######## block 1 ########
[config.mk]
export PLATFORM = sky130hd
export DESIGN_NAME = instr_sequencer
export DESIGN_NICKNAME = d
export VERILOG_FILES = /design/src/rtl/seq_pkg.sv /design/src/rtl/instr_decode.sv /design/src/rtl/instr_sequencer.sv
export SDC_FILE = /design/constraint.sdc
export NUM_CORES = 1
export LEC_CHECK = 0
export CELL_PAD_IN_SITES_DETAIL_PLACEMENT = 1
export CELL_PAD_IN_SITES_GLOBAL_PLACEMENT = 2
export CORE_MARGIN = 10
export CORE_UTILIZATION = 27
export DETAILED_ROUTE_END_ITERATION = 10
export MAX_ROUTING_LAYER = met4
export PLACE_DENSITY_LB_ADDON = 0.1
export SLEW_MARGIN = 40
export SYNTH_ARGS = -nofsm -noshare
export SYNTH_HDL_FRONTEND = slang
export SYNTH_SLANG_ARGS = --single-unit
[constraint.sdc]
create_clock -name clk -period 1.7 [get_ports clk]
set_input_delay 0.34 -clock clk [delete_from_list [all_inputs] [get_ports clk]]
set_output_delay 0.34 -clock clk [all_outputs]
set_load 0.1 [all_outputs]
[src/rtl/seq_pkg.sv]
// seq_pkg: shared definitions for the instruction sequencer.
//   - opcode values, FSM state encoding, write-back source codes
//   - instruction field bit positions
//   - ctl_t: per-instruction action flags produced by instr_decode
package seq_pkg;

   localparam logic [3:0] OP_OUT0 = 4'h0;
   localparam logic [3:0] OP_LOAD = 4'h1;
   localparam logic [3:0] OP_ADD  = 4'h2;
   localparam logic [3:0] OP_SUB  = 4'h3;
   localparam logic [3:0] OP_JMP  = 4'h8;
   localparam logic [3:0] OP_SUBI = 4'hB;
   localparam logic [3:0] OP_BR   = 4'hC;
   localparam logic [3:0] OP_MOV  = 4'hE;
   localparam logic [3:0] OP_OUT1 = 4'hF;

   typedef enum logic [1:0] {
      IDLE,
      FETCH,
      DECODE,
      EXEC
   } state_t;

   localparam logic [1:0] WB_ALU = 2'd0;
   localparam logic [1:0] WB_IMM = 2'd1;
   localparam logic [1:0] WB_RB  = 2'd2;

   localparam int unsigned OP_MSB  = 15;
   localparam int unsigned OP_LSB  = 12;
   localparam int unsigned RD_MSB  = 11;
   localparam int unsigned RD_LSB  = 9;
   localparam int unsigned RS_MSB  = 8;
   localparam int unsigned RS_LSB  = 6;
   localparam int unsigned IMM_MSB = 7;
   localparam int unsigned IMM_LSB = 0;
   localparam int unsigned TGT_MSB = 11;
   localparam int unsigned TGT_LSB = 8;

   typedef struct packed {
      logic wr;     // register-file write in EXEC
      logic out;    // output-register load in EXEC
      logic upd_z;  // capture alu_zero into flag_z
      logic jmp;    // unconditional pc load
      logic br;     // pc load when flag_z is set
   } ctl_t;

endpackage

[src/rtl/instr_decode.sv]
// instr_decode: purely combinational decode of the instruction register.
// Ports:
//   ir        in   instruction register
//   rf_ra     out  read port A address (rd)
//   rf_rb     out  read port B address (rs)
//   rf_wa     out  write address (rd)
//   imm       out  ir[7:0]
//   wb_sel    out  write-back source (WB_ALU / WB_IMM / WB_RB)
//   alu_op    out  0 add, 1 subtract
//   alu_b_imm out  ALU operand B is imm
//   target    out  jump / branch target ir[11:8]
//   ctl       out  action flags, qualified by the FSM
module instr_decode
   import seq_pkg::*;
#(
   parameter int PC_W = 4,
   parameter int IW   = 16,
   parameter int RA_W = 3
) (
   input  logic [IW-1:0]   ir,
   output logic [RA_W-1:0] rf_ra,
   output logic [RA_W-1:0] rf_rb,
   output logic [RA_W-1:0] rf_wa,
   output logic [7:0]      imm,
   output logic [1:0]      wb_sel,
   output logic            alu_op,
   output logic            alu_b_imm,
   output logic [PC_W-1:0] target,
   output ctl_t            ctl
);

   logic [3:0] op;

   assign op     = ir[OP_MSB:OP_LSB];
   assign rf_ra  = ir[RD_MSB:RD_LSB];
   assign rf_rb  = ir[RS_MSB:RS_LSB];
   assign rf_wa  = ir[RD_MSB:RD_LSB];
   assign imm    = ir[IMM_MSB:IMM_LSB];
   assign target = ir[TGT_MSB:TGT_LSB];

   always_comb begin
      wb_sel    = WB_ALU;
      alu_op    = 1'b0;
      alu_b_imm = 1'b0;
      ctl       = '0;
      case (op)
         OP_OUT0, OP_OUT1: ctl.out = 1'b1;
         OP_LOAD: begin
            ctl.wr = 1'b1;
            wb_sel = WB_IMM;
         end
         OP_ADD: begin
            ctl.wr    = 1'b1;
            ctl.upd_z = 1'b1;
         end
         OP_SUB: begin
            ctl.wr    = 1'b1;
            ctl.upd_z = 1'b1;
            alu_op    = 1'b1;
         end
         OP_SUBI: begin
            ctl.wr    = 1'b1;
            ctl.upd_z = 1'b1;
            alu_op    = 1'b1;
            alu_b_imm = 1'b1;
         end
         OP_MOV: begin
            ctl.wr = 1'b1;
            wb_sel = WB_RB;
         end
         OP_JMP:  ctl.jmp = 1'b1;
         OP_BR:   ctl.br  = 1'b1;
         default: ;
      endcase
   end

endmodule

[src/rtl/instr_sequencer.sv]
// instr_sequencer: 3-cycle-per-instruction control unit (IDLE/FETCH/DECODE/EXEC).
// Owns pc, ir and the zero flag; drives ROM address and datapath strobes.
// Optional macro SEQ_STEP_EN adds a 'step' input for single-instruction execution.
// Ports:
//   clk, rst_n          clock, async active-low reset
//   run                 1 = execute continuously, 0 = halt at instruction boundary
//   step                (SEQ_STEP_EN only) rising edge in IDLE runs one instruction
//   rom_addr / rom_data ROM address (= pc) and combinational read data
//   alu_zero            ALU result is zero
//   rf_ra/rf_rb/rf_wa   register-file addresses
//   rf_we, out_we       one-cycle strobes in EXEC
//   wb_sel, alu_op, alu_b_imm, imm   datapath controls decoded from ir
//   flag_z              registered zero flag
//   busy                FSM not in IDLE
module instr_sequencer
   import seq_pkg::*;
#(
   parameter int PC_W = 4,
   parameter int IW   = 16,
   parameter int RA_W = 3
) (
   input  logic            clk,
   input  logic            rst_n,
   input  logic            run,
`ifdef SEQ_STEP_EN
   input  logic            step,
`endif
   output logic [PC_W-1:0] rom_addr,
   input  logic [IW-1:0]   rom_data,
   input  logic            alu_zero,
   output logic [RA_W-1:0] rf_ra,
   output logic [RA_W-1:0] rf_rb,
   output logic [RA_W-1:0] rf_wa,
   output logic            rf_we,
   output logic [1:0]      wb_sel,
   output logic            alu_op,
   output logic            alu_b_imm,
   output logic [7:0]      imm,
   output logic            out_we,
   output logic            flag_z,
   output logic            busy
);

   state_t          state_q;
   state_t          state_d;
   logic [PC_W-1:0] pc;
   logic [IW-1:0]   ir;
   logic [PC_W-1:0] target;
   ctl_t            ctl;
   logic            start;

`ifdef SEQ_STEP_EN
   logic step_q;

   always_ff @(posedge clk or negedge rst_n) begin
      if (!rst_n) step_q <= 1'b0;
      else        step_q <= step;
   end

   // The edge is only consumed from IDLE, so pulses elsewhere have no effect.
   assign start = run | (step & ~step_q);
`else
   assign start = run;
`endif

   instr_decode #(
      .PC_W (PC_W),
      .IW   (IW),
      .RA_W (RA_W)
   ) u_decode (
      .ir        (ir),
      .rf_ra     (rf_ra),
      .rf_rb     (rf_rb),
      .rf_wa     (rf_wa),
      .imm       (imm),
      .wb_sel    (wb_sel),
      .alu_op    (alu_op),
      .alu_b_imm (alu_b_imm),
      .target    (target),
      .ctl       (ctl)
   );

   always_ff @(posedge clk or negedge rst_n) begin
      if (!rst_n) state_q <= IDLE;
      else        state_q <= state_d;
   end

   always_comb begin
      state_d = state_q;
      rf_we   = 1'b0;
      out_we  = 1'b0;
      case (state_q)
         IDLE:    if (start) state_d = FETCH;
         FETCH:   state_d = DECODE;
         DECODE:  state_d = EXEC;
         EXEC: begin
            rf_we   = ctl.wr;
            out_we  = ctl.out;
            state_d = run ? FETCH : IDLE;
         end
         default: state_d = IDLE;
      endcase
   end

   always_ff @(posedge clk or negedge rst_n) begin
      if (!rst_n) begin
         pc     <= '0;
         ir     <= '0;
         flag_z <= 1'b0;
      end else begin
         if (state_q == FETCH) begin
            ir <= rom_data;
            pc <= pc + PC_W'(1);
         end
         if (state_q == EXEC) begin
            if (ctl.upd_z) flag_z <= alu_zero;
            // BR sees the flag from before this EXEC since flag_z is registered.
            if (ctl.jmp || (ctl.br && flag_z)) pc <= target;
         end
      end
   end

   assign rom_addr = pc;
   assign busy     = (state_q != IDLE);

endmodule

######## block 2 ########
[src/rtl/pipe_scroller.sv]
// Scrolling pipe source: moves the pipe left once per frame_tick, respawns it with an LFSR gap, and scores passes.
// Optional macro PIPE_SPEEDUP_EN: step grows with score (SCROLL_SPEED + score/8, capped at 2*SCROLL_SPEED).
//
// state  | meaning
// IDLE   | pipe parked at respawn position, waiting for run
// SCROLL | game in play, pipe advances on frame_tick
// HOLD   | game over freeze, outputs held until restart
module pipe_scroller #(
  parameter int SCREEN_WIDTH = 640,
  parameter int PIPE_WIDTH   = 50,
  parameter int PIPE_GAP     = 100,
  parameter int BIRD_X       = 500,
  parameter int SCROLL_SPEED = 2,
  parameter int GAP_Y_MIN    = 120,
  parameter int GAP_Y_MAX    = 360,
  parameter logic [15:0] LFSR_SEED = 16'hACE1
) (
  input  logic       clk,
  input  logic       reset,
  input  logic       frame_tick,
  input  logic       run,
  input  logic       restart,
  output logic [9:0] pipe_x,
  output logic [9:0] pipe_y_top,
  output logic [9:0] pipe_y_bot,
  output logic [9:0] gap_y,
  output logic       score_pulse,
  output logic [7:0] score
);

  localparam int GAP_RANGE = GAP_Y_MAX - GAP_Y_MIN + 1;
  localparam int GAP_MID   = (GAP_Y_MIN + GAP_Y_MAX) / 2;
  localparam int HALF_GAP  = PIPE_GAP / 2;

  typedef enum logic [1:0] {IDLE, SCROLL, HOLD} state_t;

  state_t      state;
  logic [15:0] lfsr;
  logic        lfsr_fb;
  logic [4:0]  step;
  logic [9:0]  x_next;
  logic [10:0] old_edge;
  logic [10:0] new_edge;
  logic        passed;
  logic        respawn;
  logic [9:0]  gap_raw;
  logic [9:0]  gap_new;

  assign lfsr_fb = lfsr[15] ^ lfsr[13] ^ lfsr[12] ^ lfsr[10];

`ifdef PIPE_SPEEDUP_EN
  logic [5:0] step_raw;
  assign step_raw = 6'(SCROLL_SPEED) + {1'b0, score[7:3]};
  assign step = (step_raw > 6'(2 * SCROLL_SPEED)) ? 5'(2 * SCROLL_SPEED) : step_raw[4:0];
`else
  assign step = 5'(SCROLL_SPEED);
`endif

  assign respawn  = pipe_x < {5'b0, step};
  assign x_next   = pipe_x - {5'b0, step};
  // Trailing edge crossing the bird, evaluated in 11 bits so pipe_x+PIPE_WIDTH cannot wrap.
  assign old_edge = {1'b0, pipe_x} + 11'(PIPE_WIDTH);
  assign new_edge = {1'b0, x_next} + 11'(PIPE_WIDTH);
  assign passed   = (old_edge >= 11'(BIRD_X)) && (new_edge < 11'(BIRD_X));

  // GAP_Y_MIN + 255 stays well inside 10 bits, so one conditional subtract folds it into range.
  assign gap_raw = 10'(GAP_Y_MIN) + {2'b0, lfsr[7:0]};
  assign gap_new = (gap_raw > 10'(GAP_Y_MAX)) ? gap_raw - 10'(GAP_RANGE) : gap_raw;

  always_ff @(posedge clk or posedge reset) begin
    if (reset) begin
      state       <= IDLE;
      lfsr        <= LFSR_SEED;
      pipe_x      <= 10'(SCREEN_WIDTH);
      gap_y       <= 10'(GAP_MID);
      pipe_y_top  <= 10'(GAP_MID - HALF_GAP);
      pipe_y_bot  <= 10'(GAP_MID + HALF_GAP);
      score       <= 8'd0;
      score_pulse <= 1'b0;
    end else begin
      lfsr        <= {lfsr[14:0], lfsr_fb};
      score_pulse <= 1'b0;
      if (restart) begin
        state      <= IDLE;
        pipe_x     <= 10'(SCREEN_WIDTH);
        gap_y      <= 10'(GAP_MID);
        pipe_y_top <= 10'(GAP_MID - HALF_GAP);
        pipe_y_bot <= 10'(GAP_MID + HALF_GAP);
        score      <= 8'd0;
      end else begin
        case (state)
          IDLE: begin
            if (run) state <= SCROLL;
          end
          SCROLL: begin
            if (frame_tick) begin
              if (respawn) begin
                pipe_x     <= 10'(SCREEN_WIDTH);
                gap_y      <= gap_new;
                pipe_y_top <= gap_new - 10'(HALF_GAP);
                pipe_y_bot <= gap_new + 10'(HALF_GAP);
              end else begin
                pipe_x <= x_next;
                if (passed) begin
                  score_pulse <= 1'b1;
                  if (score != 8'hFF) score <= score + 8'd1;
                end
              end
            end
            if (!run) state <= HOLD;
          end
          HOLD: state <= HOLD;
          default: state <= IDLE;
        endcase
      end
    end
  end

endmodule
[config.mk]
export PLATFORM = sky130hd
export DESIGN_NAME = pipe_scroller
export DESIGN_NICKNAME = d
export VERILOG_FILES = /design/src/rtl/pipe_scroller.sv
export SDC_FILE = /design/constraint.sdc
export NUM_CORES = 1
export LEC_CHECK = 0
export CORE_ASPECT_RATIO = 1.1
export CORE_MARGIN = 2
export CORE_UTILIZATION = 45
export CTS_CLUSTER_DIAMETER = 40
export DETAILED_ROUTE_END_ITERATION = 12
export PLACE_DENSITY = 0.68
export SLEW_MARGIN = 20
export SYNTH_ARGS = -nofsm -noshare
export SYNTH_HDL_FRONTEND = slang
export SYNTH_SLANG_ARGS = --single-unit
[constraint.sdc]
create_clock -name clk -period 8.5 [get_ports clk]
set_input_delay 1.7 -clock clk [delete_from_list [all_inputs] [get_ports clk]]
set_output_delay 1.7 -clock clk [all_outputs]
set_load 0.01 [all_outputs]
Fig. 1: block 1, clock distribution
Scale: 4 px per um.
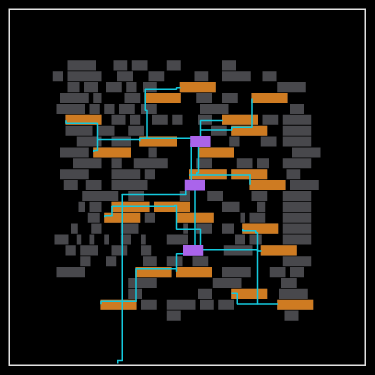
- cyan: clock wires (length 345 um)
- orange: flip-flops (count 23)
- purple: cells driving clock nets (count 3)
- routed clock nets: 4

==> notes.md, block 1 <==
Implementation status.

- The worst slew slack as a fraction of its limit is 0.793.
- The met3 global-route usage is 0.0257.
- The fraction of the core area occupied by cells at floorplan is 0.286.
- The number of sinks on the clock net is 23.
- The capture instance of the worst register-to-register path is flag_z.
- Of the total synthesized cell area, the portion taken by XOR and XNOR cells is 0.0206.
- The smallest setup slack after layout is -0.234 ns.
- In this run the maximum-capacitance check reported violations numbering 0.
- The async set-or-reset flop fraction in the synthesized netlist is 1.00.
- TritonCTS built the clock tree.
- The worst reg2reg path depth is 6.
- Along the worst path, the maximum fanout reaches 3.
- The maximum frequency from static timing analysis is ~520 MHz.
- Summing every instance area after synthesis gives 1270 um2.
- For this run, the final setup violation count is recorded as 6.
- Per the synthesis report, the dominant area consumer among library cells is dfrtp_1.
- The final reports fail on negative setup slack.
- The maximum number of pins on one net before global-route repair is 24.
- The flow ran to the end, but the final reports show violations.
- The vertical die dimension reported for this design is 88.7 um.
- Leaving out fill and tap cells, the most frequent cell in the layout is buf_12.
- The slew at the pin closest to its max-slew limit is roughly 0.31 ns.
- In this run the remaining antenna-violating nets after routing total 0.
- The clock passes through at most 2 buffers.
- The sum of negative setup slack is -0.700 ns.
- The final-report hold violation count is 0.
-- block 1: area by class of cell --
class	count	area (um2)	area share
Inverter	3	11.3	0.00501
Clock buffer	4	45.0	0.0200
Sequential cell	23	582	0.259
Tap cell	52	65.1	0.0290
Multi-Input combinational cell	53	604	0.269
Timing Repair Buffer	68	940	0.418
-- block 1: timing repair --
action | in CTS | in global routing
setup buffers | 10 | 1
hold buffers | 0 | 0
endpoints found under the setup margin | 6 | 8
gates resized | 9 | 4
endpoints found under the hold margin | 0 | 0
pin swaps | 1 | 0
-- block 1: sequential cells by signal, summed over array words and instances (netlist names) --
name	cells
flag_z	1
ir	16
rom_addr	4
state_q	2
-- block 1: critical path, cell delays in order (launching register included) --
cell      delay (ns)
dfrtp_1         0.41
or4_4           0.57
a21boi_4        0.17
buf_12          0.19
-- block 1: metrics by stage --
step	hold WS, ns	cells	cell area [um2]
after floorplan	0.0444	99	1320
after global placement	0.548	188	2070
after detailed placement	0.546	188	2070
after CTS	0.452	202	2210
after global routing	0.477	203	2250
final	0.439	203	2250
Fig. 2: block 2, metal layers overlaid
Scale: 4 px per um.
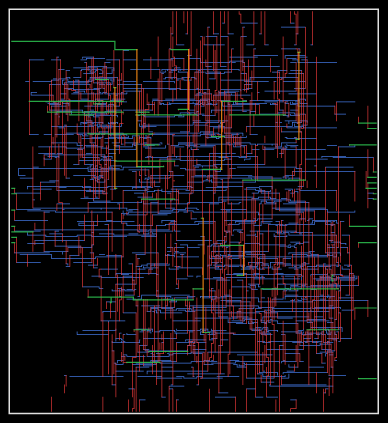
- red: met2 (wire length 4300 um)
- blue: met1 (wire length 4030 um)
- orange: met4 (wire length 144 um)
- green: met3 (wire length 350 um)

==> notes.md, block 2 <==
Implementation status.

- In this run the vertical extent of the chip is between 100 and 150 um.
- Summing over the stages, the warning tally comes to 35.
- For this block, the routed nets add up to 8820 um of wire.
- CTS added clock buffers totalling 9.
- The H-tree generated during clock tree synthesis spans 3 levels.
- The leading area contributor after synthesis is dfrtp_1.
- Among all cell types in the netlist, the one instantiated most often is nor2_1.
- Once layout is complete, the utilization of the core stands at 0.549.
- The type of the most critical hold path is reg -> reg.
- After clock tree synthesis, the clock-pin slew on the worst setup and hold paths is 0.08 ns.
- The number of port buffers is approximately 52.
- The slew at the pin closest to its max-slew limit is ~0.8 ns.
- The post-CTS resize count is 0.
- The average cell area after synthesis is approximately 9 um2.
- The mean number of vias per cell is between 5 and 6.
- The clock drives around 63 sinks.
- Endpoints with negative setup slack in the final report add up to 0.
- The via total after detailed routing is around 3300.
- After detailed routing, the number of remaining DRC violations is 0.
- The maximum fanout along the worst path is 21.
- The flow ran to the end, and the final reports show no timing, DRC or antenna violations.
- For this run, the detailed router's first-pass iteration total came to 4.
- The layout report lists the combined flip-flop and latch area as 1600 um2.
- Across all checked pins, the minimum headroom to the slew limit is 0.458.
- The fraction of the core area occupied by cells at floorplan is 0.460.
- The critical path's top delay family is simple AND/OR/NAND/NOR gates.
- The number of nets in the synthesized netlist is about 450.
- The clock tree from TritonCTS is yes.
- Yosys mapped a number of flops with a built-in enable equal to 0.
- Per the synthesis report, the simple-gate share of the synthesized area is 0.208.
- The top-level I/O count is approximately 54.
-- block 2: path summary, 6_finish.rpt --
path	cells past startpoint	slack (ns)	to	startpoint
worst max-delay path	10	4.68	pipe_y_top[8]	pipe_x[4]
worst min-delay path	0	0.36	lfsr[10]	lfsr[9]
worst max register to register	10	4.68	pipe_y_top[8]	pipe_x[4]
worst min register to register	0	0.36	lfsr[10]	lfsr[9]
max in group asynchronous	3	6.11	gap_y[2]	reset
min in group asynchronous	3	1.89	score[3]	reset
-- block 2: per-stage QoR --
step	hold WS (ns)	std cells	cell area, um2
floorplan	0.331	429	3820
global placement	0.338	564	4370
detailed placement	0.339	564	4370
CTS	0.360	580	4570
global route	0.367	580	4570
finish	0.356	580	4570
-- block 2: area by class of cell --
cell class | instances | area share
Clock inverter | 7 | 0.0159
Multi-Input combinational cell | 316 | 0.441
Sequential cell | 63 | 0.351
Clock buffer | 9 | 0.0271
Timing Repair Buffer | 55 | 0.119
Tap cell | 111 | 0.0304
Inverter | 19 | 0.0156

######## block 3 ########
Fig. 3: block 3, PDN straps and rails
Scale: 3 px per um. Pins as bars on the die edge. Tap cells in grey.
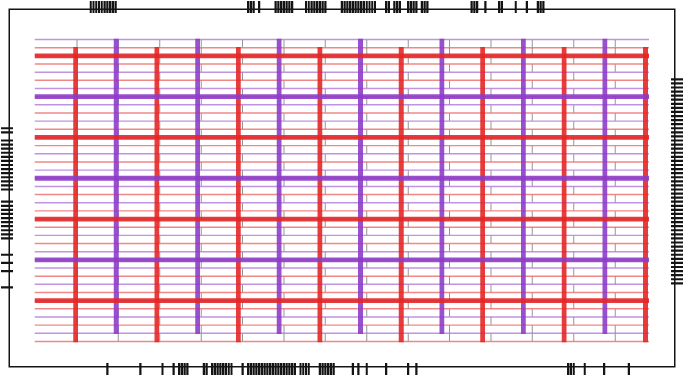

## src/rtl/alu_pkg.sv

```systemverilog
// alu_pkg: shared op/state encodings and carry seeding for the digit-serial ALU
package alu_pkg;

    typedef enum logic [1:0] {OP_AND = 2'b00, OP_OR = 2'b01, OP_ADD = 2'b10, OP_SUB = 2'b11} op_t;

    typedef enum logic [1:0] {IDLE, RUN, DONE} state_t;

    // SUB seeds 1 to complete the two's complement of the pre-inverted B
    function automatic logic carry_seed(op_t op, logic cin);
        return op == OP_ADD ? cin : op == OP_SUB;
    endfunction

endpackage

```

## src/rtl/alu_serial_if.sv

```systemverilog
// alu_serial_if: operand/result valid-ready bundle of the serial ALU
interface alu_serial_if #(parameter int WIDTH = 64);
    import alu_pkg::*;

    logic             in_valid;
    logic             in_ready;
    logic [WIDTH-1:0] a;
    logic [WIDTH-1:0] b;
    logic             cin;
    op_t              op;
    logic             out_valid;
    logic             out_ready;
    logic [WIDTH-1:0] s;
    logic             cout;
    logic             zero;
    logic             ovf;

    modport master(output in_valid, a, b, cin, op, out_ready,
                   input in_ready, out_valid, s, cout, zero, ovf);
    modport slave(input in_valid, a, b, cin, op, out_ready,
                  output in_ready, out_valid, s, cout, zero, ovf);

endinterface

```

## src/rtl/alu_slice.sv

```systemverilog
// alu_slice: one DIGIT-bit combinational ALU step shared by every chunk
module alu_slice
    import alu_pkg::*;
#(
    parameter int DIGIT = 8
) (
    input  logic [DIGIT-1:0] a_d,
    input  logic [DIGIT-1:0] b_d,
    input  logic             c_in,
    input  op_t              op,
    output logic [DIGIT-1:0] s_d,
    output logic             c_out,
    output logic             c_msb
);

    logic [DIGIT:0] sum;
    logic           arith;

    assign sum   = {1'b0, a_d} + {1'b0, b_d} + {{DIGIT{1'b0}}, c_in};
    assign arith = op == OP_ADD || op == OP_SUB;
    assign s_d   = op == OP_AND ? a_d & b_d : op == OP_OR ? a_d | b_d : sum[DIGIT-1:0];
    assign c_out = arith & sum[DIGIT];
    // carry into the top bit recovered from its sum bit and operands
    assign c_msb = arith & (sum[DIGIT-1] ^ a_d[DIGIT-1] ^ b_d[DIGIT-1]);

endmodule

```

## src/rtl/alu_serial.sv

```systemverilog
// alu_serial: digit-serial AND/OR/ADD/SUB ALU, DIGIT bits per clock,
// with valid/ready handshakes on operands and result.
module alu_serial
    import alu_pkg::*;
#(
    parameter int WIDTH = 64,
    parameter int DIGIT = 8
) (
    input logic         clk,
    input logic         rst,
    alu_serial_if.slave bus
);

    localparam int NCHUNK = WIDTH / DIGIT;
    localparam int CW     = NCHUNK > 1 ? $clog2(NCHUNK) : 1;

    if (WIDTH % DIGIT != 0) begin : g_bad_digit
        $error("WIDTH must be a multiple of DIGIT");
    end

    state_t           state, nxt;
    logic [WIDTH-1:0] a_r, b_r, s_r, s_nxt;
    op_t              op_r;
    logic             c_r, cout_r, zero_r, ovf_r;
    logic [CW-1:0]    cnt;
    logic [DIGIT-1:0] s_d;
    logic             c_out, c_msb, last, accept;

    alu_slice #(.DIGIT(DIGIT)) u_slice (
        .a_d  (a_r[DIGIT-1:0]),
        .b_d  (b_r[DIGIT-1:0]),
        .c_in (c_r),
        .op   (op_r),
        .s_d  (s_d),
        .c_out(c_out),
        .c_msb(c_msb)
    );

    assign last   = cnt == CW'(NCHUNK - 1);
    assign accept = state == IDLE && bus.in_valid;
    // each new digit enters at the top; after NCHUNK steps the first one sits at bit 0
    assign s_nxt  = WIDTH'({s_d, s_r} >> DIGIT);

    always_ff @(posedge clk or posedge rst) begin
        if (rst) state <= IDLE;
        else     state <= nxt;
    end

    always_comb begin
        nxt = state;
        case (state)
            IDLE:    nxt = bus.in_valid ? RUN : IDLE;
            RUN:     nxt = last ? DONE : RUN;
            DONE:    nxt = bus.out_ready ? IDLE : DONE;
            default: nxt = IDLE;
        endcase
        bus.in_ready  = state == IDLE;
        bus.out_valid = state == DONE;
    end

    always_ff @(posedge clk or posedge rst) begin
        if (rst) begin
            a_r    <= '0;
            b_r    <= '0;
            s_r    <= '0;
            op_r   <= OP_AND;
            c_r    <= 1'b0;
            cnt    <= '0;
            cout_r <= 1'b0;
            zero_r <= 1'b0;
            ovf_r  <= 1'b0;
        end else if (accept) begin
            a_r  <= bus.a;
            b_r  <= bus.op == OP_SUB ? ~bus.b : bus.b;
            op_r <= bus.op;
            c_r  <= carry_seed(bus.op, bus.cin);
            cnt  <= '0;
        end else if (state == RUN) begin
            a_r <= a_r >> DIGIT;
            b_r <= b_r >> DIGIT;
            s_r <= s_nxt;
            c_r <= c_out;
            cnt <= cnt + CW'(1);
            if (last) begin
                cout_r <= c_out;
                ovf_r  <= c_msb ^ c_out;
                zero_r <= s_nxt == '0;
            end
        end
    end

    assign bus.s    = s_r;
    assign bus.cout = cout_r;
    assign bus.zero = zero_r;
    assign bus.ovf  = ovf_r;

endmodule

```

## src/flat_wrapper.sv

```systemverilog
// flat-port wrapper written by rule: the top's interface ports become plain ports
module alu_serial_flat import alu_pkg::*;
#(
    parameter int WIDTH = 64,
    parameter int DIGIT = 8
)
  (clk, rst, bus_in_valid, bus_a, bus_b, bus_cin, bus_op, bus_out_ready, bus_in_ready, bus_out_valid, bus_s, bus_cout, bus_zero, bus_ovf);
  alu_serial_if #(.WIDTH(WIDTH)) bus_i ();
  input logic clk;
  input logic rst;
  input wire logic [$bits(bus_i.in_valid)-1:0] bus_in_valid;
  input wire logic [$bits(bus_i.a)-1:0] bus_a;
  input wire logic [$bits(bus_i.b)-1:0] bus_b;
  input wire logic [$bits(bus_i.cin)-1:0] bus_cin;
  input wire logic [$bits(bus_i.op)-1:0] bus_op;
  input wire logic [$bits(bus_i.out_ready)-1:0] bus_out_ready;
  output wire logic [$bits(bus_i.in_ready)-1:0] bus_in_ready;
  output wire logic [$bits(bus_i.out_valid)-1:0] bus_out_valid;
  output wire logic [$bits(bus_i.s)-1:0] bus_s;
  output wire logic [$bits(bus_i.cout)-1:0] bus_cout;
  output wire logic [$bits(bus_i.zero)-1:0] bus_zero;
  output wire logic [$bits(bus_i.ovf)-1:0] bus_ovf;
  assign bus_i.in_valid = bus_in_valid;
  assign bus_i.a = bus_a;
  assign bus_i.b = bus_b;
  assign bus_i.cin = bus_cin;
  assign bus_i.op = bus_op;
  assign bus_i.out_ready = bus_out_ready;
  assign bus_in_ready = bus_i.in_ready;
  assign bus_out_valid = bus_i.out_valid;
  assign bus_s = bus_i.s;
  assign bus_cout = bus_i.cout;
  assign bus_zero = bus_i.zero;
  assign bus_ovf = bus_i.ovf;
  alu_serial #(.WIDTH(WIDTH), .DIGIT(DIGIT)) u_core (.clk(clk), .rst(rst), .bus(bus_i));
endmodule
```

## config.mk

```make
export PLATFORM = sky130hd
export DESIGN_NAME = alu_serial_flat
export DESIGN_NICKNAME = d
export VERILOG_FILES = /design/src/rtl/alu_pkg.sv /design/src/rtl/alu_serial_if.sv /design/src/rtl/alu_slice.sv /design/src/rtl/alu_serial.sv /design/src/flat_wrapper.sv
export SDC_FILE = /design/constraint.sdc
export NUM_CORES = 1
export LEC_CHECK = 0
export CAP_MARGIN = 15
export CORE_ASPECT_RATIO = 0.5
export CORE_MARGIN = 8
export CORE_UTILIZATION = 45
export CTS_CLUSTER_DIAMETER = 150
export DETAILED_ROUTE_END_ITERATION = 6
export MAX_ROUTING_LAYER = met4
export PLACE_DENSITY = 0.76
export RECOVER_POWER = 100
export SYNTH_ARGS = -nofsm -noshare
export SYNTH_HDL_FRONTEND = slang
export SYNTH_SLANG_ARGS = --single-unit
```

## constraint.sdc

```tcl
create_clock -name clk -period 7.1 [get_ports clk]
set_input_delay 1.42 -clock clk [delete_from_list [all_inputs] [get_ports clk]]
set_output_delay 1.42 -clock clk [all_outputs]
set_load 0.005 [all_outputs]
```

######## block 4 ########
`src/rtl/fetch_module_if.sv`:
```
// rtl/fetch_module_if.sv - fetch stage control, imem and dispatch-side signal bundle
interface fetch_module_if;
    logic        in_start;
    logic        in_stall;
    logic        in_redirect;
    logic [63:0] in_redirect_pc;
    logic        out_imem_req;
    logic [63:0] out_imem_addr;
    logic [31:0] in_imem_data;
    logic [31:0] out_insnbits;
    logic [63:0] out_pc;
    logic        out_fetch_done;
    logic        out_halted;

    modport master (
        input  in_start,
        input  in_stall,
        input  in_redirect,
        input  in_redirect_pc,
        input  in_imem_data,
        output out_imem_req,
        output out_imem_addr,
        output out_insnbits,
        output out_pc,
        output out_fetch_done,
        output out_halted
    );

    modport slave (
        output in_start,
        output in_stall,
        output in_redirect,
        output in_redirect_pc,
        output in_imem_data,
        input  out_imem_req,
        input  out_imem_addr,
        input  out_insnbits,
        input  out_pc,
        input  out_fetch_done,
        input  out_halted
    );
endinterface

```
`src/rtl/fetch_module.sv`:
```
// rtl/fetch_module.sv - instruction fetch: PC, 1-cycle imem requests, head FIFO to dispatch
// Optional halt detection (HLT drains then halts) enabled by FETCH_HALT_DETECT_EN.
module fetch_module #(
    parameter logic [63:0] RESET_PC    = 64'h0,
    parameter int          QUEUE_DEPTH = 4
) (
    input  logic          in_clk,
    input  logic          in_rst,
    fetch_module_if.master bus
);
    localparam int PTR_W = $clog2(QUEUE_DEPTH);
    localparam int CNT_W = PTR_W + 1;
    localparam logic [CNT_W:0] DEPTH_C = (CNT_W + 1)'(QUEUE_DEPTH);

    typedef enum logic [1:0] {
        ST_IDLE,
        ST_RUN,
        ST_DRAIN,
        ST_HALTED
    } state_t;

    state_t             state;
    state_t             state_nxt;
    logic [63:0]        pc;
    logic               inflight;
    logic [63:0]        inflight_pc;
    logic [31:0]        q_data [QUEUE_DEPTH];
    logic [63:0]        q_pc   [QUEUE_DEPTH];
    logic [PTR_W-1:0]   wr_ptr;
    logic [PTR_W-1:0]   rd_ptr;
    logic [CNT_W-1:0]   count;

    logic req;
    logic enq;
    logic deq;
    logic head_valid;
    logic halt_word;

    // Credits count both queued entries and the in-flight response so the FIFO can never overflow.
    always_comb begin
        head_valid = (count != '0);
        req = (state == ST_RUN) && !bus.in_redirect &&
              (({1'b0, count} + {{CNT_W{1'b0}}, inflight}) < DEPTH_C);
        enq = inflight && (state == ST_RUN) && !bus.in_redirect;
        deq = head_valid && !bus.in_stall && !bus.in_redirect;
`ifdef FETCH_HALT_DETECT_EN
        halt_word = ((bus.in_imem_data & 32'hFFE0_001F) == 32'hD440_0000);
`else
        halt_word = 1'b0;
`endif
    end

    always_comb begin
        state_nxt = state;
        case (state)
            ST_IDLE:   if (bus.in_start) state_nxt = ST_RUN;
            ST_RUN:    if (enq && halt_word) state_nxt = ST_DRAIN;
            ST_DRAIN:  if (count == '0) state_nxt = ST_HALTED;
            ST_HALTED: state_nxt = ST_HALTED;
            default:   state_nxt = ST_IDLE;
        endcase
        if (bus.in_redirect && (state != ST_IDLE)) state_nxt = ST_RUN;
    end

    always_ff @(posedge in_clk) begin
        if (in_rst) begin
            state    <= ST_IDLE;
            pc       <= RESET_PC;
            inflight <= 1'b0;
            wr_ptr   <= '0;
            rd_ptr   <= '0;
            count    <= '0;
        end else begin
            state    <= state_nxt;
            inflight <= req;
            if (bus.in_redirect) begin
                pc     <= bus.in_redirect_pc & ~64'd3;
                wr_ptr <= '0;
                rd_ptr <= '0;
                count  <= '0;
            end else begin
                if (req) pc <= pc + 64'd4;
                if (enq) wr_ptr <= wr_ptr + PTR_W'(1);
                if (deq) rd_ptr <= rd_ptr + PTR_W'(1);
                case ({enq, deq})
                    2'b10:   count <= count + CNT_W'(1);
                    2'b01:   count <= count - CNT_W'(1);
                    default: count <= count;
                endcase
            end
        end
    end

    always_ff @(posedge in_clk) begin
        if (req) inflight_pc <= pc;
        if (enq && !in_rst) begin
            q_data[wr_ptr] <= bus.in_imem_data;
            q_pc[wr_ptr]   <= inflight_pc;
        end
    end

    assign bus.out_imem_req   = req;
    assign bus.out_imem_addr  = pc;
    assign bus.out_fetch_done = head_valid;
    assign bus.out_insnbits   = head_valid ? q_data[rd_ptr] : 32'd0;
    assign bus.out_pc         = head_valid ? q_pc[rd_ptr] : 64'd0;
`ifdef FETCH_HALT_DETECT_EN
    assign bus.out_halted     = (state == ST_HALTED);
`else
    assign bus.out_halted     = 1'b0;
`endif
endmodule

```
`src/flat_wrapper.sv`:
```
// flat-port wrapper written by rule: the top's interface ports become plain ports
module fetch_module_flat 
#(
    parameter logic [63:0] RESET_PC    = 64'h0,
    parameter int          QUEUE_DEPTH = 4
)
  (in_clk, in_rst, bus_in_start, bus_in_stall, bus_in_redirect, bus_in_redirect_pc, bus_in_imem_data, bus_out_imem_req, bus_out_imem_addr, bus_out_insnbits, bus_out_pc, bus_out_fetch_done, bus_out_halted);
  fetch_module_if bus_i ();
  input  logic in_clk;
  input  logic in_rst;
  input wire logic [$bits(bus_i.in_start)-1:0] bus_in_start;
  input wire logic [$bits(bus_i.in_stall)-1:0] bus_in_stall;
  input wire logic [$bits(bus_i.in_redirect)-1:0] bus_in_redirect;
  input wire logic [$bits(bus_i.in_redirect_pc)-1:0] bus_in_redirect_pc;
  input wire logic [$bits(bus_i.in_imem_data)-1:0] bus_in_imem_data;
  output wire logic [$bits(bus_i.out_imem_req)-1:0] bus_out_imem_req;
  output wire logic [$bits(bus_i.out_imem_addr)-1:0] bus_out_imem_addr;
  output wire logic [$bits(bus_i.out_insnbits)-1:0] bus_out_insnbits;
  output wire logic [$bits(bus_i.out_pc)-1:0] bus_out_pc;
  output wire logic [$bits(bus_i.out_fetch_done)-1:0] bus_out_fetch_done;
  output wire logic [$bits(bus_i.out_halted)-1:0] bus_out_halted;
  assign bus_i.in_start = bus_in_start;
  assign bus_i.in_stall = bus_in_stall;
  assign bus_i.in_redirect = bus_in_redirect;
  assign bus_i.in_redirect_pc = bus_in_redirect_pc;
  assign bus_i.in_imem_data = bus_in_imem_data;
  assign bus_out_imem_req = bus_i.out_imem_req;
  assign bus_out_imem_addr = bus_i.out_imem_addr;
  assign bus_out_insnbits = bus_i.out_insnbits;
  assign bus_out_pc = bus_i.out_pc;
  assign bus_out_fetch_done = bus_i.out_fetch_done;
  assign bus_out_halted = bus_i.out_halted;
  fetch_module #(.RESET_PC(RESET_PC), .QUEUE_DEPTH(QUEUE_DEPTH)) u_core (.in_clk(in_clk), .in_rst(in_rst), .bus(bus_i));
endmodule
```
`config.mk`:
```
export PLATFORM = sky130hd
export DESIGN_NAME = fetch_module_flat
export DESIGN_NICKNAME = d
export VERILOG_FILES = /design/src/rtl/fetch_module_if.sv /design/src/rtl/fetch_module.sv /design/src/flat_wrapper.sv
export SDC_FILE = /design/constraint.sdc
export NUM_CORES = 1
export LEC_CHECK = 0
export ABC_AREA = 1
export CORE_MARGIN = 2
export CORE_UTILIZATION = 40
export DETAILED_ROUTE_END_ITERATION = 16
export GPL_TIMING_DRIVEN = 1
export PLACE_DENSITY_LB_ADDON = 0.12
export SLEW_MARGIN = 20
export SYNTH_ARGS = -nofsm -noshare
export SYNTH_HDL_FRONTEND = slang
export SYNTH_SLANG_ARGS = --single-unit
```
`constraint.sdc`:
```
create_clock -name in_clk -period 15.2 [get_ports in_clk]
set_input_delay 3.04 -clock in_clk [delete_from_list [all_inputs] [get_ports in_clk]]
set_output_delay 3.04 -clock in_clk [all_outputs]
set_load 0.005 [all_outputs]
```
######## block 5 ########
--- src/rtl/bpu_ras_if.sv ---
// bpu_ras_if: predictor-side port bundle for the return address stack.
// master = predictor (drives push/pop/flush/checkpoint), slave = RAS.
interface bpu_ras_if #(
  parameter int DEPTH = 8,
  localparam int CNT_W = $clog2(DEPTH) + 1
);
  logic             push;
  logic [31:0]      push_addr;
  logic             pop;
  logic             flush;
  logic             ckpt_save;
  logic             ckpt_restore;
  logic [32:0]      top;    // {valid, data}
  logic [CNT_W-1:0] count;

  modport master (
    output push, push_addr, pop, flush, ckpt_save, ckpt_restore,
    input  top, count
  );

  modport slave (
    input  push, push_addr, pop, flush, ckpt_save, ckpt_restore,
    output top, count
  );
endinterface

--- src/rtl/bpu_ras.sv ---
// bpu_ras: circular return address stack beside pre_IF.
// Calls push PC+8, returns pop and expose the predicted target on top.
// When full, a push overwrites the oldest entry. Optional pointer
// checkpoint/restore is compiled in with RAS_CHECKPOINT_EN; without it
// ckpt_restore acts as a flush and ckpt_save is ignored.
module bpu_ras #(
  parameter int DEPTH = 8,
  localparam int PTR_W = $clog2(DEPTH)
) (
  input logic      clk,
  input logic      resetn,
  bpu_ras_if.slave bus
);
  localparam logic [PTR_W:0] CNT_MAX = (PTR_W+1)'(DEPTH);

  logic [31:0]      ent_data_q [DEPTH];
  logic [DEPTH-1:0] ent_vld_q;
  logic [PTR_W-1:0] sp_q, sp_d, sp_top, wr_idx;
  logic [PTR_W:0]   cnt_q, cnt_d;
  logic             wr_en, clr_top, clr_all;
  logic             do_flush, do_restore;
  logic [PTR_W-1:0] ck_sp;
  logic [PTR_W:0]   ck_cnt;

  // Per-entry valid bits are kept as part of the stack image but the
  // visible valid comes from the occupancy count, so nothing reads them.
  logic unused_ent_vld;
  assign unused_ent_vld = ^ent_vld_q;

  assign sp_top    = sp_q - PTR_W'(1);
  assign bus.count = cnt_q;
  assign bus.top   = (cnt_q != '0) ? {1'b1, ent_data_q[sp_top]} : 33'd0;

`ifdef RAS_CHECKPOINT_EN
  logic [PTR_W-1:0] ck_sp_q;
  logic [PTR_W:0]   ck_cnt_q;

  assign do_flush   = bus.flush;
  assign do_restore = bus.ckpt_restore;
  assign ck_sp      = ck_sp_q;
  assign ck_cnt     = ck_cnt_q;

  // Capture pointer/count; a coincident restore reloads the checkpoint,
  // which is then the value that stays saved.
  always_ff @(posedge clk or negedge resetn) begin
    if (!resetn) begin
      ck_sp_q  <= '0;
      ck_cnt_q <= '0;
    end else if (bus.ckpt_save && !bus.ckpt_restore) begin
      ck_sp_q  <= sp_q;
      ck_cnt_q <= cnt_q;
    end
  end
`else
  logic unused_ckpt_save;
  assign unused_ckpt_save = bus.ckpt_save;

  assign do_flush   = bus.flush | bus.ckpt_restore;
  assign do_restore = 1'b0;
  assign ck_sp      = '0;
  assign ck_cnt     = '0;
`endif

  // Next pointer/count and entry write selection: flush > restore > push/pop.
  always_comb begin
    sp_d    = sp_q;
    cnt_d   = cnt_q;
    wr_en   = 1'b0;
    wr_idx  = sp_q;
    clr_top = 1'b0;
    clr_all = 1'b0;
    if (do_flush) begin
      clr_all = 1'b1;
      sp_d    = '0;
      cnt_d   = '0;
    end else if (do_restore) begin
      sp_d  = ck_sp;
      cnt_d = ck_cnt;
    end else if (bus.push && bus.pop && cnt_q != '0) begin
      // call+return in one cycle: net effect is replacing the top
      wr_en  = 1'b1;
      wr_idx = sp_top;
    end else if (bus.push) begin
      wr_en = 1'b1;
      sp_d  = sp_q + PTR_W'(1);
      cnt_d = (cnt_q == CNT_MAX) ? cnt_q : cnt_q + (PTR_W+1)'(1);
    end else if (bus.pop && cnt_q != '0) begin
      clr_top = 1'b1;
      sp_d    = sp_top;
      cnt_d   = cnt_q - (PTR_W+1)'(1);
    end
  end

  // Pointer and occupancy registers.
  always_ff @(posedge clk or negedge resetn) begin
    if (!resetn) begin
      sp_q  <= '0;
      cnt_q <= '0;
    end else begin
      sp_q  <= sp_d;
      cnt_q <= cnt_d;
    end
  end

  // Entry storage; flush only drops valid bits, data is left in place.
  always_ff @(posedge clk or negedge resetn) begin
    if (!resetn) begin
      for (int i = 0; i < DEPTH; i++) ent_data_q[i] <= '0;
      ent_vld_q <= '0;
    end else if (clr_all) begin
      ent_vld_q <= '0;
    end else if (wr_en) begin
      ent_data_q[wr_idx] <= bus.push_addr;
      ent_vld_q[wr_idx]  <= 1'b1;
    end else if (clr_top) begin
      ent_vld_q[sp_top] <= 1'b0;
    end
  end
endmodule
--- src/flat_wrapper.sv ---
// flat-port wrapper written by rule: the top's interface ports become plain ports
module bpu_ras_flat 
#(
  parameter int DEPTH = 8,
  localparam int PTR_W = $clog2(DEPTH)
)
  (clk, resetn, bus_push, bus_push_addr, bus_pop, bus_flush, bus_ckpt_save, bus_ckpt_restore, bus_top, bus_count);
  bpu_ras_if #(.DEPTH(DEPTH)) bus_i ();
  input logic clk;
  input logic resetn;
  input wire logic [$bits(bus_i.push)-1:0] bus_push;
  input wire logic [$bits(bus_i.push_addr)-1:0] bus_push_addr;
  input wire logic [$bits(bus_i.pop)-1:0] bus_pop;
  input wire logic [$bits(bus_i.flush)-1:0] bus_flush;
  input wire logic [$bits(bus_i.ckpt_save)-1:0] bus_ckpt_save;
  input wire logic [$bits(bus_i.ckpt_restore)-1:0] bus_ckpt_restore;
  output wire logic [$bits(bus_i.top)-1:0] bus_top;
  output wire logic [$bits(bus_i.count)-1:0] bus_count;
  assign bus_i.push = bus_push;
  assign bus_i.push_addr = bus_push_addr;
  assign bus_i.pop = bus_pop;
  assign bus_i.flush = bus_flush;
  assign bus_i.ckpt_save = bus_ckpt_save;
  assign bus_i.ckpt_restore = bus_ckpt_restore;
  assign bus_top = bus_i.top;
  assign bus_count = bus_i.count;
  bpu_ras #(.DEPTH(DEPTH)) u_core (.clk(clk), .resetn(resetn), .bus(bus_i));
endmodule
--- config.mk ---
export PLATFORM = sky130hd
export DESIGN_NAME = bpu_ras_flat
export DESIGN_NICKNAME = d
export VERILOG_FILES = /design/src/rtl/bpu_ras_if.sv /design/src/rtl/bpu_ras.sv /design/src/flat_wrapper.sv
export SDC_FILE = /design/constraint.sdc
export NUM_CORES = 1
export LEC_CHECK = 0
export CORE_UTILIZATION = 54
export DETAILED_ROUTE_END_ITERATION = 10
export PLACE_DENSITY = 0.87
export SLEW_MARGIN = 25
export SYNTH_ARGS = -nofsm -noshare
export SYNTH_HDL_FRONTEND = slang
export SYNTH_SLANG_ARGS = --single-unit
--- constraint.sdc ---
create_clock -name clk -period 2.81 [get_ports clk]
set_clock_uncertainty 0.05 [all_clocks]
set_input_delay 0.4215 -clock clk [delete_from_list [all_inputs] [get_ports clk]]
set_output_delay 0.4215 -clock clk [all_outputs]
set_load 0.1 [all_outputs]
######## block 6 ########
===== src/rtl/pipe_ctrl_pkg.sv =====
// rtl/pipe_ctrl_pkg.sv - shared encodings for the pipeline stall/flush sequencer
package pipe_ctrl_pkg;

    typedef enum logic [1:0] {
        ST_RUN        = 2'd0,
        ST_LOAD_STALL = 2'd1,
        ST_MEM_WAIT   = 2'd2,
        ST_FLUSH      = 2'd3
    } state_t;

    // Stage-register enable polarity: 0 loads, 1 holds.
    localparam logic EN_LOAD = 1'b0;
    localparam logic EN_HOLD = 1'b1;

    // Instruction word the stage registers capture when bubbled/flushed.
    localparam logic [31:0] NOP_INSTR = 32'h0000_0000;

    // A load in ID_EX writes a register the ID instruction is about to read.
    // Register 0 is hardwired to zero, so it never creates a dependency.
    function automatic logic load_use_hazard(
        input logic       ex_mem_read,
        input logic [4:0] ex_rt,
        input logic [4:0] id_rs,
        input logic [4:0] id_rt,
        input logic       id_uses_rt
    );
        return ex_mem_read && (ex_rt != 5'd0) &&
               ((ex_rt == id_rs) || (id_uses_rt && (ex_rt == id_rt)));
    endfunction

endpackage


===== src/rtl/pipeline_ctrl_if.sv =====
// rtl/pipeline_ctrl_if.sv - hazard inputs and stage-control outputs of the sequencer
interface pipeline_ctrl_if #(
    parameter int CNT_W = 16
);
    logic [4:0]       id_rs;
    logic [4:0]       id_rt;
    logic             id_uses_rt;
    logic             ex_mem_read;
    logic [4:0]       ex_rt;
    logic             ex_branch_taken;
    logic             mem_req;
    logic             mem_ack;

    logic             pc_enable;
    logic             IF_ID_enable;
    logic             ID_EX_enable;
    logic             EX_MEM_enable;
    logic             MEM_WB_enable;
    logic             ID_EX_bubble;
    logic             IF_ID_flush;
    logic             mem_timeout;
    logic [1:0]       state;
    logic [CNT_W-1:0] stall_cnt;

    // Datapath side: reports hazards, obeys the stage controls.
    modport master (
        output id_rs, id_rt, id_uses_rt, ex_mem_read, ex_rt,
               ex_branch_taken, mem_req, mem_ack,
        input  pc_enable, IF_ID_enable, ID_EX_enable, EX_MEM_enable,
               MEM_WB_enable, ID_EX_bubble, IF_ID_flush, mem_timeout,
               state, stall_cnt
    );

    // Sequencer side.
    modport slave (
        input  id_rs, id_rt, id_uses_rt, ex_mem_read, ex_rt,
               ex_branch_taken, mem_req, mem_ack,
        output pc_enable, IF_ID_enable, ID_EX_enable, EX_MEM_enable,
               MEM_WB_enable, ID_EX_bubble, IF_ID_flush, mem_timeout,
               state, stall_cnt
    );
endinterface


===== src/rtl/sat_counter.sv =====
// rtl/sat_counter.sv - saturating up counter with synchronous clear
module sat_counter #(
    parameter int W = 16
) (
    input  logic         clk,
    input  logic         clr_i,
    input  logic         inc_i,
    output logic [W-1:0] cnt_o
);
    logic [W-1:0] cnt_q;

    // Count up on inc, stick at all-ones rather than wrapping.
    always_ff @(posedge clk) begin
        if (clr_i) begin
            cnt_q <= '0;
        end else if (inc_i && (cnt_q != {W{1'b1}})) begin
            cnt_q <= cnt_q + W'(1);
        end
    end

    assign cnt_o = cnt_q;
endmodule


===== src/rtl/pipeline_ctrl.sv =====
// rtl/pipeline_ctrl.sv - stall/flush sequencer for the 5-stage pipeline
module pipeline_ctrl
    import pipe_ctrl_pkg::*;
#(
    parameter int FLUSH_CYCLES = 2,
    parameter int MEM_TIMEOUT  = 255,
    parameter int CNT_W        = 16
) (
    input  logic           clk,
    input  logic           rst_n,
    pipeline_ctrl_if.slave bus
);
    // One timer serves both the flush countdown and the memory-wait count,
    // so it is sized for whichever limit is larger.
    localparam int TMR_MAX = (MEM_TIMEOUT > FLUSH_CYCLES) ? MEM_TIMEOUT : FLUSH_CYCLES;
    localparam int TMR_W   = $clog2(TMR_MAX + 1);
    localparam logic [TMR_W-1:0] FLUSH_LOAD = TMR_W'(FLUSH_CYCLES - 1);
    localparam logic [TMR_W-1:0] WAIT_LAST  = TMR_W'(MEM_TIMEOUT - 1);

    state_t           state_q, state_d;
    logic [TMR_W-1:0] timer_q, timer_d;
    logic             timeout_q, timeout_d;
    logic             load_use;

    logic pc_en, if_id_en, id_ex_en, ex_mem_en, mem_wb_en;
    logic bubble, flush;

    assign load_use = load_use_hazard(bus.ex_mem_read, bus.ex_rt, bus.id_rs,
                                      bus.id_rt, bus.id_uses_rt);

    // State, shared timer and sticky timeout flag.
    always_ff @(posedge clk) begin
        if (!rst_n) begin
            state_q   <= ST_RUN;
            timer_q   <= '0;
            timeout_q <= 1'b0;
        end else begin
            state_q   <= state_d;
            timer_q   <= timer_d;
            timeout_q <= timeout_d;
        end
    end

    // Next state: memory wait beats branch beats load-use; only RUN looks at hazards.
    always_comb begin
        state_d   = state_q;
        timer_d   = timer_q;
        timeout_d = timeout_q;
        case (state_q)
            ST_RUN: begin
                if (bus.mem_req && !bus.mem_ack) begin
                    state_d = ST_MEM_WAIT;
                    timer_d = '0;
                end else if (bus.ex_branch_taken) begin
                    state_d = ST_FLUSH;
                    timer_d = FLUSH_LOAD;
                end else if (load_use) begin
                    state_d = ST_LOAD_STALL;
                end
            end
            ST_LOAD_STALL: begin
                state_d = ST_RUN;
            end
            ST_MEM_WAIT: begin
                if (bus.mem_ack) begin
                    state_d = ST_RUN;
                    timer_d = '0;
                end else if (timer_q == WAIT_LAST) begin
                    state_d   = ST_RUN;
                    timer_d   = '0;
                    timeout_d = 1'b1;
                end else begin
                    timer_d = timer_q + TMR_W'(1);
                end
            end
            ST_FLUSH: begin
                if (timer_q == '0) begin
                    state_d = ST_RUN;
                end else begin
                    timer_d = timer_q - TMR_W'(1);
                end
            end
            default: begin
                state_d = ST_RUN;
                timer_d = '0;
            end
        endcase
    end

    // Moore decode of the stage controls from the registered state.
    always_comb begin
        pc_en     = EN_LOAD;
        if_id_en  = EN_LOAD;
        id_ex_en  = EN_LOAD;
        ex_mem_en = EN_LOAD;
        mem_wb_en = EN_LOAD;
        bubble    = 1'b0;
        flush     = 1'b0;
        case (state_q)
            ST_LOAD_STALL: begin
                pc_en    = EN_HOLD;
                if_id_en = EN_HOLD;
                bubble   = 1'b1;
            end
            ST_MEM_WAIT: begin
                pc_en     = EN_HOLD;
                if_id_en  = EN_HOLD;
                id_ex_en  = EN_HOLD;
                ex_mem_en = EN_HOLD;
                mem_wb_en = EN_HOLD;
            end
            ST_FLUSH: begin
                flush  = 1'b1;
                bubble = 1'b1;
            end
            default: begin
            end
        endcase
    end

    sat_counter #(.W(CNT_W)) u_stall_cnt (
        .clk   (clk),
        .clr_i (!rst_n),
        .inc_i (state_q != ST_RUN),
        .cnt_o (bus.stall_cnt)
    );

    assign bus.pc_enable     = pc_en;
    assign bus.IF_ID_enable  = if_id_en;
    assign bus.ID_EX_enable  = id_ex_en;
    assign bus.EX_MEM_enable = ex_mem_en;
    assign bus.MEM_WB_enable = mem_wb_en;
    assign bus.ID_EX_bubble  = bubble;
    assign bus.IF_ID_flush   = flush;
    assign bus.mem_timeout   = timeout_q;
    assign bus.state         = state_q;
endmodule

===== src/flat_wrapper.sv =====
// flat-port wrapper written by rule: the top's interface ports become plain ports
module pipeline_ctrl_flat import pipe_ctrl_pkg::*;
#(
    parameter int FLUSH_CYCLES = 2,
    parameter int MEM_TIMEOUT  = 255,
    parameter int CNT_W        = 16
)
  (clk, rst_n, bus_id_rs, bus_id_rt, bus_id_uses_rt, bus_ex_mem_read, bus_ex_rt, bus_ex_branch_taken, bus_mem_req, bus_mem_ack, bus_pc_enable, bus_IF_ID_enable, bus_ID_EX_enable, bus_EX_MEM_enable, bus_MEM_WB_enable, bus_ID_EX_bubble, bus_IF_ID_flush, bus_mem_timeout, bus_state, bus_stall_cnt);
  pipeline_ctrl_if #(.CNT_W(CNT_W)) bus_i ();
  input  logic clk;
  input  logic rst_n;
  input wire logic [$bits(bus_i.id_rs)-1:0] bus_id_rs;
  input wire logic [$bits(bus_i.id_rt)-1:0] bus_id_rt;
  input wire logic [$bits(bus_i.id_uses_rt)-1:0] bus_id_uses_rt;
  input wire logic [$bits(bus_i.ex_mem_read)-1:0] bus_ex_mem_read;
  input wire logic [$bits(bus_i.ex_rt)-1:0] bus_ex_rt;
  input wire logic [$bits(bus_i.ex_branch_taken)-1:0] bus_ex_branch_taken;
  input wire logic [$bits(bus_i.mem_req)-1:0] bus_mem_req;
  input wire logic [$bits(bus_i.mem_ack)-1:0] bus_mem_ack;
  output wire logic [$bits(bus_i.pc_enable)-1:0] bus_pc_enable;
  output wire logic [$bits(bus_i.IF_ID_enable)-1:0] bus_IF_ID_enable;
  output wire logic [$bits(bus_i.ID_EX_enable)-1:0] bus_ID_EX_enable;
  output wire logic [$bits(bus_i.EX_MEM_enable)-1:0] bus_EX_MEM_enable;
  output wire logic [$bits(bus_i.MEM_WB_enable)-1:0] bus_MEM_WB_enable;
  output wire logic [$bits(bus_i.ID_EX_bubble)-1:0] bus_ID_EX_bubble;
  output wire logic [$bits(bus_i.IF_ID_flush)-1:0] bus_IF_ID_flush;
  output wire logic [$bits(bus_i.mem_timeout)-1:0] bus_mem_timeout;
  output wire logic [$bits(bus_i.state)-1:0] bus_state;
  output wire logic [$bits(bus_i.stall_cnt)-1:0] bus_stall_cnt;
  assign bus_i.id_rs = bus_id_rs;
  assign bus_i.id_rt = bus_id_rt;
  assign bus_i.id_uses_rt = bus_id_uses_rt;
  assign bus_i.ex_mem_read = bus_ex_mem_read;
  assign bus_i.ex_rt = bus_ex_rt;
  assign bus_i.ex_branch_taken = bus_ex_branch_taken;
  assign bus_i.mem_req = bus_mem_req;
  assign bus_i.mem_ack = bus_mem_ack;
  assign bus_pc_enable = bus_i.pc_enable;
  assign bus_IF_ID_enable = bus_i.IF_ID_enable;
  assign bus_ID_EX_enable = bus_i.ID_EX_enable;
  assign bus_EX_MEM_enable = bus_i.EX_MEM_enable;
  assign bus_MEM_WB_enable = bus_i.MEM_WB_enable;
  assign bus_ID_EX_bubble = bus_i.ID_EX_bubble;
  assign bus_IF_ID_flush = bus_i.IF_ID_flush;
  assign bus_mem_timeout = bus_i.mem_timeout;
  assign bus_state = bus_i.state;
  assign bus_stall_cnt = bus_i.stall_cnt;
  pipeline_ctrl #(.FLUSH_CYCLES(FLUSH_CYCLES), .MEM_TIMEOUT(MEM_TIMEOUT), .CNT_W(CNT_W)) u_core (.clk(clk), .rst_n(rst_n), .bus(bus_i));
endmodule

===== config.mk =====
export PLATFORM = sky130hd
export DESIGN_NAME = pipeline_ctrl_flat
export DESIGN_NICKNAME = d
export VERILOG_FILES = /design/src/rtl/pipe_ctrl_pkg.sv /design/src/rtl/pipeline_ctrl_if.sv /design/src/rtl/sat_counter.sv /design/src/rtl/pipeline_ctrl.sv /design/src/flat_wrapper.sv
export SDC_FILE = /design/constraint.sdc
export NUM_CORES = 1
export LEC_CHECK = 0
export CORE_ASPECT_RATIO = 0.9
export CORE_MARGIN = 2
export CORE_UTILIZATION = 49
export CTS_CLUSTER_DIAMETER = 60
export DETAILED_ROUTE_END_ITERATION = 12
export PLACE_DENSITY_LB_ADDON = 0.05
export SLEW_MARGIN = 15
export SYNTH_ARGS = -nofsm -noshare
export SYNTH_HDL_FRONTEND = slang
export SYNTH_SLANG_ARGS = --single-unit

===== constraint.sdc =====
create_clock -name clk -period 1.85 [get_ports clk]
set_input_delay 0.185 -clock clk [delete_from_list [all_inputs] [get_ports clk]]
set_output_delay 0.185 -clock clk [all_outputs]
set_load 0.02 [all_outputs]

Fig. 4: block 3, clock distribution
Scale: 2 px per um.
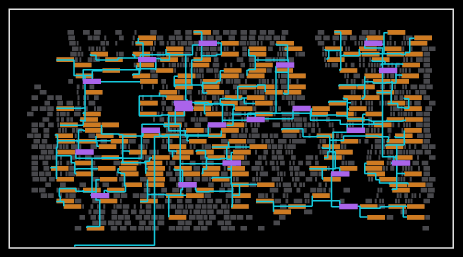
- cyan: clock wires (length 2460 um)
- purple: cells driving clock nets (count 20)
- orange: flip-flops (count 203)
- routed clock nets: 21

Fig. 5: block 3, congestion heat map
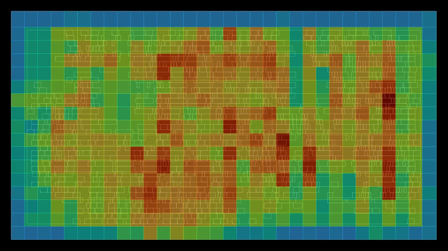
final core utilization: 0.593
WL per Instance: 17.6 um

Notes on Fig. 3 above:
- red: VSS
- purple: VDD
- signal pins: 204
- met4 straps: 15

==> notes.md, block 3 <==
Implementation status.

- The transition time recorded at the tightest slew-check pin is approximately 3.6 ns.
- The post-placement cell count is ~1400.
- Post-synth the commonest register cell is dfrtp_1.
- The number of sinks on the clock net is roughly 200.
- The checks that failed: max-capacitance violations, max-slew violations.
- The post-CTS hold buffer count recorded in the log is 0.
- The area fraction of the dominant cell type after synthesis is 0.536.
- The max-capacitance violation count is 4.
- The arrival time at the worst endpoint is between 5 and 6 ns.
- In the final report, the number of pins over their slew limit comes to between 400 and 500.
- In the layout the commonest cells are nand2_1 (307), dfrtp_1 (203), clkdlybuf4s50_1 (132), dlygate4sd3_1 (71).
- In the placement report, post-DP HPWL is listed as roughly 17000 um.
- The cell area after layout is 12200 um2.
- The run finished, with violations left.
- The gate count of the mapped netlist is 991.
- Summing all multiplexer cells gives an area fraction of 0.00765.
- The floorplan has 37 rows.
- The sort of element at the end of the critical path is a flip-flop.
- After synthesis, the cell types taking the most area are dfrtp_1 (54%), nand2_1 (12%), a221o_1 (6.8%).
- The warning tally printed by Yosys for this design is 0.
- Per the skew report, the later register of the worst-skew pair sees a clock latency of about 0.49 ns.
-- block 3: final cells by class --
class	instances	area share
Timing Repair Buffer	208	0.169
Clock buffer	26	0.0453
Clock inverter	9	0.00389
Inverter	25	0.00798
Sequential cell	203	0.416
Antenna cell	1	0.000205
Multi-Input combinational cell	695	0.330
Tap cell	273	0.0279
-- block 3: report_power, final --
part	internal, uW	total [uW]	switching (uW)
logic	1020	2190	1170
registers	1670	2090	423
clock network	552	992	441
total	3240	5270	2030
-- block 3: state kept, by name (all words and copies together), names as in the netlist --
signal and cells:
u_core.bus.s 64, u_core.c_r 1, u_core.state 2, u_core.bus.zero 1
u_core.a_r 64, u_core.bus.cout 1, u_core.bus.ovf 1, u_core.cnt 3
u_core.op_r 2, u_core.b_r 64
-- block 3: kinds of logic after synthesis --
logic type | count (synthesis)
AND/OR/NAND/NOR | 425
adder cells (fa/ha/maj) | 20
flip-flops | 203
multiplexers | 7
buffers and inverters | 93
XOR/XNOR | 69
AND-OR/OR-AND | 174
-- block 3: per-layer routing --
layer  track usage  part of all wire  vias up
met2         0.315              0.48      231
met1         0.250              0.44     3803
met4        0.0527             0.024        0
li1              -                 -     3705
met5             -                 0        -
met3        0.0336             0.052       41
Fig. 6: block 5, PDN straps and rails
Scale: 3 px per um. Pins as bars on the die edge. Tap cells in grey.
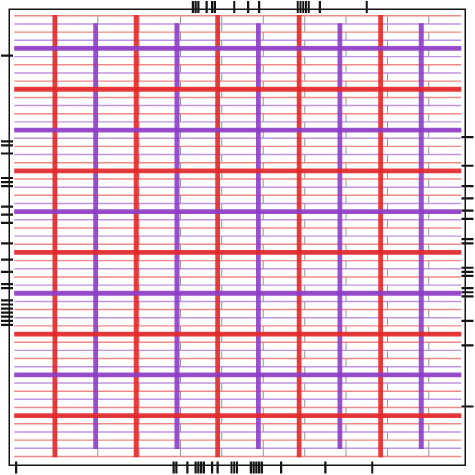
- purple: VDD
- red: VSS
- met4 straps: 10
- signal pins: 76

==> notes.md, block 5 <==
Implementation status.

- The non-clock buffer instance count of the final layout is between 150 and 200.
- The number of sequential cells in the layout is ~260.
- The checks that failed: negative setup slack.
- The detailed-routing iteration count for the pre-antenna-repair pass is 7.
- CTS built an H-tree with a depth of 1.
- The detailed router used layers up to and including met4.
- The flow reports power dissipated in sequential cells as about 5500 uW.
- The proportion of power drawn by flip-flops and latches is 0.383.
- Data arrives at the worst endpoint at roughly 2.5 ns.
- In this run the deepest clock path goes through 3 buffers.
- Summed over all nets, wire length on met2 after detailed routing comes to about 19000 um.
- The number of sinks on the clock net is approximately 260.
- The fraction of the core area occupied by cells at floorplan is 0.552.
- The fraction of layout cells with a size suffix above 1 is 0.349.
- The initial antenna violation count came to 0.
- The detailed placer reported the number of placed instances as around 1200.
- The fraction of cell area in multi-input combinational cells is reported as 0.356.
- The final setup violation count is approximately 52.
- Pin placement for this block handled roughly 76 I/O pins.
- The commonest register cell after synthesis is dfrtp_1.
- The final timing report gives a worst setup slack of -0.129 ns.
- The buffering overhead is 0.133.
- The flow ran to the end, but the final reports show violations.
- Once layout is complete, the cells apart from fillers number about 1300.
- The remaining antenna violation count is 0.
- The core footprint is 21900 um2.
- Total global-route track usage over all layers is 0.333.
- On met1, the global router reports a usage of 0.433.
- The registers of the reported paths see a clock transition of approximately 0.060 ns.
- STA puts the critical path data required time at 2.34 ns.
-- block 5: final timing paths --
check	depth (start not counted)	to	slack, ns	startpoint
max in group asynchronous	3	u_core.ent_data_q[22]	1.48	resetn
worst min-delay path	2	u_core.ent_data_q[39]	0.43	resetn
min in group clk	1	u_core.ent_data_q[250]	0.45	u_core.ent_data_q[250]
worst max-delay path	8	bus_top[30]	-0.13	u_core.sp_q[0]
worst max register to register	10	u_core.ent_data_q[191]	-0.08	u_core.sp_q[0]
worst min register to register	1	u_core.ent_data_q[250]	0.45	u_core.ent_data_q[250]
-- block 5: per-stage QoR --
stage | setup TNS [ns] | setup slack (ns) | util | area, um2
after CTS | -0.865 | -0.0493 | 0.698 | 15300
final | -3.27 | -0.129 | 0.711 | 15600
after global placement | 0 | 0.194 | 0.635 | 13900
after detailed placement | 0 | 0.108 | 0.635 | 13900
after floorplan | 0 | 0.0141 | - | 12500
after global routing | -7.97 | -0.225 | 0.711 | 15600
-- block 5: repair_timing --
action                     4_1_cts  5_1_grt
setup endpoints to repair       32       61
pin swaps                       26       24
gates cloned                     4        5
hold buffers                     1        0
resized                         63       30
setup buffers                    9        9
hold endpoints to repair        77        0
Fig. 7: block 4, PDN straps and rails
Scale: 2 px per um. Pins as bars on the die edge. Tap cells in grey.
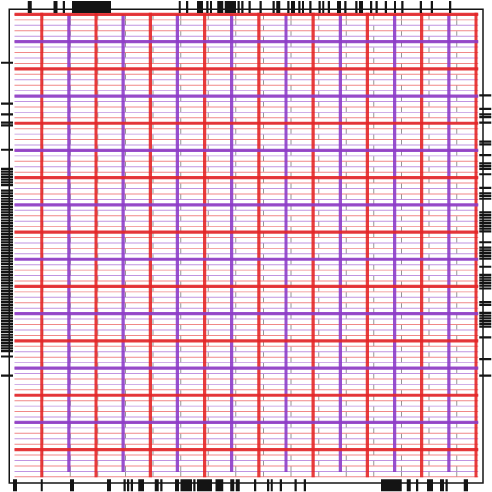
- red: VSS
- purple: VDD
- met4 straps: 17
- tap cells: 696
- met5 straps: 17

==> notes.md, block 4 <==
Implementation status.

- The clock edge transition at the registers on the reported setup and hold paths is around 0.060 ns.
- The row count is roughly 85.
- The flow ran to the end, and the final reports show no timing, DRC or antenna violations.
- The area used by sequential logic in the layout is 14600 um2.
- The mean number of vias per cell is between 5 and 6.
- The sort of element at the end of the critical path is an output port.
- The power report attributes to the sequential group a share of 0.541.
- The most area-hungry cell class in the final design is flip-flops and latches.
- By count the netlist is led by nor2_1 (532), edfxtp_1 (438), nand2_1 (262).
- The largest single stage delay on the critical path is roughly 0.61 ns.
- The registers reported with the highest flop counts are u_core.q_pc: 248 flops, u_core.q_data: 128 flops.
- The type of the most critical hold path is reg -> reg.
- The core footprint is ~54000 um2.
- The post-synth tally of flip-flops with integrated enable is 438.
- The sequential element share of the synthesized area is 0.679.
- The max-capacitance violation count is 0.
- The floorplan step records an initial core utilization of 0.402.
- The final report gives the standard cell area, fillers excluded, as 26400 um2.
- Setup repair after global routing left no endpoint under its margin.
- In the post-route report, total wirelength is listed as around 60000 um.
- Detailed routing inserted a total of roughly 16000 vias.
- The number of warning messages in the yosys log is 0.
- The async set-or-reset flop fraction in the synthesized netlist is 0.
- The wire length of the first global-routing pass is 90400 um.
- The script extracted a net switching power of a little over 600 uW.
- The clock network consumes a total of 1220 uW.
- The flip-flop count of the largest register, all copies and words added is ~250.
- The clock passes through at most 3 buffers.
- The power report attributes to the combinational group a share of 0.041.
[block 4: logic make-up after synthesis]
family / synth area share
other: 0.000174
adders and majority gates: 0.00441
buffers and inverters: 0.0341
AOI/OAI and AO/OA: 0.107
xor gates and xnor gates: 0.00609
DFF: 0.679
and+or+nand+nor: 0.170
[block 4: metrics by stage]
stage               hold WS [ns]  std cells
detailed placement         0.456       2916
floorplan                  0.430       2050
global route               0.501       3008
finish                     0.463       3008
global placement           0.439       2916
CTS                        0.465       3007
[block 4: worst max-delay path, delay by kind of cell]
family                 cells  cell delay (ns)
buffers and inverters      5             1.87
and+or+nand+nor            3             0.47
[block 4: placed cells by master (no fill, tap or decap), types with 7 or more instances in the layout]
cell type        instances
nor2_1                 528
edfxtp_1               438
nand2_1                262
clkdlybuf4s50_1        255
o21ai_0                236
a21oi_1                143
dfxtp_1                 72
inv_1                   66
clkbuf_16               53
nand3_1                 40
o21ai_1                 19
buf_4                   19
o211ai_1                13
a31oi_1                 12
nand4_1                 12
clkbuf_1                12
nor2_2                  10
clkinv_2                10
nor2_4                   9
clkinv_1                 9
nand2_2                  8
xor2_1                   8
xnor2_1                  7
Fig. 8: block 6, congestion heat map
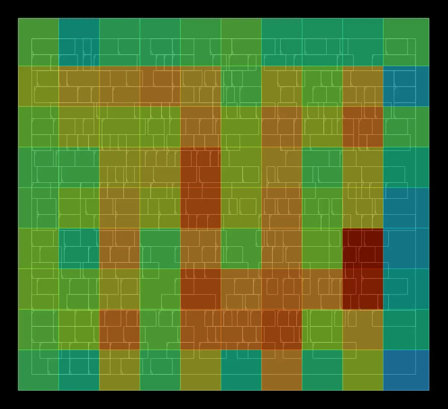
met1 capacity usage during global routing: 0.310
Global Route met2 Usage: 0.357
met3 Resource Use GR: 0.0496
WL per Instance: 14.5 um
busiest grt layer: met2

Fig. 9: block 6, metal layers overlaid
Scale: 6 px per um.
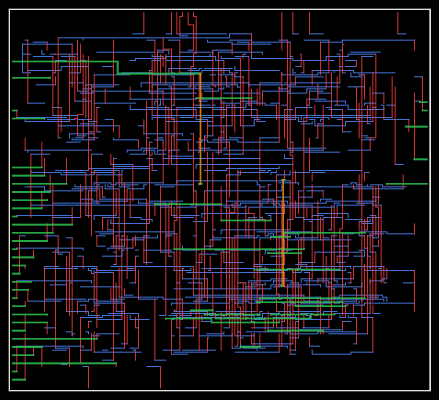
- orange: met4 (wire length 36.0 um)
- green: met3 (wire length 388 um)
- red: met2 (wire length 2150 um)
- blue: met1 (wire length 2340 um)

==> notes.md, block 6 <==
Implementation status.

- The run finished with clean final reports.
- The total design power is between 2000 and 2500 uW.
- The initial antenna violation count is 0.
- The total nets after synthesis is ~260.
- The cell area after layout is 2590 um2.
- The height of the chip is about 63 um.
- The worst setup timing slack at the placement stage is between 0.02 and 0.03 ns.
- The number of tap cells added at floorplan is approximately 46.
- The critical path maximum fanout is 7.
- The proportion of total power due to net switching is 0.408.
- The synthesis area per yosys is roughly 1900 um2.
- The largest part of the power goes to combinational cells.
- CTS added clock buffers totalling 3.
- Measured against its own limit, the worst slew margin works out to 0.718.
- Per the cell usage report, the commonest logic cells after layout are clkdlybuf4s50_1 (41), dfxtp_1 (26), nor2_1 (24), buf_4 (22), a21oi_1 (17).
- The most used flip-flop cell after synthesis is dfxtp_1.
- For this block, the routed nets add up to between 4000 and 5000 um of wire.
- The post-placement cell count is approximately 340.
- The number of global-route vias before repair was 1770.
- The number of hold-repair buffers added at the cts stage is 0.
- The fraction of area in multi-input gates is 0.494.
- For this design the total switching power over the nets is ~900 uW.
- The maximum frequency from static timing analysis is ~570 MHz.
- The area fraction of the dominant cell type after synthesis is 0.282.
- The fraction of layout cells with a size suffix above 1 is 0.164.
- The number of logic gates is 183.
- After detailed placement, the total cell area comes to approximately 2500 um2.
==> block 6: sequential cells by signal (all words and copies together) (netlist names) <==
signal and flops:
u_core.bus.mem_timeout 1, u_core.timer_q 8, u_core.bus.state 2, u_core.u_stall_cnt.cnt_o 16
==> block 6: path summary, 6_finish.rpt <==
kind                                                     to                    from  depth (start not counted)
worst max register to register  u_core.u_stall_cnt.cnt_o[6]     u_core.bus.state[1]                          6
worst max-delay path            u_core.u_stall_cnt.cnt_o[6]     u_core.bus.state[1]                          6
worst min register to register       u_core.bus.mem_timeout  u_core.bus.mem_timeout                          2
worst min-delay path                 u_core.bus.mem_timeout  u_core.bus.mem_timeout                          2
==> block 6: metal layers <==
layer | track usage | part of all wire
met4 | 0.0385 | 0.0073
met3 | 0.0496 | 0.079
met2 | 0.357 | 0.44
met1 | 0.310 | 0.48
met5 | 0 | 0
==> block 6: timing repair <==
action	in CTS	in global routing
gates resized	6	4
endpoints found under the setup margin	6	18
setup buffers	0	0
pin swaps	0	0
==> block 6: worst max-delay path, stage by stage, from the launching register on <==
cell and delay (ns):
dfxtp_1 0.40, inv_1 0.10, ha_2 0.24, nand2b_1 0.21, or2_1 0.27, or3_1 0.32, a21oi_1 0.14

######## block 7 ########
Fig. 10: block 7, clock distribution
Scale: 4 px per um.
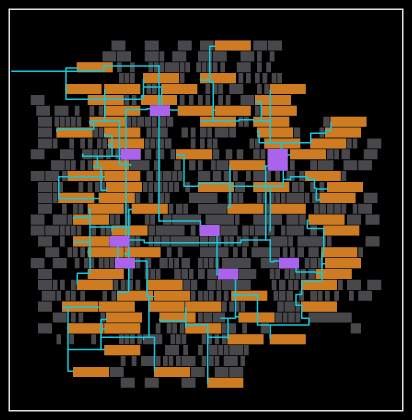

### config.mk
export PLATFORM = sky130hd
export DESIGN_NAME = popcount_seq_ctrl
export DESIGN_NICKNAME = d
export VERILOG_FILES = /design/src/rtl/popcount_pkg.sv /design/src/rtl/popcount_seq_ctrl_oc15.sv /design/src/rtl/popcount_seq_ctrl.sv
export SDC_FILE = /design/constraint.sdc
export NUM_CORES = 1
export LEC_CHECK = 0
export ABC_AREA = 1
export CAP_MARGIN = 20
export CORE_AREA = 5 5 93 95
export CTS_CLUSTER_SIZE = 40
export DETAILED_ROUTE_END_ITERATION = 12
export DIE_AREA = 0 0 98 100
export HOLD_SLACK_MARGIN = 0.05
export PLACE_DENSITY = 0.83
export SYNTH_ARGS = -nofsm -noshare
export SYNTH_HDL_FRONTEND = slang
export SYNTH_HIERARCHICAL = 1
export SYNTH_SLANG_ARGS = --single-unit
### constraint.sdc
create_clock -name clk -period 5.9 [get_ports clk]
set_input_delay 1.18 -clock clk [delete_from_list [all_inputs] [get_ports clk]]
set_output_delay 1.18 -clock clk [all_outputs]
set_load 0.005 [all_outputs]
### src/rtl/popcount_pkg.sv
// Shared constants and state encoding for the sliced popcount sequencer.
package popcount_pkg;

    localparam int SLICE_W = 15;
    localparam int OC_W    = 4;

    typedef enum logic [1:0] {
        S_IDLE = 2'b00,
        S_RUN  = 2'b01,
        S_DONE = 2'b10
    } state_t;

endpackage

### src/rtl/popcount_seq_ctrl_oc15.sv
// OC_15in: combinational ones counter, 15-bit input to 4-bit count.
import popcount_pkg::*;

module OC_15in (
    input  logic [SLICE_W-1:0] in_i,
    output logic [OC_W-1:0]    cnt_o
);

    always_comb begin
        cnt_o = '0;
        for (int i = 0; i < SLICE_W; i++) begin
            cnt_o = cnt_o + OC_W'(in_i[i]);
        end
    end

endmodule

### src/rtl/popcount_seq_ctrl.sv
// Sequencer that counts the ones in a wide word by feeding one 15-bit slice per
// clock through a single shared OC_15in and accumulating the partial counts.
import popcount_pkg::*;

module popcount_seq_ctrl #(
    parameter int SLICES = 4,
    parameter int CNT_W  = 6
) (
    input  logic                      clk,
    input  logic                      rst_n,
    input  logic                      start,
    input  logic [SLICE_W*SLICES-1:0] data_in,
    input  logic                      ack,
    output logic                      busy,
    output logic                      done,
    output logic [CNT_W-1:0]          count
);

    localparam int W     = SLICE_W * SLICES;
    localparam int IDX_W = (SLICES > 1) ? $clog2(SLICES) : 1;
    localparam logic [IDX_W-1:0] LAST_IDX = IDX_W'(SLICES - 1);

    // The accumulator must hold the largest possible count without wrapping.
    if ((2 ** CNT_W) <= W) begin : g_cnt_w_too_small
        $error("popcount_seq_ctrl: CNT_W too small for 15*SLICES");
    end

    state_t             state_q,  state_d;
    logic [IDX_W-1:0]   idx_q,    idx_d;
    logic [CNT_W-1:0]   acc_q,    acc_d;
    logic [W-1:0]       shadow_q, shadow_d;
    logic [CNT_W-1:0]   count_q,  count_d;
    logic               busy_q,   busy_d;
    logic               done_q,   done_d;

    logic [SLICE_W-1:0] slice_w [SLICES];
    logic [SLICE_W-1:0] oc_in;
    logic [OC_W-1:0]    oc_cnt;
    logic [CNT_W-1:0]   oc_ext;

    for (genvar s = 0; s < SLICES; s++) begin : g_slice
        assign slice_w[s] = shadow_q[s*SLICE_W +: SLICE_W];
    end

    assign oc_in  = slice_w[idx_q];
    assign oc_ext = CNT_W'(oc_cnt);

    OC_15in u_oc (
        .in_i  (oc_in),
        .cnt_o (oc_cnt)
    );

    always_comb begin
        state_d  = state_q;
        idx_d    = idx_q;
        acc_d    = acc_q;
        shadow_d = shadow_q;
        count_d  = count_q;

        case (state_q)
            S_IDLE: begin
                if (start) begin
                    shadow_d = data_in;
                    acc_d    = '0;
                    idx_d    = '0;
                    state_d  = S_RUN;
                end
            end
            S_RUN: begin
                acc_d = acc_q + oc_ext;
                idx_d = idx_q + IDX_W'(1);
                if (idx_q == LAST_IDX) begin
                    count_d = acc_q + oc_ext;
                    idx_d   = '0;
                    state_d = S_DONE;
                end
            end
            S_DONE: begin
                // A simultaneous ack+start chains straight into the next word.
                if (ack) begin
                    if (start) begin
                        shadow_d = data_in;
                        acc_d    = '0;
                        idx_d    = '0;
                        state_d  = S_RUN;
                    end else begin
                        state_d  = S_IDLE;
                    end
                end
            end
            default: state_d = S_IDLE;
        endcase

        busy_d = (state_d == S_RUN);
        done_d = (state_d == S_DONE);
    end

    always_ff @(posedge clk or negedge rst_n) begin
        if (!rst_n) begin
            state_q  <= S_IDLE;
            idx_q    <= '0;
            acc_q    <= '0;
            shadow_q <= '0;
            count_q  <= '0;
            busy_q   <= 1'b0;
            done_q   <= 1'b0;
        end else begin
            state_q  <= state_d;
            idx_q    <= idx_d;
            acc_q    <= acc_d;
            shadow_q <= shadow_d;
            count_q  <= count_d;
            busy_q   <= busy_d;
            done_q   <= done_d;
        end
    end

    assign busy  = busy_q;
    assign done  = done_q;
    assign count = count_q;

endmodule

######## block 8 ########
===== config.mk =====
export PLATFORM = sky130hd
export DESIGN_NAME = operand2_issue
export DESIGN_NICKNAME = d
export VERILOG_FILES = /design/src/rtl/operand2_issue_pkg.sv /design/src/rtl/reg_shift_resolve.sv /design/src/rtl/operand2_issue.sv
export SDC_FILE = /design/constraint.sdc
export NUM_CORES = 1
export LEC_CHECK = 0
export CAP_MARGIN = 30
export CORE_MARGIN = 3
export CORE_UTILIZATION = 43
export DETAILED_ROUTE_END_ITERATION = 12
export HOLD_SLACK_MARGIN = 0.1
export PLACE_DENSITY = 0.79
export SYNTH_ARGS = -nofsm -noshare
export SYNTH_HDL_FRONTEND = slang
export SYNTH_SLANG_ARGS = --single-unit

===== constraint.sdc =====
create_clock -name in_Clk -period 2.3 [get_ports in_Clk]
set_input_delay 0.46 -clock in_Clk [delete_from_list [all_inputs] [get_ports in_Clk]]
set_output_delay 0.46 -clock in_Clk [all_outputs]
set_load 0.05 [all_outputs]

===== src/rtl/operand2_issue_pkg.sv =====
// Shared definitions for the operand2 issue unit: word width, barrel shifter type codes,
// FSM state encoding, ARM data-processing instruction field offsets and the operand bundle.
package operand2_issue_pkg;

  localparam int WordWidth = 32;

  localparam logic [1:0] LogicalLeftShift     = 2'b00;
  localparam logic [1:0] LogicalRightShift    = 2'b01;
  localparam logic [1:0] ArithmeticRightShift = 2'b10;
  localparam logic [1:0] RotateRightShift     = 2'b11;

  typedef enum logic [2:0] {
    ST_IDLE   = 3'd0,
    ST_RD_RS  = 3'd1,
    ST_RD_RM  = 3'd2,
    ST_CAP_RM = 3'd3,
    ST_ISSUE  = 3'd4
  } state_e;

  localparam int ImmBit      = 25;
  localparam int RegShiftBit = 4;
  localparam int RmLsb       = 0;
  localparam int ShTypeLsb   = 5;
  localparam int ShImmLsb    = 7;
  localparam int RsLsb       = 8;
  localparam int RotLsb      = 8;
  localparam int Imm8Lsb     = 0;

  typedef struct packed {
    logic [WordWidth-1:0] reg_val;
    logic [WordWidth-1:0] imm_val;
    logic [3:0]           rotate;
    logic [4:0]           shift_val;
    logic [1:0]           shift_type;
    logic                 imm_sel;
    logic                 override;
    logic [WordWidth-1:0] override_val;
    logic                 override_carry;
  } bundle_t;

  function automatic logic [WordWidth-1:0] zext_imm8(input logic [7:0] imm8);
    return {{(WordWidth-8){1'b0}}, imm8};
  endfunction

endpackage


===== src/rtl/reg_shift_resolve.sv =====
// Maps a register-specified shift (8-bit amount) onto the 5-bit barrel shifter, forcing the
// operand and carry where the shifter cannot express the result. Purely combinational.
module reg_shift_resolve
  import operand2_issue_pkg::*;
(
  input  logic [WordWidth-1:0] rm_i,
  input  logic [7:0]           amt_i,
  input  logic [1:0]           type_i,
  output logic [4:0]           shift_val_o,
  output logic [1:0]           shift_type_o,
  output logic                 override_o,
  output logic [WordWidth-1:0] override_val_o,
  output logic                 override_carry_o
);

  logic amt_zero;
  logic amt_big;
  logic amt_is_32;

  assign amt_zero  = (amt_i == 8'd0);
  assign amt_big   = |amt_i[7:5];
  assign amt_is_32 = (amt_i == 8'd32);

  always_comb begin
    shift_val_o      = amt_i[4:0];
    shift_type_o     = type_i;
    override_o       = 1'b0;
    override_val_o   = '0;
    override_carry_o = 1'b0;
    if (amt_zero) begin
      // Zero amount leaves Rm and the incoming carry untouched: LSL #0 does exactly that.
      shift_type_o = LogicalLeftShift;
    end else if (amt_big) begin
      case (type_i)
        LogicalLeftShift: begin
          override_o       = 1'b1;
          override_carry_o = amt_is_32 & rm_i[0];
        end
        LogicalRightShift: begin
          // LSR #0 in the shifter's encoding already means a 32-bit shift.
          override_o = ~amt_is_32;
        end
        ArithmeticRightShift: begin
          shift_val_o = 5'd0;
        end
        default: begin
          if (amt_i[4:0] == 5'd0) begin
            override_o       = 1'b1;
            override_val_o   = rm_i;
            override_carry_o = rm_i[WordWidth-1];
          end
        end
      endcase
    end
  end

endmodule


===== src/rtl/operand2_issue.sv =====
// Decodes ARM operand2, sequences Rs/Rm register reads and issues one registered operand bundle.
// Latency imm/shift-imm/shift-reg = 1/3/4 cycles; bundle held until in_Ready, out_Ready only in IDLE.
module operand2_issue
  import operand2_issue_pkg::*;
(
  input  logic                 in_Clk,
  input  logic                 in_Reset_n,
  input  logic                 in_Valid,
  input  logic [31:0]          in_Instr,
  output logic                 out_Ready,
  output logic [3:0]           out_Rf_addr,
  input  logic [WordWidth-1:0] in_Rf_data,
  output logic                 out_Valid,
  input  logic                 in_Ready,
  output logic [WordWidth-1:0] out_Reg_val,
  output logic [WordWidth-1:0] out_Imm_val,
  output logic [3:0]           out_Rotate,
  output logic [4:0]           out_Shift_val,
  output logic [1:0]           out_Shift_type,
  output logic                 out_Imm_sel,
  output logic                 out_Override,
  output logic [WordWidth-1:0] out_Override_val,
  output logic                 out_Override_carry
);

  state_e         state_q, state_d;
  logic [11:0]    instr_q, instr_d;
  logic [7:0]     amt_q, amt_d;
  bundle_t        bundle_q, bundle_d;

  logic           accept;
  logic           latch_amt;
  logic           load_rm;
  logic           done;

  logic [4:0]           rs_shift_val;
  logic [1:0]           rs_shift_type;
  logic                 rs_override;
  logic [WordWidth-1:0] rs_override_val;
  logic                 rs_override_carry;

  logic unused_instr_bits;
  assign unused_instr_bits = ^{in_Instr[31:26], in_Instr[24:12]};

  always_ff @(posedge in_Clk or negedge in_Reset_n) begin
    if (!in_Reset_n) begin
      state_q <= ST_IDLE;
    end else begin
      state_q <= state_d;
    end
  end

  always_comb begin
    state_d     = state_q;
    out_Ready   = 1'b0;
    out_Valid   = 1'b0;
    out_Rf_addr = 4'd0;
    accept      = 1'b0;
    latch_amt   = 1'b0;
    load_rm     = 1'b0;
    done        = 1'b0;
    case (state_q)
      ST_IDLE: begin
        out_Ready = 1'b1;
        if (in_Valid) begin
          accept = 1'b1;
          if (in_Instr[ImmBit]) begin
            state_d = ST_ISSUE;
          end else if (in_Instr[RegShiftBit]) begin
            state_d = ST_RD_RS;
          end else begin
            state_d = ST_RD_RM;
          end
        end
      end
      ST_RD_RS: begin
        out_Rf_addr = instr_q[RsLsb +: 4];
        state_d     = ST_RD_RM;
      end
      ST_RD_RM: begin
        // Read data now on in_Rf_data is Rs when arriving from RD_RS.
        out_Rf_addr = instr_q[RmLsb +: 4];
        latch_amt   = instr_q[RegShiftBit];
        state_d     = ST_CAP_RM;
      end
      ST_CAP_RM: begin
        load_rm = 1'b1;
        state_d = ST_ISSUE;
      end
      ST_ISSUE: begin
        out_Valid = 1'b1;
        if (in_Ready) begin
          done    = 1'b1;
          state_d = ST_IDLE;
        end
      end
      default: begin
        state_d = ST_IDLE;
      end
    endcase
  end

  reg_shift_resolve u_resolve (
    .rm_i             (in_Rf_data),
    .amt_i            (amt_q),
    .type_i           (instr_q[ShTypeLsb +: 2]),
    .shift_val_o      (rs_shift_val),
    .shift_type_o     (rs_shift_type),
    .override_o       (rs_override),
    .override_val_o   (rs_override_val),
    .override_carry_o (rs_override_carry)
  );

  assign instr_d = accept ? in_Instr[11:0] : instr_q;
  assign amt_d   = latch_amt ? in_Rf_data[7:0] : amt_q;

  always_comb begin
    bundle_d = bundle_q;
    if (accept && in_Instr[ImmBit]) begin
      bundle_d         = '0;
      bundle_d.imm_val = zext_imm8(in_Instr[Imm8Lsb +: 8]);
      bundle_d.rotate  = in_Instr[RotLsb +: 4];
      bundle_d.imm_sel = 1'b1;
    end else if (load_rm) begin
      bundle_d         = '0;
      bundle_d.reg_val = in_Rf_data;
      bundle_d.imm_val = zext_imm8(instr_q[Imm8Lsb +: 8]);
      bundle_d.rotate  = instr_q[RotLsb +: 4];
      if (instr_q[RegShiftBit]) begin
        bundle_d.shift_val      = rs_shift_val;
        bundle_d.shift_type     = rs_shift_type;
        bundle_d.override       = rs_override;
        bundle_d.override_val   = rs_override_val;
        bundle_d.override_carry = rs_override_carry;
      end else begin
        // Immediate-amount #0 encodings go to the shifter as-is; it owns their meaning.
        bundle_d.shift_val  = instr_q[ShImmLsb +: 5];
        bundle_d.shift_type = instr_q[ShTypeLsb +: 2];
      end
    end else if (done) begin
      bundle_d = '0;
    end
  end

  always_ff @(posedge in_Clk or negedge in_Reset_n) begin
    if (!in_Reset_n) begin
      instr_q  <= '0;
      amt_q    <= '0;
      bundle_q <= '0;
    end else begin
      instr_q  <= instr_d;
      amt_q    <= amt_d;
      bundle_q <= bundle_d;
    end
  end

  assign out_Reg_val        = bundle_q.reg_val;
  assign out_Imm_val        = bundle_q.imm_val;
  assign out_Rotate         = bundle_q.rotate;
  assign out_Shift_val      = bundle_q.shift_val;
  assign out_Shift_type     = bundle_q.shift_type;
  assign out_Imm_sel        = bundle_q.imm_sel;
  assign out_Override       = bundle_q.override;
  assign out_Override_val   = bundle_q.override_val;
  assign out_Override_carry = bundle_q.override_carry;

endmodule

Fig. 11: block 7, cell classes on the final placement
Scale: 4 px per um. Fill, decap, tap and diode cells in grey.
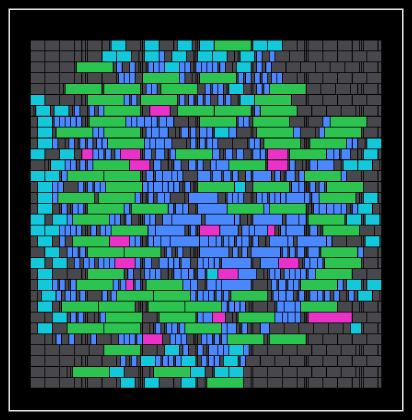
- magenta: clock drivers and dummy loads (cells 16; share of their area 4.4%)
- green: flops (cells 78; share of their area 42%)
- blue: all other logic (cells 375; share of their area 39%)
- cyan: other buffers and delay cells (cells 73; share of their area 15%)

About Fig. 10:
- purple: cells driving clock nets (count 9)
- orange: flip-flops (count 78)
- cyan: clock wires (length 858 um)
- routed clock nets: 10

==> notes.md, block 7 <==
Implementation status.

- The gate count of the mapped netlist is between 400 and 500.
- The root buffer cell is clkbuf_8.
- The number of buffers and inverters on the critical path is 3.
- The repair_antennas step left the layout with diodes totalling 0.
- The tally of unique sky130hd cells used after synthesis is 23.
- The via total after detailed routing is between 3000 and 4000.
- In the post-route report, total wirelength is listed as approximately 9000 um.
- The arrival time at the worst endpoint is 5.50 ns.
- The detailed-routed wire length on met3 is 465 um.
- The fraction of area in multi-input gates is 0.347.
- The post-synthesis to final-layout area growth is 24.8%.
- The row count is 32.
- The area fraction in xor and xnor cells is 0.00453.
- Leaving out buffers and inverters, the combinational logic in the layout accounts for roughly 1700 um2.
- The area fraction of the dominant cell type after synthesis is 0.505.
- In this run the tool buffered the top-level ports with 71 buffer cells.
- The wire length of the first global-routing pass is 15100 um.
- By instance count, the cell type seen most on the critical path is fa_1.
- The final-report hold violation count is 0.
- Global routing finished with a remaining overflow of 0.
- The area fraction in mux cells is 0.
- The flow ran to the end, and the final reports show no timing, DRC or antenna violations.
- The number of pins exceeding their max-slew limit in the final report is 0.
[block 7: flip-flops by register name, indices dropped and copies added (netlist names)]
signal	flops
shadow_q	60
acc_q	6
count	6
idx_q	2
state_q	2
busy	1
done	1
[block 7: cells by family (layout without fill, tap and decap cells)]
kind of cell    after synthesis  in the layout
flops                        78             78
buf+inv                      57            125
fa+ha+maj                    18             18
simple gates                259            259
xor+xnor                      2              2
compound gates               60             60
[block 7: worst paths after layout]
check	start	end	slack, ns	depth (start not counted)
max in group asynchronous	rst_n	shadow_q[53]	4.30	1
max reg2reg	idx_q[1]	acc_q[5]	0.63	19
min reg2reg	shadow_q[22]	shadow_q[22]	0.48	2
min	shadow_q[22]	shadow_q[22]	0.48	2
max	idx_q[1]	acc_q[5]	0.63	19
min in group asynchronous	rst_n	acc_q[3]	0.97	1
Fig. 12: block 8, clock distribution
Scale: 3 px per um.
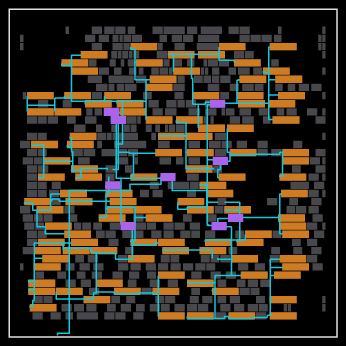
- orange: flip-flops (count 109)
- purple: cells driving clock nets (count 9)
- cyan: clock wires (length 1150 um)
- flops lie: widely spread
- routed clock nets: 10

==> notes.md, block 8 <==
Implementation status.

- From synthesis to final layout, the design area changed by 37.1%.
- The post-placement cell count is just under 600.
- The timing report gives the biggest stage delay along the critical path as ~0.52 ns.
- The global-route track usage on met1 is 0.256.
- For the finished layout, the period the worst path requires is roughly 2.2 ns.
- The count of H-tree levels built during CTS is 3.
- In this run, the number of DRC markers left after iteration 0 of detailed routing was roughly 95.
- The cell area after layout is between 6000 and 7000 um2.
- 0 antenna diodes ended up in the layout.
- The run finished with clean final reports.
- Per the STA report, the cell with the highest stage delay on the worst path is dfrtp_1.
- The reg-to-reg startpoint is state_q[0].
- The cell count in the Yosys report is 331.
- The finished layout holds 605 standard cells, fillers aside.
- The logs give a warning total of 47.
- The capture point of the worst path is out_Rf_addr[2].
- The final layout report lists a filler cell count of 815.
- In this run the register-to-register setup slack is between 0.3 and 0.4 ns.
- The global routing report lists met2 layer usage as 0.338.
- The critical path data required time is 1.84 ns.
- The average cell area after synthesis is 13.7 um2.
- The library cell with the highest instance count after synthesis is dfrtp_1.
- The root buffer cell is clkbuf_8.
- The number of global-route vias before repair was approximately 3400.
- The largest total area in the synthesized netlist belongs to dfrtp_1.
- The worst slew slack as a fraction of its limit is 0.606.
- In this run, post-CTS hold repair placed 0 buffers.
- The initial antenna violation count is 0.
- The main area contributors are dfrtp_1 (60%), a22o_1 (15%), mux2_2 (5.7%).
==> block 8: cell type report <==
| class | count | area share |
|---|---|---|
| Timing Repair Buffer | 151 | 0.252 |
| Clock buffer | 9 | 0.0199 |
| Clock inverter | 7 | 0.0131 |
| Sequential cell | 109 | 0.438 |
| Tap cell | 133 | 0.0267 |
| Multi-Input combinational cell | 193 | 0.249 |
| Inverter | 3 | 0.00181 |
==> block 8: metal layers <==
layer | part of all wire | vias up
li1 | - | 1474
met1 | 0.41 | 1668
met3 | 0.041 | 22
met2 | 0.52 | 99
met5 | 0 | -
met4 | 0.026 | 0
==> block 8: placed cells by master, fill, tap and decap left out, types with 2 or more instances in the layout <==
master / count
a32o_1: 5
clkbuf_8: 9
o22ai_1: 2
nor2_1: 6
nor3_1: 4
a22o_1: 76
inv_6: 2
clkinv_4: 2
a21o_1: 11
dfrtp_1: 109
buf_12: 8
inv_1: 3
conb_1: 24
a22oi_1: 4
and2_1: 6
o21ai_0: 2
a31oi_1: 3
a221o_1: 3
clkdlybuf4s50_1: 133
nor4b_4: 2
buf_4: 10
mux2_2: 23
nor2b_1: 2
nand2_1: 5

==> notes/layouts.md <==
Pictures saved along the way, in no particular order.

Congestion heat map.
shot_01.png
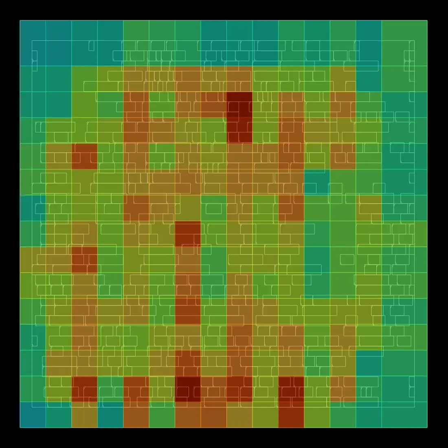
shot_02.png
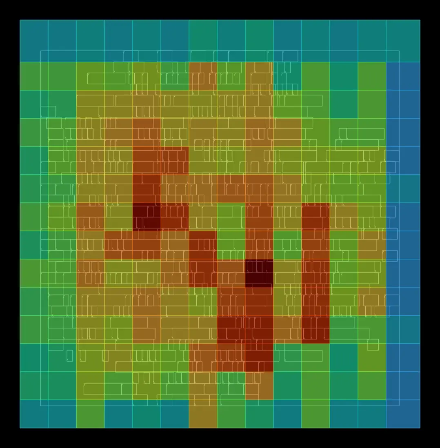
shot_02.png -> block 7
shot_01.png -> block 8
The one with the most wire per cell is shot_01.png.


######## block 9 ########
Fig. 13: block 9, congestion heat map
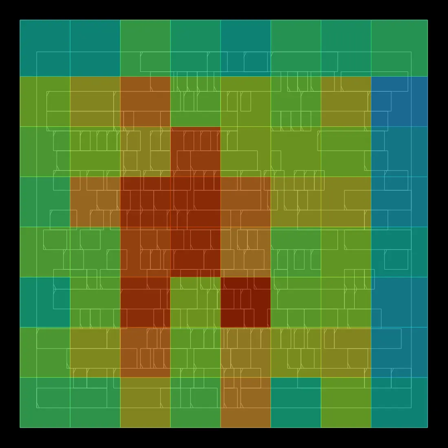

<file path="config.mk">
export PLATFORM = sky130hd
export DESIGN_NAME = demux1x8_tdm_rx_flat
export DESIGN_NICKNAME = d
export VERILOG_FILES = /design/src/rtl/demux1x8_tdm_rx_if.sv /design/src/rtl/demux1x8_tdm_rx.sv /design/src/flat_wrapper.sv
export SDC_FILE = /design/constraint.sdc
export NUM_CORES = 1
export LEC_CHECK = 0
export ABC_AREA = 1
export CAP_MARGIN = 0
export CORE_MARGIN = 2
export CORE_UTILIZATION = 45
export CTS_CLUSTER_DIAMETER = 30
export CTS_CLUSTER_SIZE = 16
export DETAILED_ROUTE_END_ITERATION = 6
export PLACE_DENSITY_LB_ADDON = 0.1
export SLEW_MARGIN = 20
export SYNTH_ARGS = -nofsm -noshare
export SYNTH_HDL_FRONTEND = slang
export SYNTH_SLANG_ARGS = --single-unit
</file>
<file path="constraint.sdc">
create_clock -name clk -period 1.57 [get_ports clk]
set_input_delay 0.314 -clock clk [delete_from_list [all_inputs] [get_ports clk]]
set_output_delay 0.314 -clock clk [all_outputs]
set_load 0.02 [all_outputs]
</file>
<file path="src/rtl/demux1x8_tdm_rx_if.sv">
// Serial-in / parallel-out bundle for the TDM demux receiver.
// Optional macro DEMUX_PARITY_EN widens slot to 4 bits and adds parity_err.
// master = stream source and result consumer, slave = demux receiver.
interface demux1x8_tdm_rx_if;
`ifdef DEMUX_PARITY_EN
   localparam int SLOT_W = 4;
`else
   localparam int SLOT_W = 3;
`endif

   logic              din;
   logic              bit_en;
   logic              frame_sync;
   logic [7:0]        d_out;
   logic              frame_valid;
   logic [SLOT_W-1:0] slot;
   logic              locked;
   logic              sync_err;
`ifdef DEMUX_PARITY_EN
   logic              parity_err;

   modport master (output din, bit_en, frame_sync,
                   input  d_out, frame_valid, slot, locked, sync_err, parity_err);
   modport slave  (input  din, bit_en, frame_sync,
                   output d_out, frame_valid, slot, locked, sync_err, parity_err);
`else
   modport master (output din, bit_en, frame_sync,
                   input  d_out, frame_valid, slot, locked, sync_err);
   modport slave  (input  din, bit_en, frame_sync,
                   output d_out, frame_valid, slot, locked, sync_err);
`endif
endinterface

</file>
<file path="src/rtl/demux1x8_tdm_rx.sv">
// Receive side of the 8:1 serial link: slot counter, frame-sync alignment,
// shadow register and registered 8-bit output word with a valid strobe.
// Optional macro DEMUX_PARITY_EN: 9-slot frame, slot 8 carries even parity.
//
// state  | meaning
// HUNT   | not aligned, waiting for frame_sync to mark slot 0
// ACTIVE | aligned, collecting bits into the shadow register (locked)
module demux1x8_tdm_rx #(
   parameter int MISS_LIMIT = 2,
   parameter int SEL_W      = 3
) (
   input logic               clk,
   input logic               rst_n,
   demux1x8_tdm_rx_if.slave  bus
);
`ifdef DEMUX_PARITY_EN
   localparam int            SW        = SEL_W + 1;
   localparam logic [SW-1:0] LAST_SLOT = SW'(2**SEL_W);
`else
   localparam int            SW        = SEL_W;
   localparam logic [SW-1:0] LAST_SLOT = SW'(2**SEL_W - 1);
`endif
   localparam logic [2:0]    MISS_MAX  = 3'(MISS_LIMIT);

   typedef enum logic {HUNT, ACTIVE} state_t;

   state_t        state, state_nxt;
   logic [SW-1:0] slot_q, slot_nxt;
   logic [2:0]    miss_q, miss_nxt, miss_inc;
   logic [7:0]    shadow_q, shadow_nxt;
   logic [7:0]    d_out_q, d_out_nxt;
   logic          fv_q, fv_nxt;
   logic          se_q, se_nxt;
   logic          locked_q;
   logic          pe_q, pe_nxt;

   assign miss_inc = miss_q + 3'd1;

   // State register.
   always_ff @(posedge clk or negedge rst_n) begin
      if (!rst_n) state <= HUNT;
      else        state <= state_nxt;
   end

   // Next-state, slot/miss bookkeeping, shadow capture and frame completion.
   always_comb begin
      state_nxt  = state;
      slot_nxt   = slot_q;
      miss_nxt   = miss_q;
      shadow_nxt = shadow_q;
      d_out_nxt  = d_out_q;
      fv_nxt     = 1'b0;
      se_nxt     = 1'b0;
      pe_nxt     = 1'b0;
      if (bus.bit_en) begin
         case (state)
            HUNT: begin
               if (bus.frame_sync) begin
                  shadow_nxt[0] = bus.din;
                  slot_nxt      = SW'(1);
                  miss_nxt      = 3'd0;
                  state_nxt     = ACTIVE;
               end
            end
            ACTIVE: begin
               if (bus.frame_sync && slot_q != '0) begin
                  // Sync seen mid-frame: drop the partial frame, realign here.
                  se_nxt        = 1'b1;
                  shadow_nxt[0] = bus.din;
                  slot_nxt      = SW'(1);
                  miss_nxt      = 3'd0;
               end else if (slot_q == '0 && !bus.frame_sync && miss_inc == MISS_MAX) begin
                  state_nxt = HUNT;
                  slot_nxt  = '0;
                  miss_nxt  = 3'd0;
               end else begin
                  if (slot_q == '0)
                     miss_nxt = bus.frame_sync ? 3'd0 : miss_inc;
                  if (slot_q == LAST_SLOT) begin
`ifdef DEMUX_PARITY_EN
                     d_out_nxt = shadow_q;
                     pe_nxt    = (^shadow_q) ^ bus.din;
`else
                     d_out_nxt = {bus.din, shadow_q[6:0]};
`endif
                     fv_nxt    = 1'b1;
                     slot_nxt  = '0;
                  end else begin
                     shadow_nxt[slot_q[SEL_W-1:0]] = bus.din;
                     slot_nxt = slot_q + SW'(1);
                  end
               end
            end
            default: state_nxt = HUNT;
         endcase
      end
   end

   // Datapath and registered outputs.
   always_ff @(posedge clk or negedge rst_n) begin
      if (!rst_n) begin
         slot_q   <= '0;
         miss_q   <= 3'd0;
         shadow_q <= 8'h00;
         d_out_q  <= 8'h00;
         fv_q     <= 1'b0;
         se_q     <= 1'b0;
         locked_q <= 1'b0;
         pe_q     <= 1'b0;
      end else begin
         slot_q   <= slot_nxt;
         miss_q   <= miss_nxt;
         shadow_q <= shadow_nxt;
         d_out_q  <= d_out_nxt;
         fv_q     <= fv_nxt;
         se_q     <= se_nxt;
         locked_q <= (state_nxt == ACTIVE);
         pe_q     <= pe_nxt;
      end
   end

   assign bus.d_out       = d_out_q;
   assign bus.frame_valid = fv_q;
   assign bus.slot        = slot_q;
   assign bus.locked      = locked_q;
   assign bus.sync_err    = se_q;
`ifdef DEMUX_PARITY_EN
   assign bus.parity_err  = pe_q;
`else
   logic unused_pe;
   assign unused_pe = pe_q;
`endif
endmodule
</file>
<file path="src/flat_wrapper.sv">
// flat-port wrapper written by rule: the top's interface ports become plain ports
module demux1x8_tdm_rx_flat 
#(
   parameter int MISS_LIMIT = 2,
   parameter int SEL_W      = 3
)
  (clk, rst_n, bus_din, bus_bit_en, bus_frame_sync, bus_d_out, bus_frame_valid, bus_slot, bus_locked, bus_sync_err);
  demux1x8_tdm_rx_if bus_i ();
  input logic clk;
  input logic rst_n;
  input wire logic [$bits(bus_i.din)-1:0] bus_din;
  input wire logic [$bits(bus_i.bit_en)-1:0] bus_bit_en;
  input wire logic [$bits(bus_i.frame_sync)-1:0] bus_frame_sync;
  output wire logic [$bits(bus_i.d_out)-1:0] bus_d_out;
  output wire logic [$bits(bus_i.frame_valid)-1:0] bus_frame_valid;
  output wire logic [$bits(bus_i.slot)-1:0] bus_slot;
  output wire logic [$bits(bus_i.locked)-1:0] bus_locked;
  output wire logic [$bits(bus_i.sync_err)-1:0] bus_sync_err;
  assign bus_i.din = bus_din;
  assign bus_i.bit_en = bus_bit_en;
  assign bus_i.frame_sync = bus_frame_sync;
  assign bus_d_out = bus_i.d_out;
  assign bus_frame_valid = bus_i.frame_valid;
  assign bus_slot = bus_i.slot;
  assign bus_locked = bus_i.locked;
  assign bus_sync_err = bus_i.sync_err;
  demux1x8_tdm_rx #(.MISS_LIMIT(MISS_LIMIT), .SEL_W(SEL_W)) u_core (.clk(clk), .rst_n(rst_n), .bus(bus_i));
endmodule
</file>
######## block 10 ########
`config.mk`:
```
export PLATFORM = sky130hd
export DESIGN_NAME = two_bit_scan_sequencer
export DESIGN_NICKNAME = d
export VERILOG_FILES = /design/src/rtl/two_bit_scan_sequencer.sv
export SDC_FILE = /design/constraint.sdc
export NUM_CORES = 1
export LEC_CHECK = 0
export ABC_CLOCK_PERIOD_IN_PS = 2000
export CORE_MARGIN = 5
export CORE_UTILIZATION = 60
export DETAILED_ROUTE_END_ITERATION = 10
export DONT_BUFFER_PORTS = 1
export PLACE_DENSITY = 0.76
export SLEW_MARGIN = 20
export SYNTH_ARGS = -nofsm -noshare
export SYNTH_HDL_FRONTEND = slang
export SYNTH_SLANG_ARGS = --single-unit
export TNS_END_PERCENT = 100
```
`constraint.sdc`:
```
create_clock -name clk -period 2 [get_ports clk]
set_clock_uncertainty 0.15 [all_clocks]
set_input_delay 0.4 -clock clk [delete_from_list [all_inputs] [get_ports clk]]
set_output_delay 0.4 -clock clk [all_outputs]
set_load 0.01 [all_outputs]
```
`src/rtl/two_bit_scan_sequencer.sv`:
```
// ============================================================================
// two_bit_scan_sequencer
//
// Generates the 2-bit position select {b,a} that feeds a 2:4 decoder.
// Typical use is scanning a 4-digit multiplexed display or 4 LED columns.
// Each position is held for DIV clocks. The scan steps up (0,1,2,3) or down
// (3,2,1,0). It runs continuously or for one 4-position sweep. It flags every
// new position (step) and the end of a single sweep (done).
//
// Optional feature macro: SCAN_BLANK_EN
//   When defined, a BLANK state inserts BLANK_CYC clocks between positions.
//   During those clocks active=0 and blank=1, so the decoder outputs are
//   quiet while the select lines move (no ghosting). No blank follows the
//   last position of a single sweep.
//   When undefined, positions change back-to-back, blank is tied to 0 and
//   BLANK_CYC is only range-checked.
//
// Parameters
//   DIV        clocks each position is held (1..255)
//   BLANK_CYC  blanking clocks between positions (1..15, SCAN_BLANK_EN only)
//
// Ports
//   clk        rising-edge clock
//   rst        asynchronous, active-high reset
//   start      begin a scan (honoured only in IDLE, and only if stop=0)
//   stop       abort a scan (honoured in any state)
//   mode       0 = continuous, 1 = single sweep (latched at start)
//   dir        0 = up, 1 = down (latched at start)
//   a, b       position select, {b,a} = position
//   active     position on {b,a} is valid
//   blank      inter-position blanking in progress
//   step       one-clock pulse in the first cycle of every new position
//   done       one-clock pulse when a single sweep completes
//   dbg_state  current FSM state (0 = IDLE, 1 = RUN, 2 = BLANK)
//
// Handshake: start/stop are level-sampled on every rising edge; there is no
// ready. A start seen in IDLE with stop low is accepted on that edge, and the
// first position appears one clock later. All outputs are registered.
// ============================================================================
module two_bit_scan_sequencer #(
    parameter int DIV       = 4,
    parameter int BLANK_CYC = 1
) (
    input  logic       clk,
    input  logic       rst,
    input  logic       start,
    input  logic       stop,
    input  logic       mode,
    input  logic       dir,
    output logic       a,
    output logic       b,
    output logic       active,
    output logic       blank,
    output logic       step,
    output logic       done,
    output logic [1:0] dbg_state
);

    // ------------------------------------------------------------------------
    // Parameter legality (elaboration time only)
    // ------------------------------------------------------------------------
    if (DIV < 1 || DIV > 255) begin : g_bad_div
        $error("two_bit_scan_sequencer: DIV must be in 1..255");
    end
    if (BLANK_CYC < 1 || BLANK_CYC > 15) begin : g_bad_blank
        $error("two_bit_scan_sequencer: BLANK_CYC must be in 1..15");
    end

    // ------------------------------------------------------------------------
    // State encoding
    // ------------------------------------------------------------------------
    localparam logic [1:0] S_IDLE  = 2'd0;
    localparam logic [1:0] S_RUN   = 2'd1;
`ifdef SCAN_BLANK_EN
    localparam logic [1:0] S_BLANK = 2'd2;
`endif

    // Terminal counts. The hold counter counts 0..DIV-1 inside one position.
    localparam logic [7:0] HOLD_LAST  = 8'(DIV - 1);
`ifdef SCAN_BLANK_EN
    localparam logic [3:0] BLANK_LAST = 4'(BLANK_CYC - 1);
`endif

    // ------------------------------------------------------------------------
    // Registers
    // ------------------------------------------------------------------------
    logic [1:0] r_state;
    logic [1:0] r_pos;
    logic [7:0] r_hcnt;
    logic [1:0] r_swcnt;     // positions completed in the current sweep
    logic       r_mode;
    logic       r_dir;
`ifdef SCAN_BLANK_EN
    logic [3:0] r_bcnt;
    logic       r_blank;
`endif
    logic       r_active;
    logic       r_step;
    logic       r_done;

    // ------------------------------------------------------------------------
    // Combinational decode
    // ------------------------------------------------------------------------
    logic [1:0] w_state_nxt;
    logic       w_start_go;  // start accepted this edge
    logic       w_abort;     // stop seen while scanning
    logic       w_hold_end;  // last clock of the current position
    logic       w_sweep_end; // last clock of the 4th position of a single sweep
    logic       w_advance;   // pos moves to the next position this edge
    logic [1:0] w_pos_next;  // neighbour position in the latched direction
`ifdef SCAN_BLANK_EN
    logic       w_blank_end;
`endif

    logic       w_active_nxt;
    logic       w_step_nxt;
    logic       w_done_nxt;
`ifdef SCAN_BLANK_EN
    logic       w_blank_nxt;
`endif

    assign w_start_go  = (r_state == S_IDLE) && start && !stop;
    assign w_abort     = (r_state != S_IDLE) && stop;
    assign w_hold_end  = (r_state == S_RUN) && (r_hcnt == HOLD_LAST);
    assign w_sweep_end = w_hold_end && r_mode && (r_swcnt == 2'd3);
    // 2-bit arithmetic wraps naturally: 3->0 going up, 0->3 going down.
    assign w_pos_next  = r_dir ? (r_pos - 2'd1) : (r_pos + 2'd1);

`ifdef SCAN_BLANK_EN
    assign w_blank_end = (r_state == S_BLANK) && (r_bcnt == BLANK_LAST);
    // With blanking the move happens when the blank gap ends.
    assign w_advance   = w_blank_end && !stop;
`else
    // Without blanking the move happens directly at the end of the hold.
    assign w_advance   = w_hold_end && !w_sweep_end && !stop;
`endif

    // ------------------------------------------------------------------------
    // FSM process 1: state register
    // ------------------------------------------------------------------------
    always_ff @(posedge clk or posedge rst) begin
        if (rst) begin
            r_state <= S_IDLE;
        end else begin
            r_state <= w_state_nxt;
        end
    end

    // ------------------------------------------------------------------------
    // FSM process 2: next-state logic
    // ------------------------------------------------------------------------
    always_comb begin
        w_state_nxt = r_state;
        case (r_state)
            S_IDLE: begin
                if (w_start_go) begin
                    w_state_nxt = S_RUN;
                end
            end
            S_RUN: begin
                if (stop || w_sweep_end) begin
                    w_state_nxt = S_IDLE;
                end else if (w_hold_end) begin
`ifdef SCAN_BLANK_EN
                    w_state_nxt = S_BLANK;
`else
                    w_state_nxt = S_RUN;
`endif
                end
            end
`ifdef SCAN_BLANK_EN
            S_BLANK: begin
                if (stop) begin
                    w_state_nxt = S_IDLE;
                end else if (w_blank_end) begin
                    w_state_nxt = S_RUN;
                end
            end
`endif
            default: begin
                w_state_nxt = S_IDLE;
            end
        endcase
    end

    // ------------------------------------------------------------------------
    // FSM process 3: output logic (next values of the registered outputs)
    // ------------------------------------------------------------------------
    always_comb begin
        w_active_nxt = (w_state_nxt == S_RUN);
        // step marks the first cycle of the first position and of every
        // later position; it never coincides with done because a sweep end
        // does not advance.
        w_step_nxt   = w_start_go || w_advance;
        w_done_nxt   = w_sweep_end && !stop;
`ifdef SCAN_BLANK_EN
        w_blank_nxt  = (w_state_nxt == S_BLANK);
`endif
    end

    // ------------------------------------------------------------------------
    // Datapath: position, counters, latched controls
    // ------------------------------------------------------------------------
    always_ff @(posedge clk or posedge rst) begin
        if (rst) begin
            r_pos   <= 2'd0;
            r_hcnt  <= 8'd0;
            r_swcnt <= 2'd0;
            r_mode  <= 1'b0;
            r_dir   <= 1'b0;
`ifdef SCAN_BLANK_EN
            r_bcnt  <= 4'd0;
`endif
        end else if (w_start_go) begin
            r_mode  <= mode;
            r_dir   <= dir;
            r_pos   <= dir ? 2'd3 : 2'd0;
            r_hcnt  <= 8'd0;
            r_swcnt <= 2'd0;
`ifdef SCAN_BLANK_EN
            r_bcnt  <= 4'd0;
`endif
        end else if (w_abort) begin
            r_pos   <= 2'd0;
            r_hcnt  <= 8'd0;
            r_swcnt <= 2'd0;
`ifdef SCAN_BLANK_EN
            r_bcnt  <= 4'd0;
`endif
        end else if (r_state == S_RUN) begin
            if (w_hold_end) begin
                r_hcnt  <= 8'd0;
                r_swcnt <= r_swcnt + 2'd1;
                if (w_sweep_end) begin
                    r_pos <= 2'd0;
                end else begin
`ifdef SCAN_BLANK_EN
                    r_bcnt <= 4'd0;   // pos holds through the blank gap
`else
                    r_pos  <= w_pos_next;
`endif
                end
            end else begin
                r_hcnt <= r_hcnt + 8'd1;
            end
        end
`ifdef SCAN_BLANK_EN
        else if (r_state == S_BLANK) begin
            if (w_blank_end) begin
                r_bcnt <= 4'd0;
                r_pos  <= w_pos_next;
            end else begin
                r_bcnt <= r_bcnt + 4'd1;
            end
        end
`endif
    end

    // ------------------------------------------------------------------------
    // Registered status outputs
    // ------------------------------------------------------------------------
    always_ff @(posedge clk or posedge rst) begin
        if (rst) begin
            r_active <= 1'b0;
            r_step   <= 1'b0;
            r_done   <= 1'b0;
`ifdef SCAN_BLANK_EN
            r_blank  <= 1'b0;
`endif
        end else begin
            r_active <= w_active_nxt;
            r_step   <= w_step_nxt;
            r_done   <= w_done_nxt;
`ifdef SCAN_BLANK_EN
            r_blank  <= w_blank_nxt;
`endif
        end
    end

    assign a         = r_pos[0];
    assign b         = r_pos[1];
    assign active    = r_active;
    assign step      = r_step;
    assign done      = r_done;
    assign dbg_state = r_state;
`ifdef SCAN_BLANK_EN
    assign blank     = r_blank;
`else
    assign blank     = 1'b0;
`endif

endmodule

```
Fig. 14: block 10, PDN straps and rails
Scale: 10 px per um. Pins as bars on the die edge. Tap cells in grey.
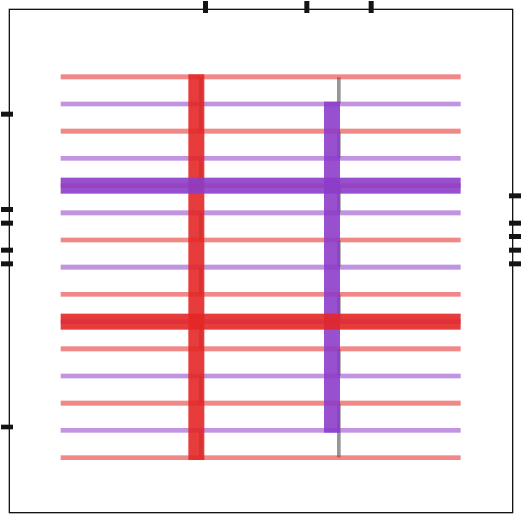
- red: VSS
- purple: VDD
- rows: 14
- tap cells: 16
- met5 straps: 2
- met4 straps: 2

Fig. 15: block 10, cell classes on the final placement
Scale: 10 px per um. Fill, decap, tap and diode cells in grey.
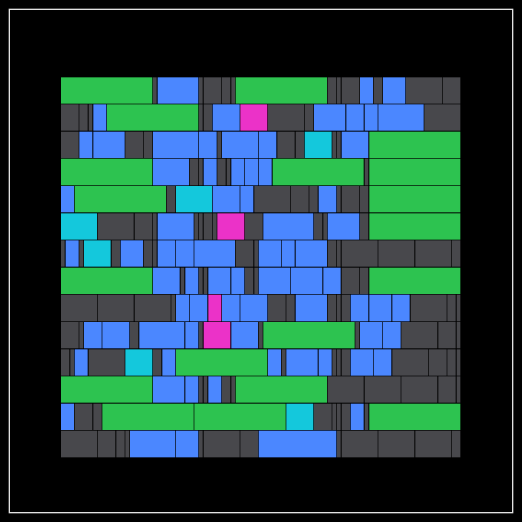
- magenta: clock drivers and dummy loads (cells 4; share of their area 2.5%)
- blue: all other logic (cells 73; share of their area 46%)
- green: flops (cells 19; share of their area 46%)
- cyan: other buffers and delay cells (cells 6; share of their area 4.9%)

==> notes.md, block 10 <==
Implementation status.

- The run finished with clean final reports.
- The flop share of the area is 0.452.
- The final max-slew violation count recorded for this run is 0.
- Once layout is complete, the utilization of the core stands at 0.690.
- STA classifies the critical path endpoint as a flip-flop.
- The tree is rooted in a clkbuf_4.
- The mean number of vias per cell is 5.96.
- The area fraction in xor and xnor cells is 0.0452.
- The worst reg2reg path depth is 3.
- The detailed-route wire length per cell is 15.6 um.
- The fraction of layout cells with a size suffix above 1 is 0.137.
- After global routing the overflow that remains totals 0.
- After synthesis, the share of cell area in mux cells is 0.0323.
- The total routing usage reported by global routing is 0.161.
- TritonCTS built the clock tree.
- There are 19 flip-flops and latches.
- The area used by sequential logic in the layout is 475 um2.
==> block 10: cells by family (layout without fill, tap and decap cells) <==
logic type,Yosys count,in the layout
compound gates,21,21
xor+xnor,5,5
fa+ha+maj,2,2
buf+inv,5,13
flops,19,19
mux,3,3
other cells,1,2
simple gates,37,37
==> block 10: sequential cells by signal (all words and copies together) (netlist names) <==
name	flops
r_swcnt	2
r_dir	1
r_hcnt	8
step	1
done	1
r_pos	2
active	1
r_mode	1
dbg_state	2
==> block 10: layout by cell type (no fill, tap or decap), types with 2 or more instances in the layout <==
cell,count
xor2_1,2
buf_4,4
dlygate4sd3_1,2
a2111oi_0,2
o21ai_0,5
inv_1,3
xnor2_1,3
dfrtp_1,19
nor2_1,11
a21oi_1,5
nand2_1,8
nor2b_1,2
conb_1,2
clkbuf_4,3
ha_1,2
nand3_1,3
o21a_1,2
o31ai_1,3
mux2i_1,2
or3_1,2
==> block 10: power breakdown <==
group	switching (uW)	internal, uW	total [uW]
logic	43.0	34.2	77.2
registers	24.2	404	428
clock network	110	77.6	188
==> block 10: routing by layer <==
layer / part of all wire / vias to the layer above
li1: - / 347
met1: 0.48 / 334
met2: 0.46 / 20
met3: 0.059 / 2
met4: 0.0054 / 0
met5: 0 / -
Fig. 16: block 9, cell classes on the final placement
Scale: 8 px per um. Fill, decap, tap and diode cells in grey.
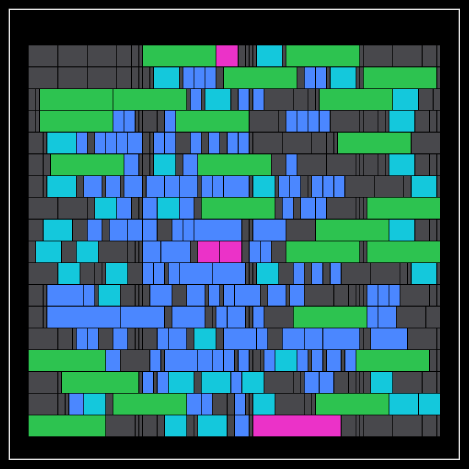
- green: flops (cells 24; share of their area 38%)
- blue: all other logic (cells 122; share of their area 41%)
- cyan: other buffers and delay cells (cells 35; share of their area 18%)
- magenta: clock drivers and dummy loads (cells 4; share of their area 3.3%)

About Fig. 13:
busiest grt layer: met2
met1 capacity usage during global routing: 0.252

==> notes.md, block 9 <==
Implementation status.

- In this run the tools logged warnings totalling 29.
- The total design power is approximately 2600 uW.
- Synthesis handed over a netlist of approximately 150 instances.
- According to the tapcell log, the count of inserted taps is 30.
- Summed over the clock group, the power is around 460 uW.
- For this run the aggregate overflow at the end of global routing stands at 0.
- The flow ran to the end, and the final reports show no timing, DRC or antenna violations.
- The synthesis report lists the Yosys warning total as 0.
- The remaining antenna violation count is 0.
- The timing report shows that the slowest cell on the worst path is dfrtp_2.
- The remaining design rule violation count is 0.
- The worst path in the final design needs a cycle of roughly 1.5 ns, including I/O delays and setup.
- The non-clock buffer instance count of the final layout is 35.
- The wire length of the first global-routing pass is 4640 um.
- TritonCTS created 3 clock buffers.
-- block 9: placed cells by master, fill, tap and decap left out, types with 3 or more instances in the layout --
cell             instances
buf_4                   17
nor2_1                   5
ha_1                     3
dlygate4sd2_1           12
dfrtp_2                  3
dfrtp_1                 21
inv_1                   13
nand2_2                  3
nand3_1                  9
clkdlybuf4s50_1          4
clkbuf_4                 3
o21ai_0                  5
inv_2                    3
o21ai_1                  3
nor3_1                   5
nand2_1                 50
nand2_4                  3
nor2_4                   3
nand4_1                  6
-- block 9: synthesized netlist by cell type (2+ instances only) --
cell	number	area, um2
nand4_1	6	37.5
nand3_1	10	50.1
inv_1	15	56.3
nand2_1	52	195
nor2_1	5	18.8
nor2_2	2	12.5
dfrtp_1	24	601
o21ai_0	6	30.0
nor3_1	5	25.0
o21ai_1	2	10.0
nand2_4	3	33.8
ha_1	5	62.6
-- block 9: worst max-delay path, delay by kind of cell (launching register included) --
kind                   cells  cell delay [ns]
buffers and inverters      2             0.43
flip-flops                 1             0.45
-- block 9: repair_timing --
action                     CTS  global route
resized                     17            13
hold endpoints to repair     0             0
setup endpoints to repair   18            19
gates cloned                 0             1
pin swaps                    1             3
setup buffers                0             3


## Gallery

Congestion heat map.
image #1
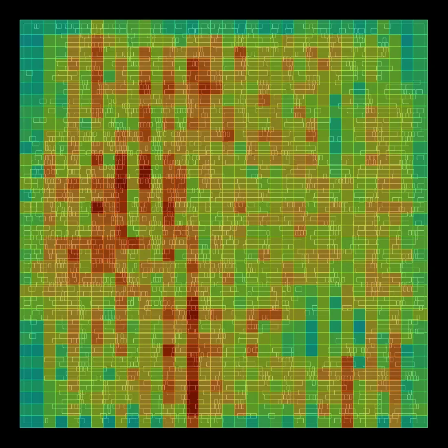
image #2
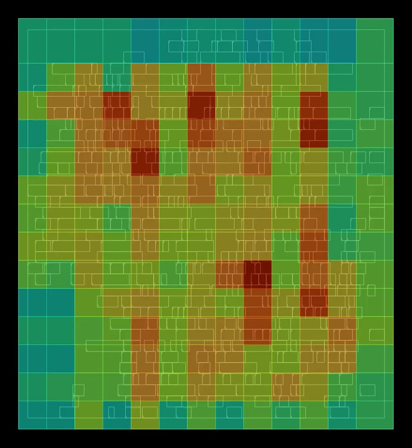
image #3
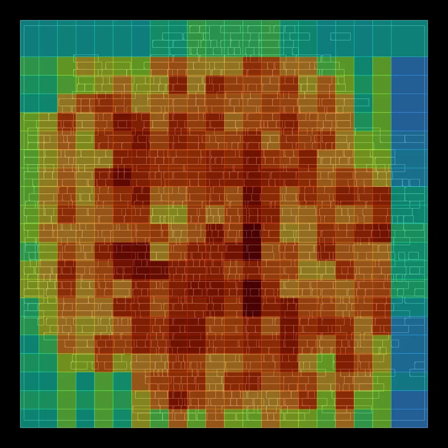
image #4
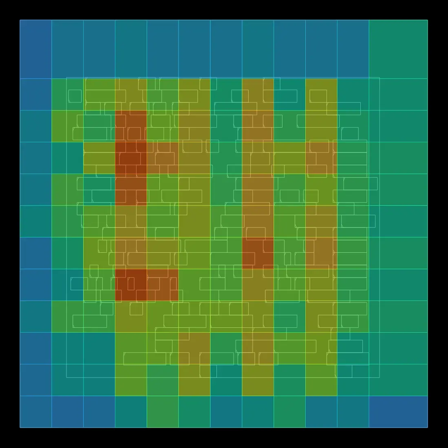
- highest utilization: image #3
For block 5, see image #3.
For block 4, see image #1.
For block 2, see image #2.
For block 1, see image #4.


==> gallery <==
Clock distribution.
Plate I
Scale: 4 px per um.
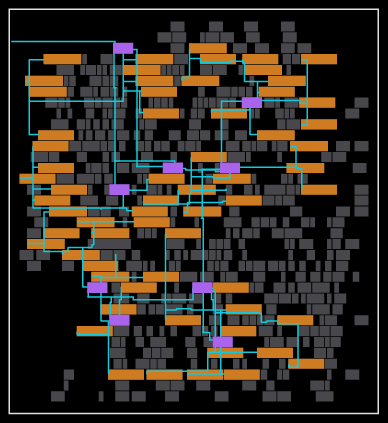
Plate II
Scale: 8 px per um.
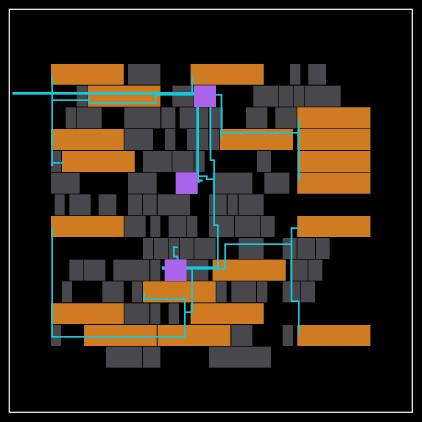
Plate III
Scale: 1.5 px per um.
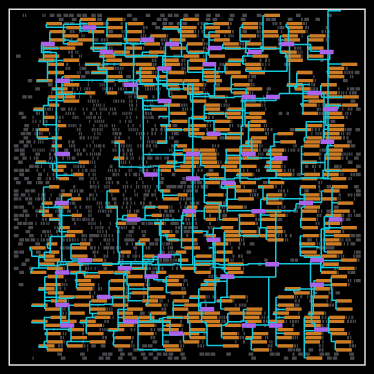
Plate IV
Scale: 6 px per um.
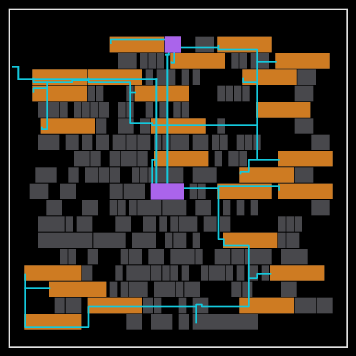
Plate V
Scale: 2 px per um.
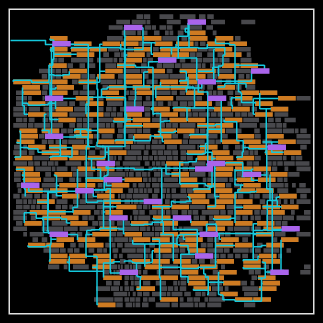
Plate VI
Scale: 6 px per um.
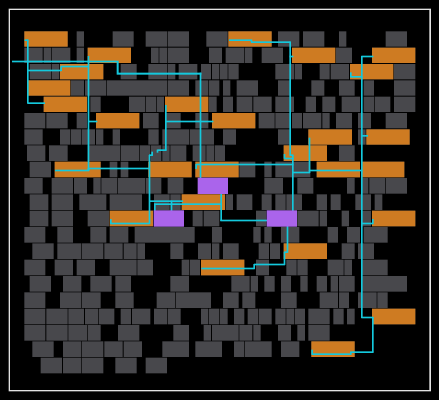
Plate I comes from block 2.
Plate V comes from block 5.
Plate II comes from block 10.
Plate III comes from block 4.
Plate VI comes from block 6.
Plate IV comes from block 9.
- most sequential cells: Plate III

No activity file was given, so power comes from the tool's default toggle rates.
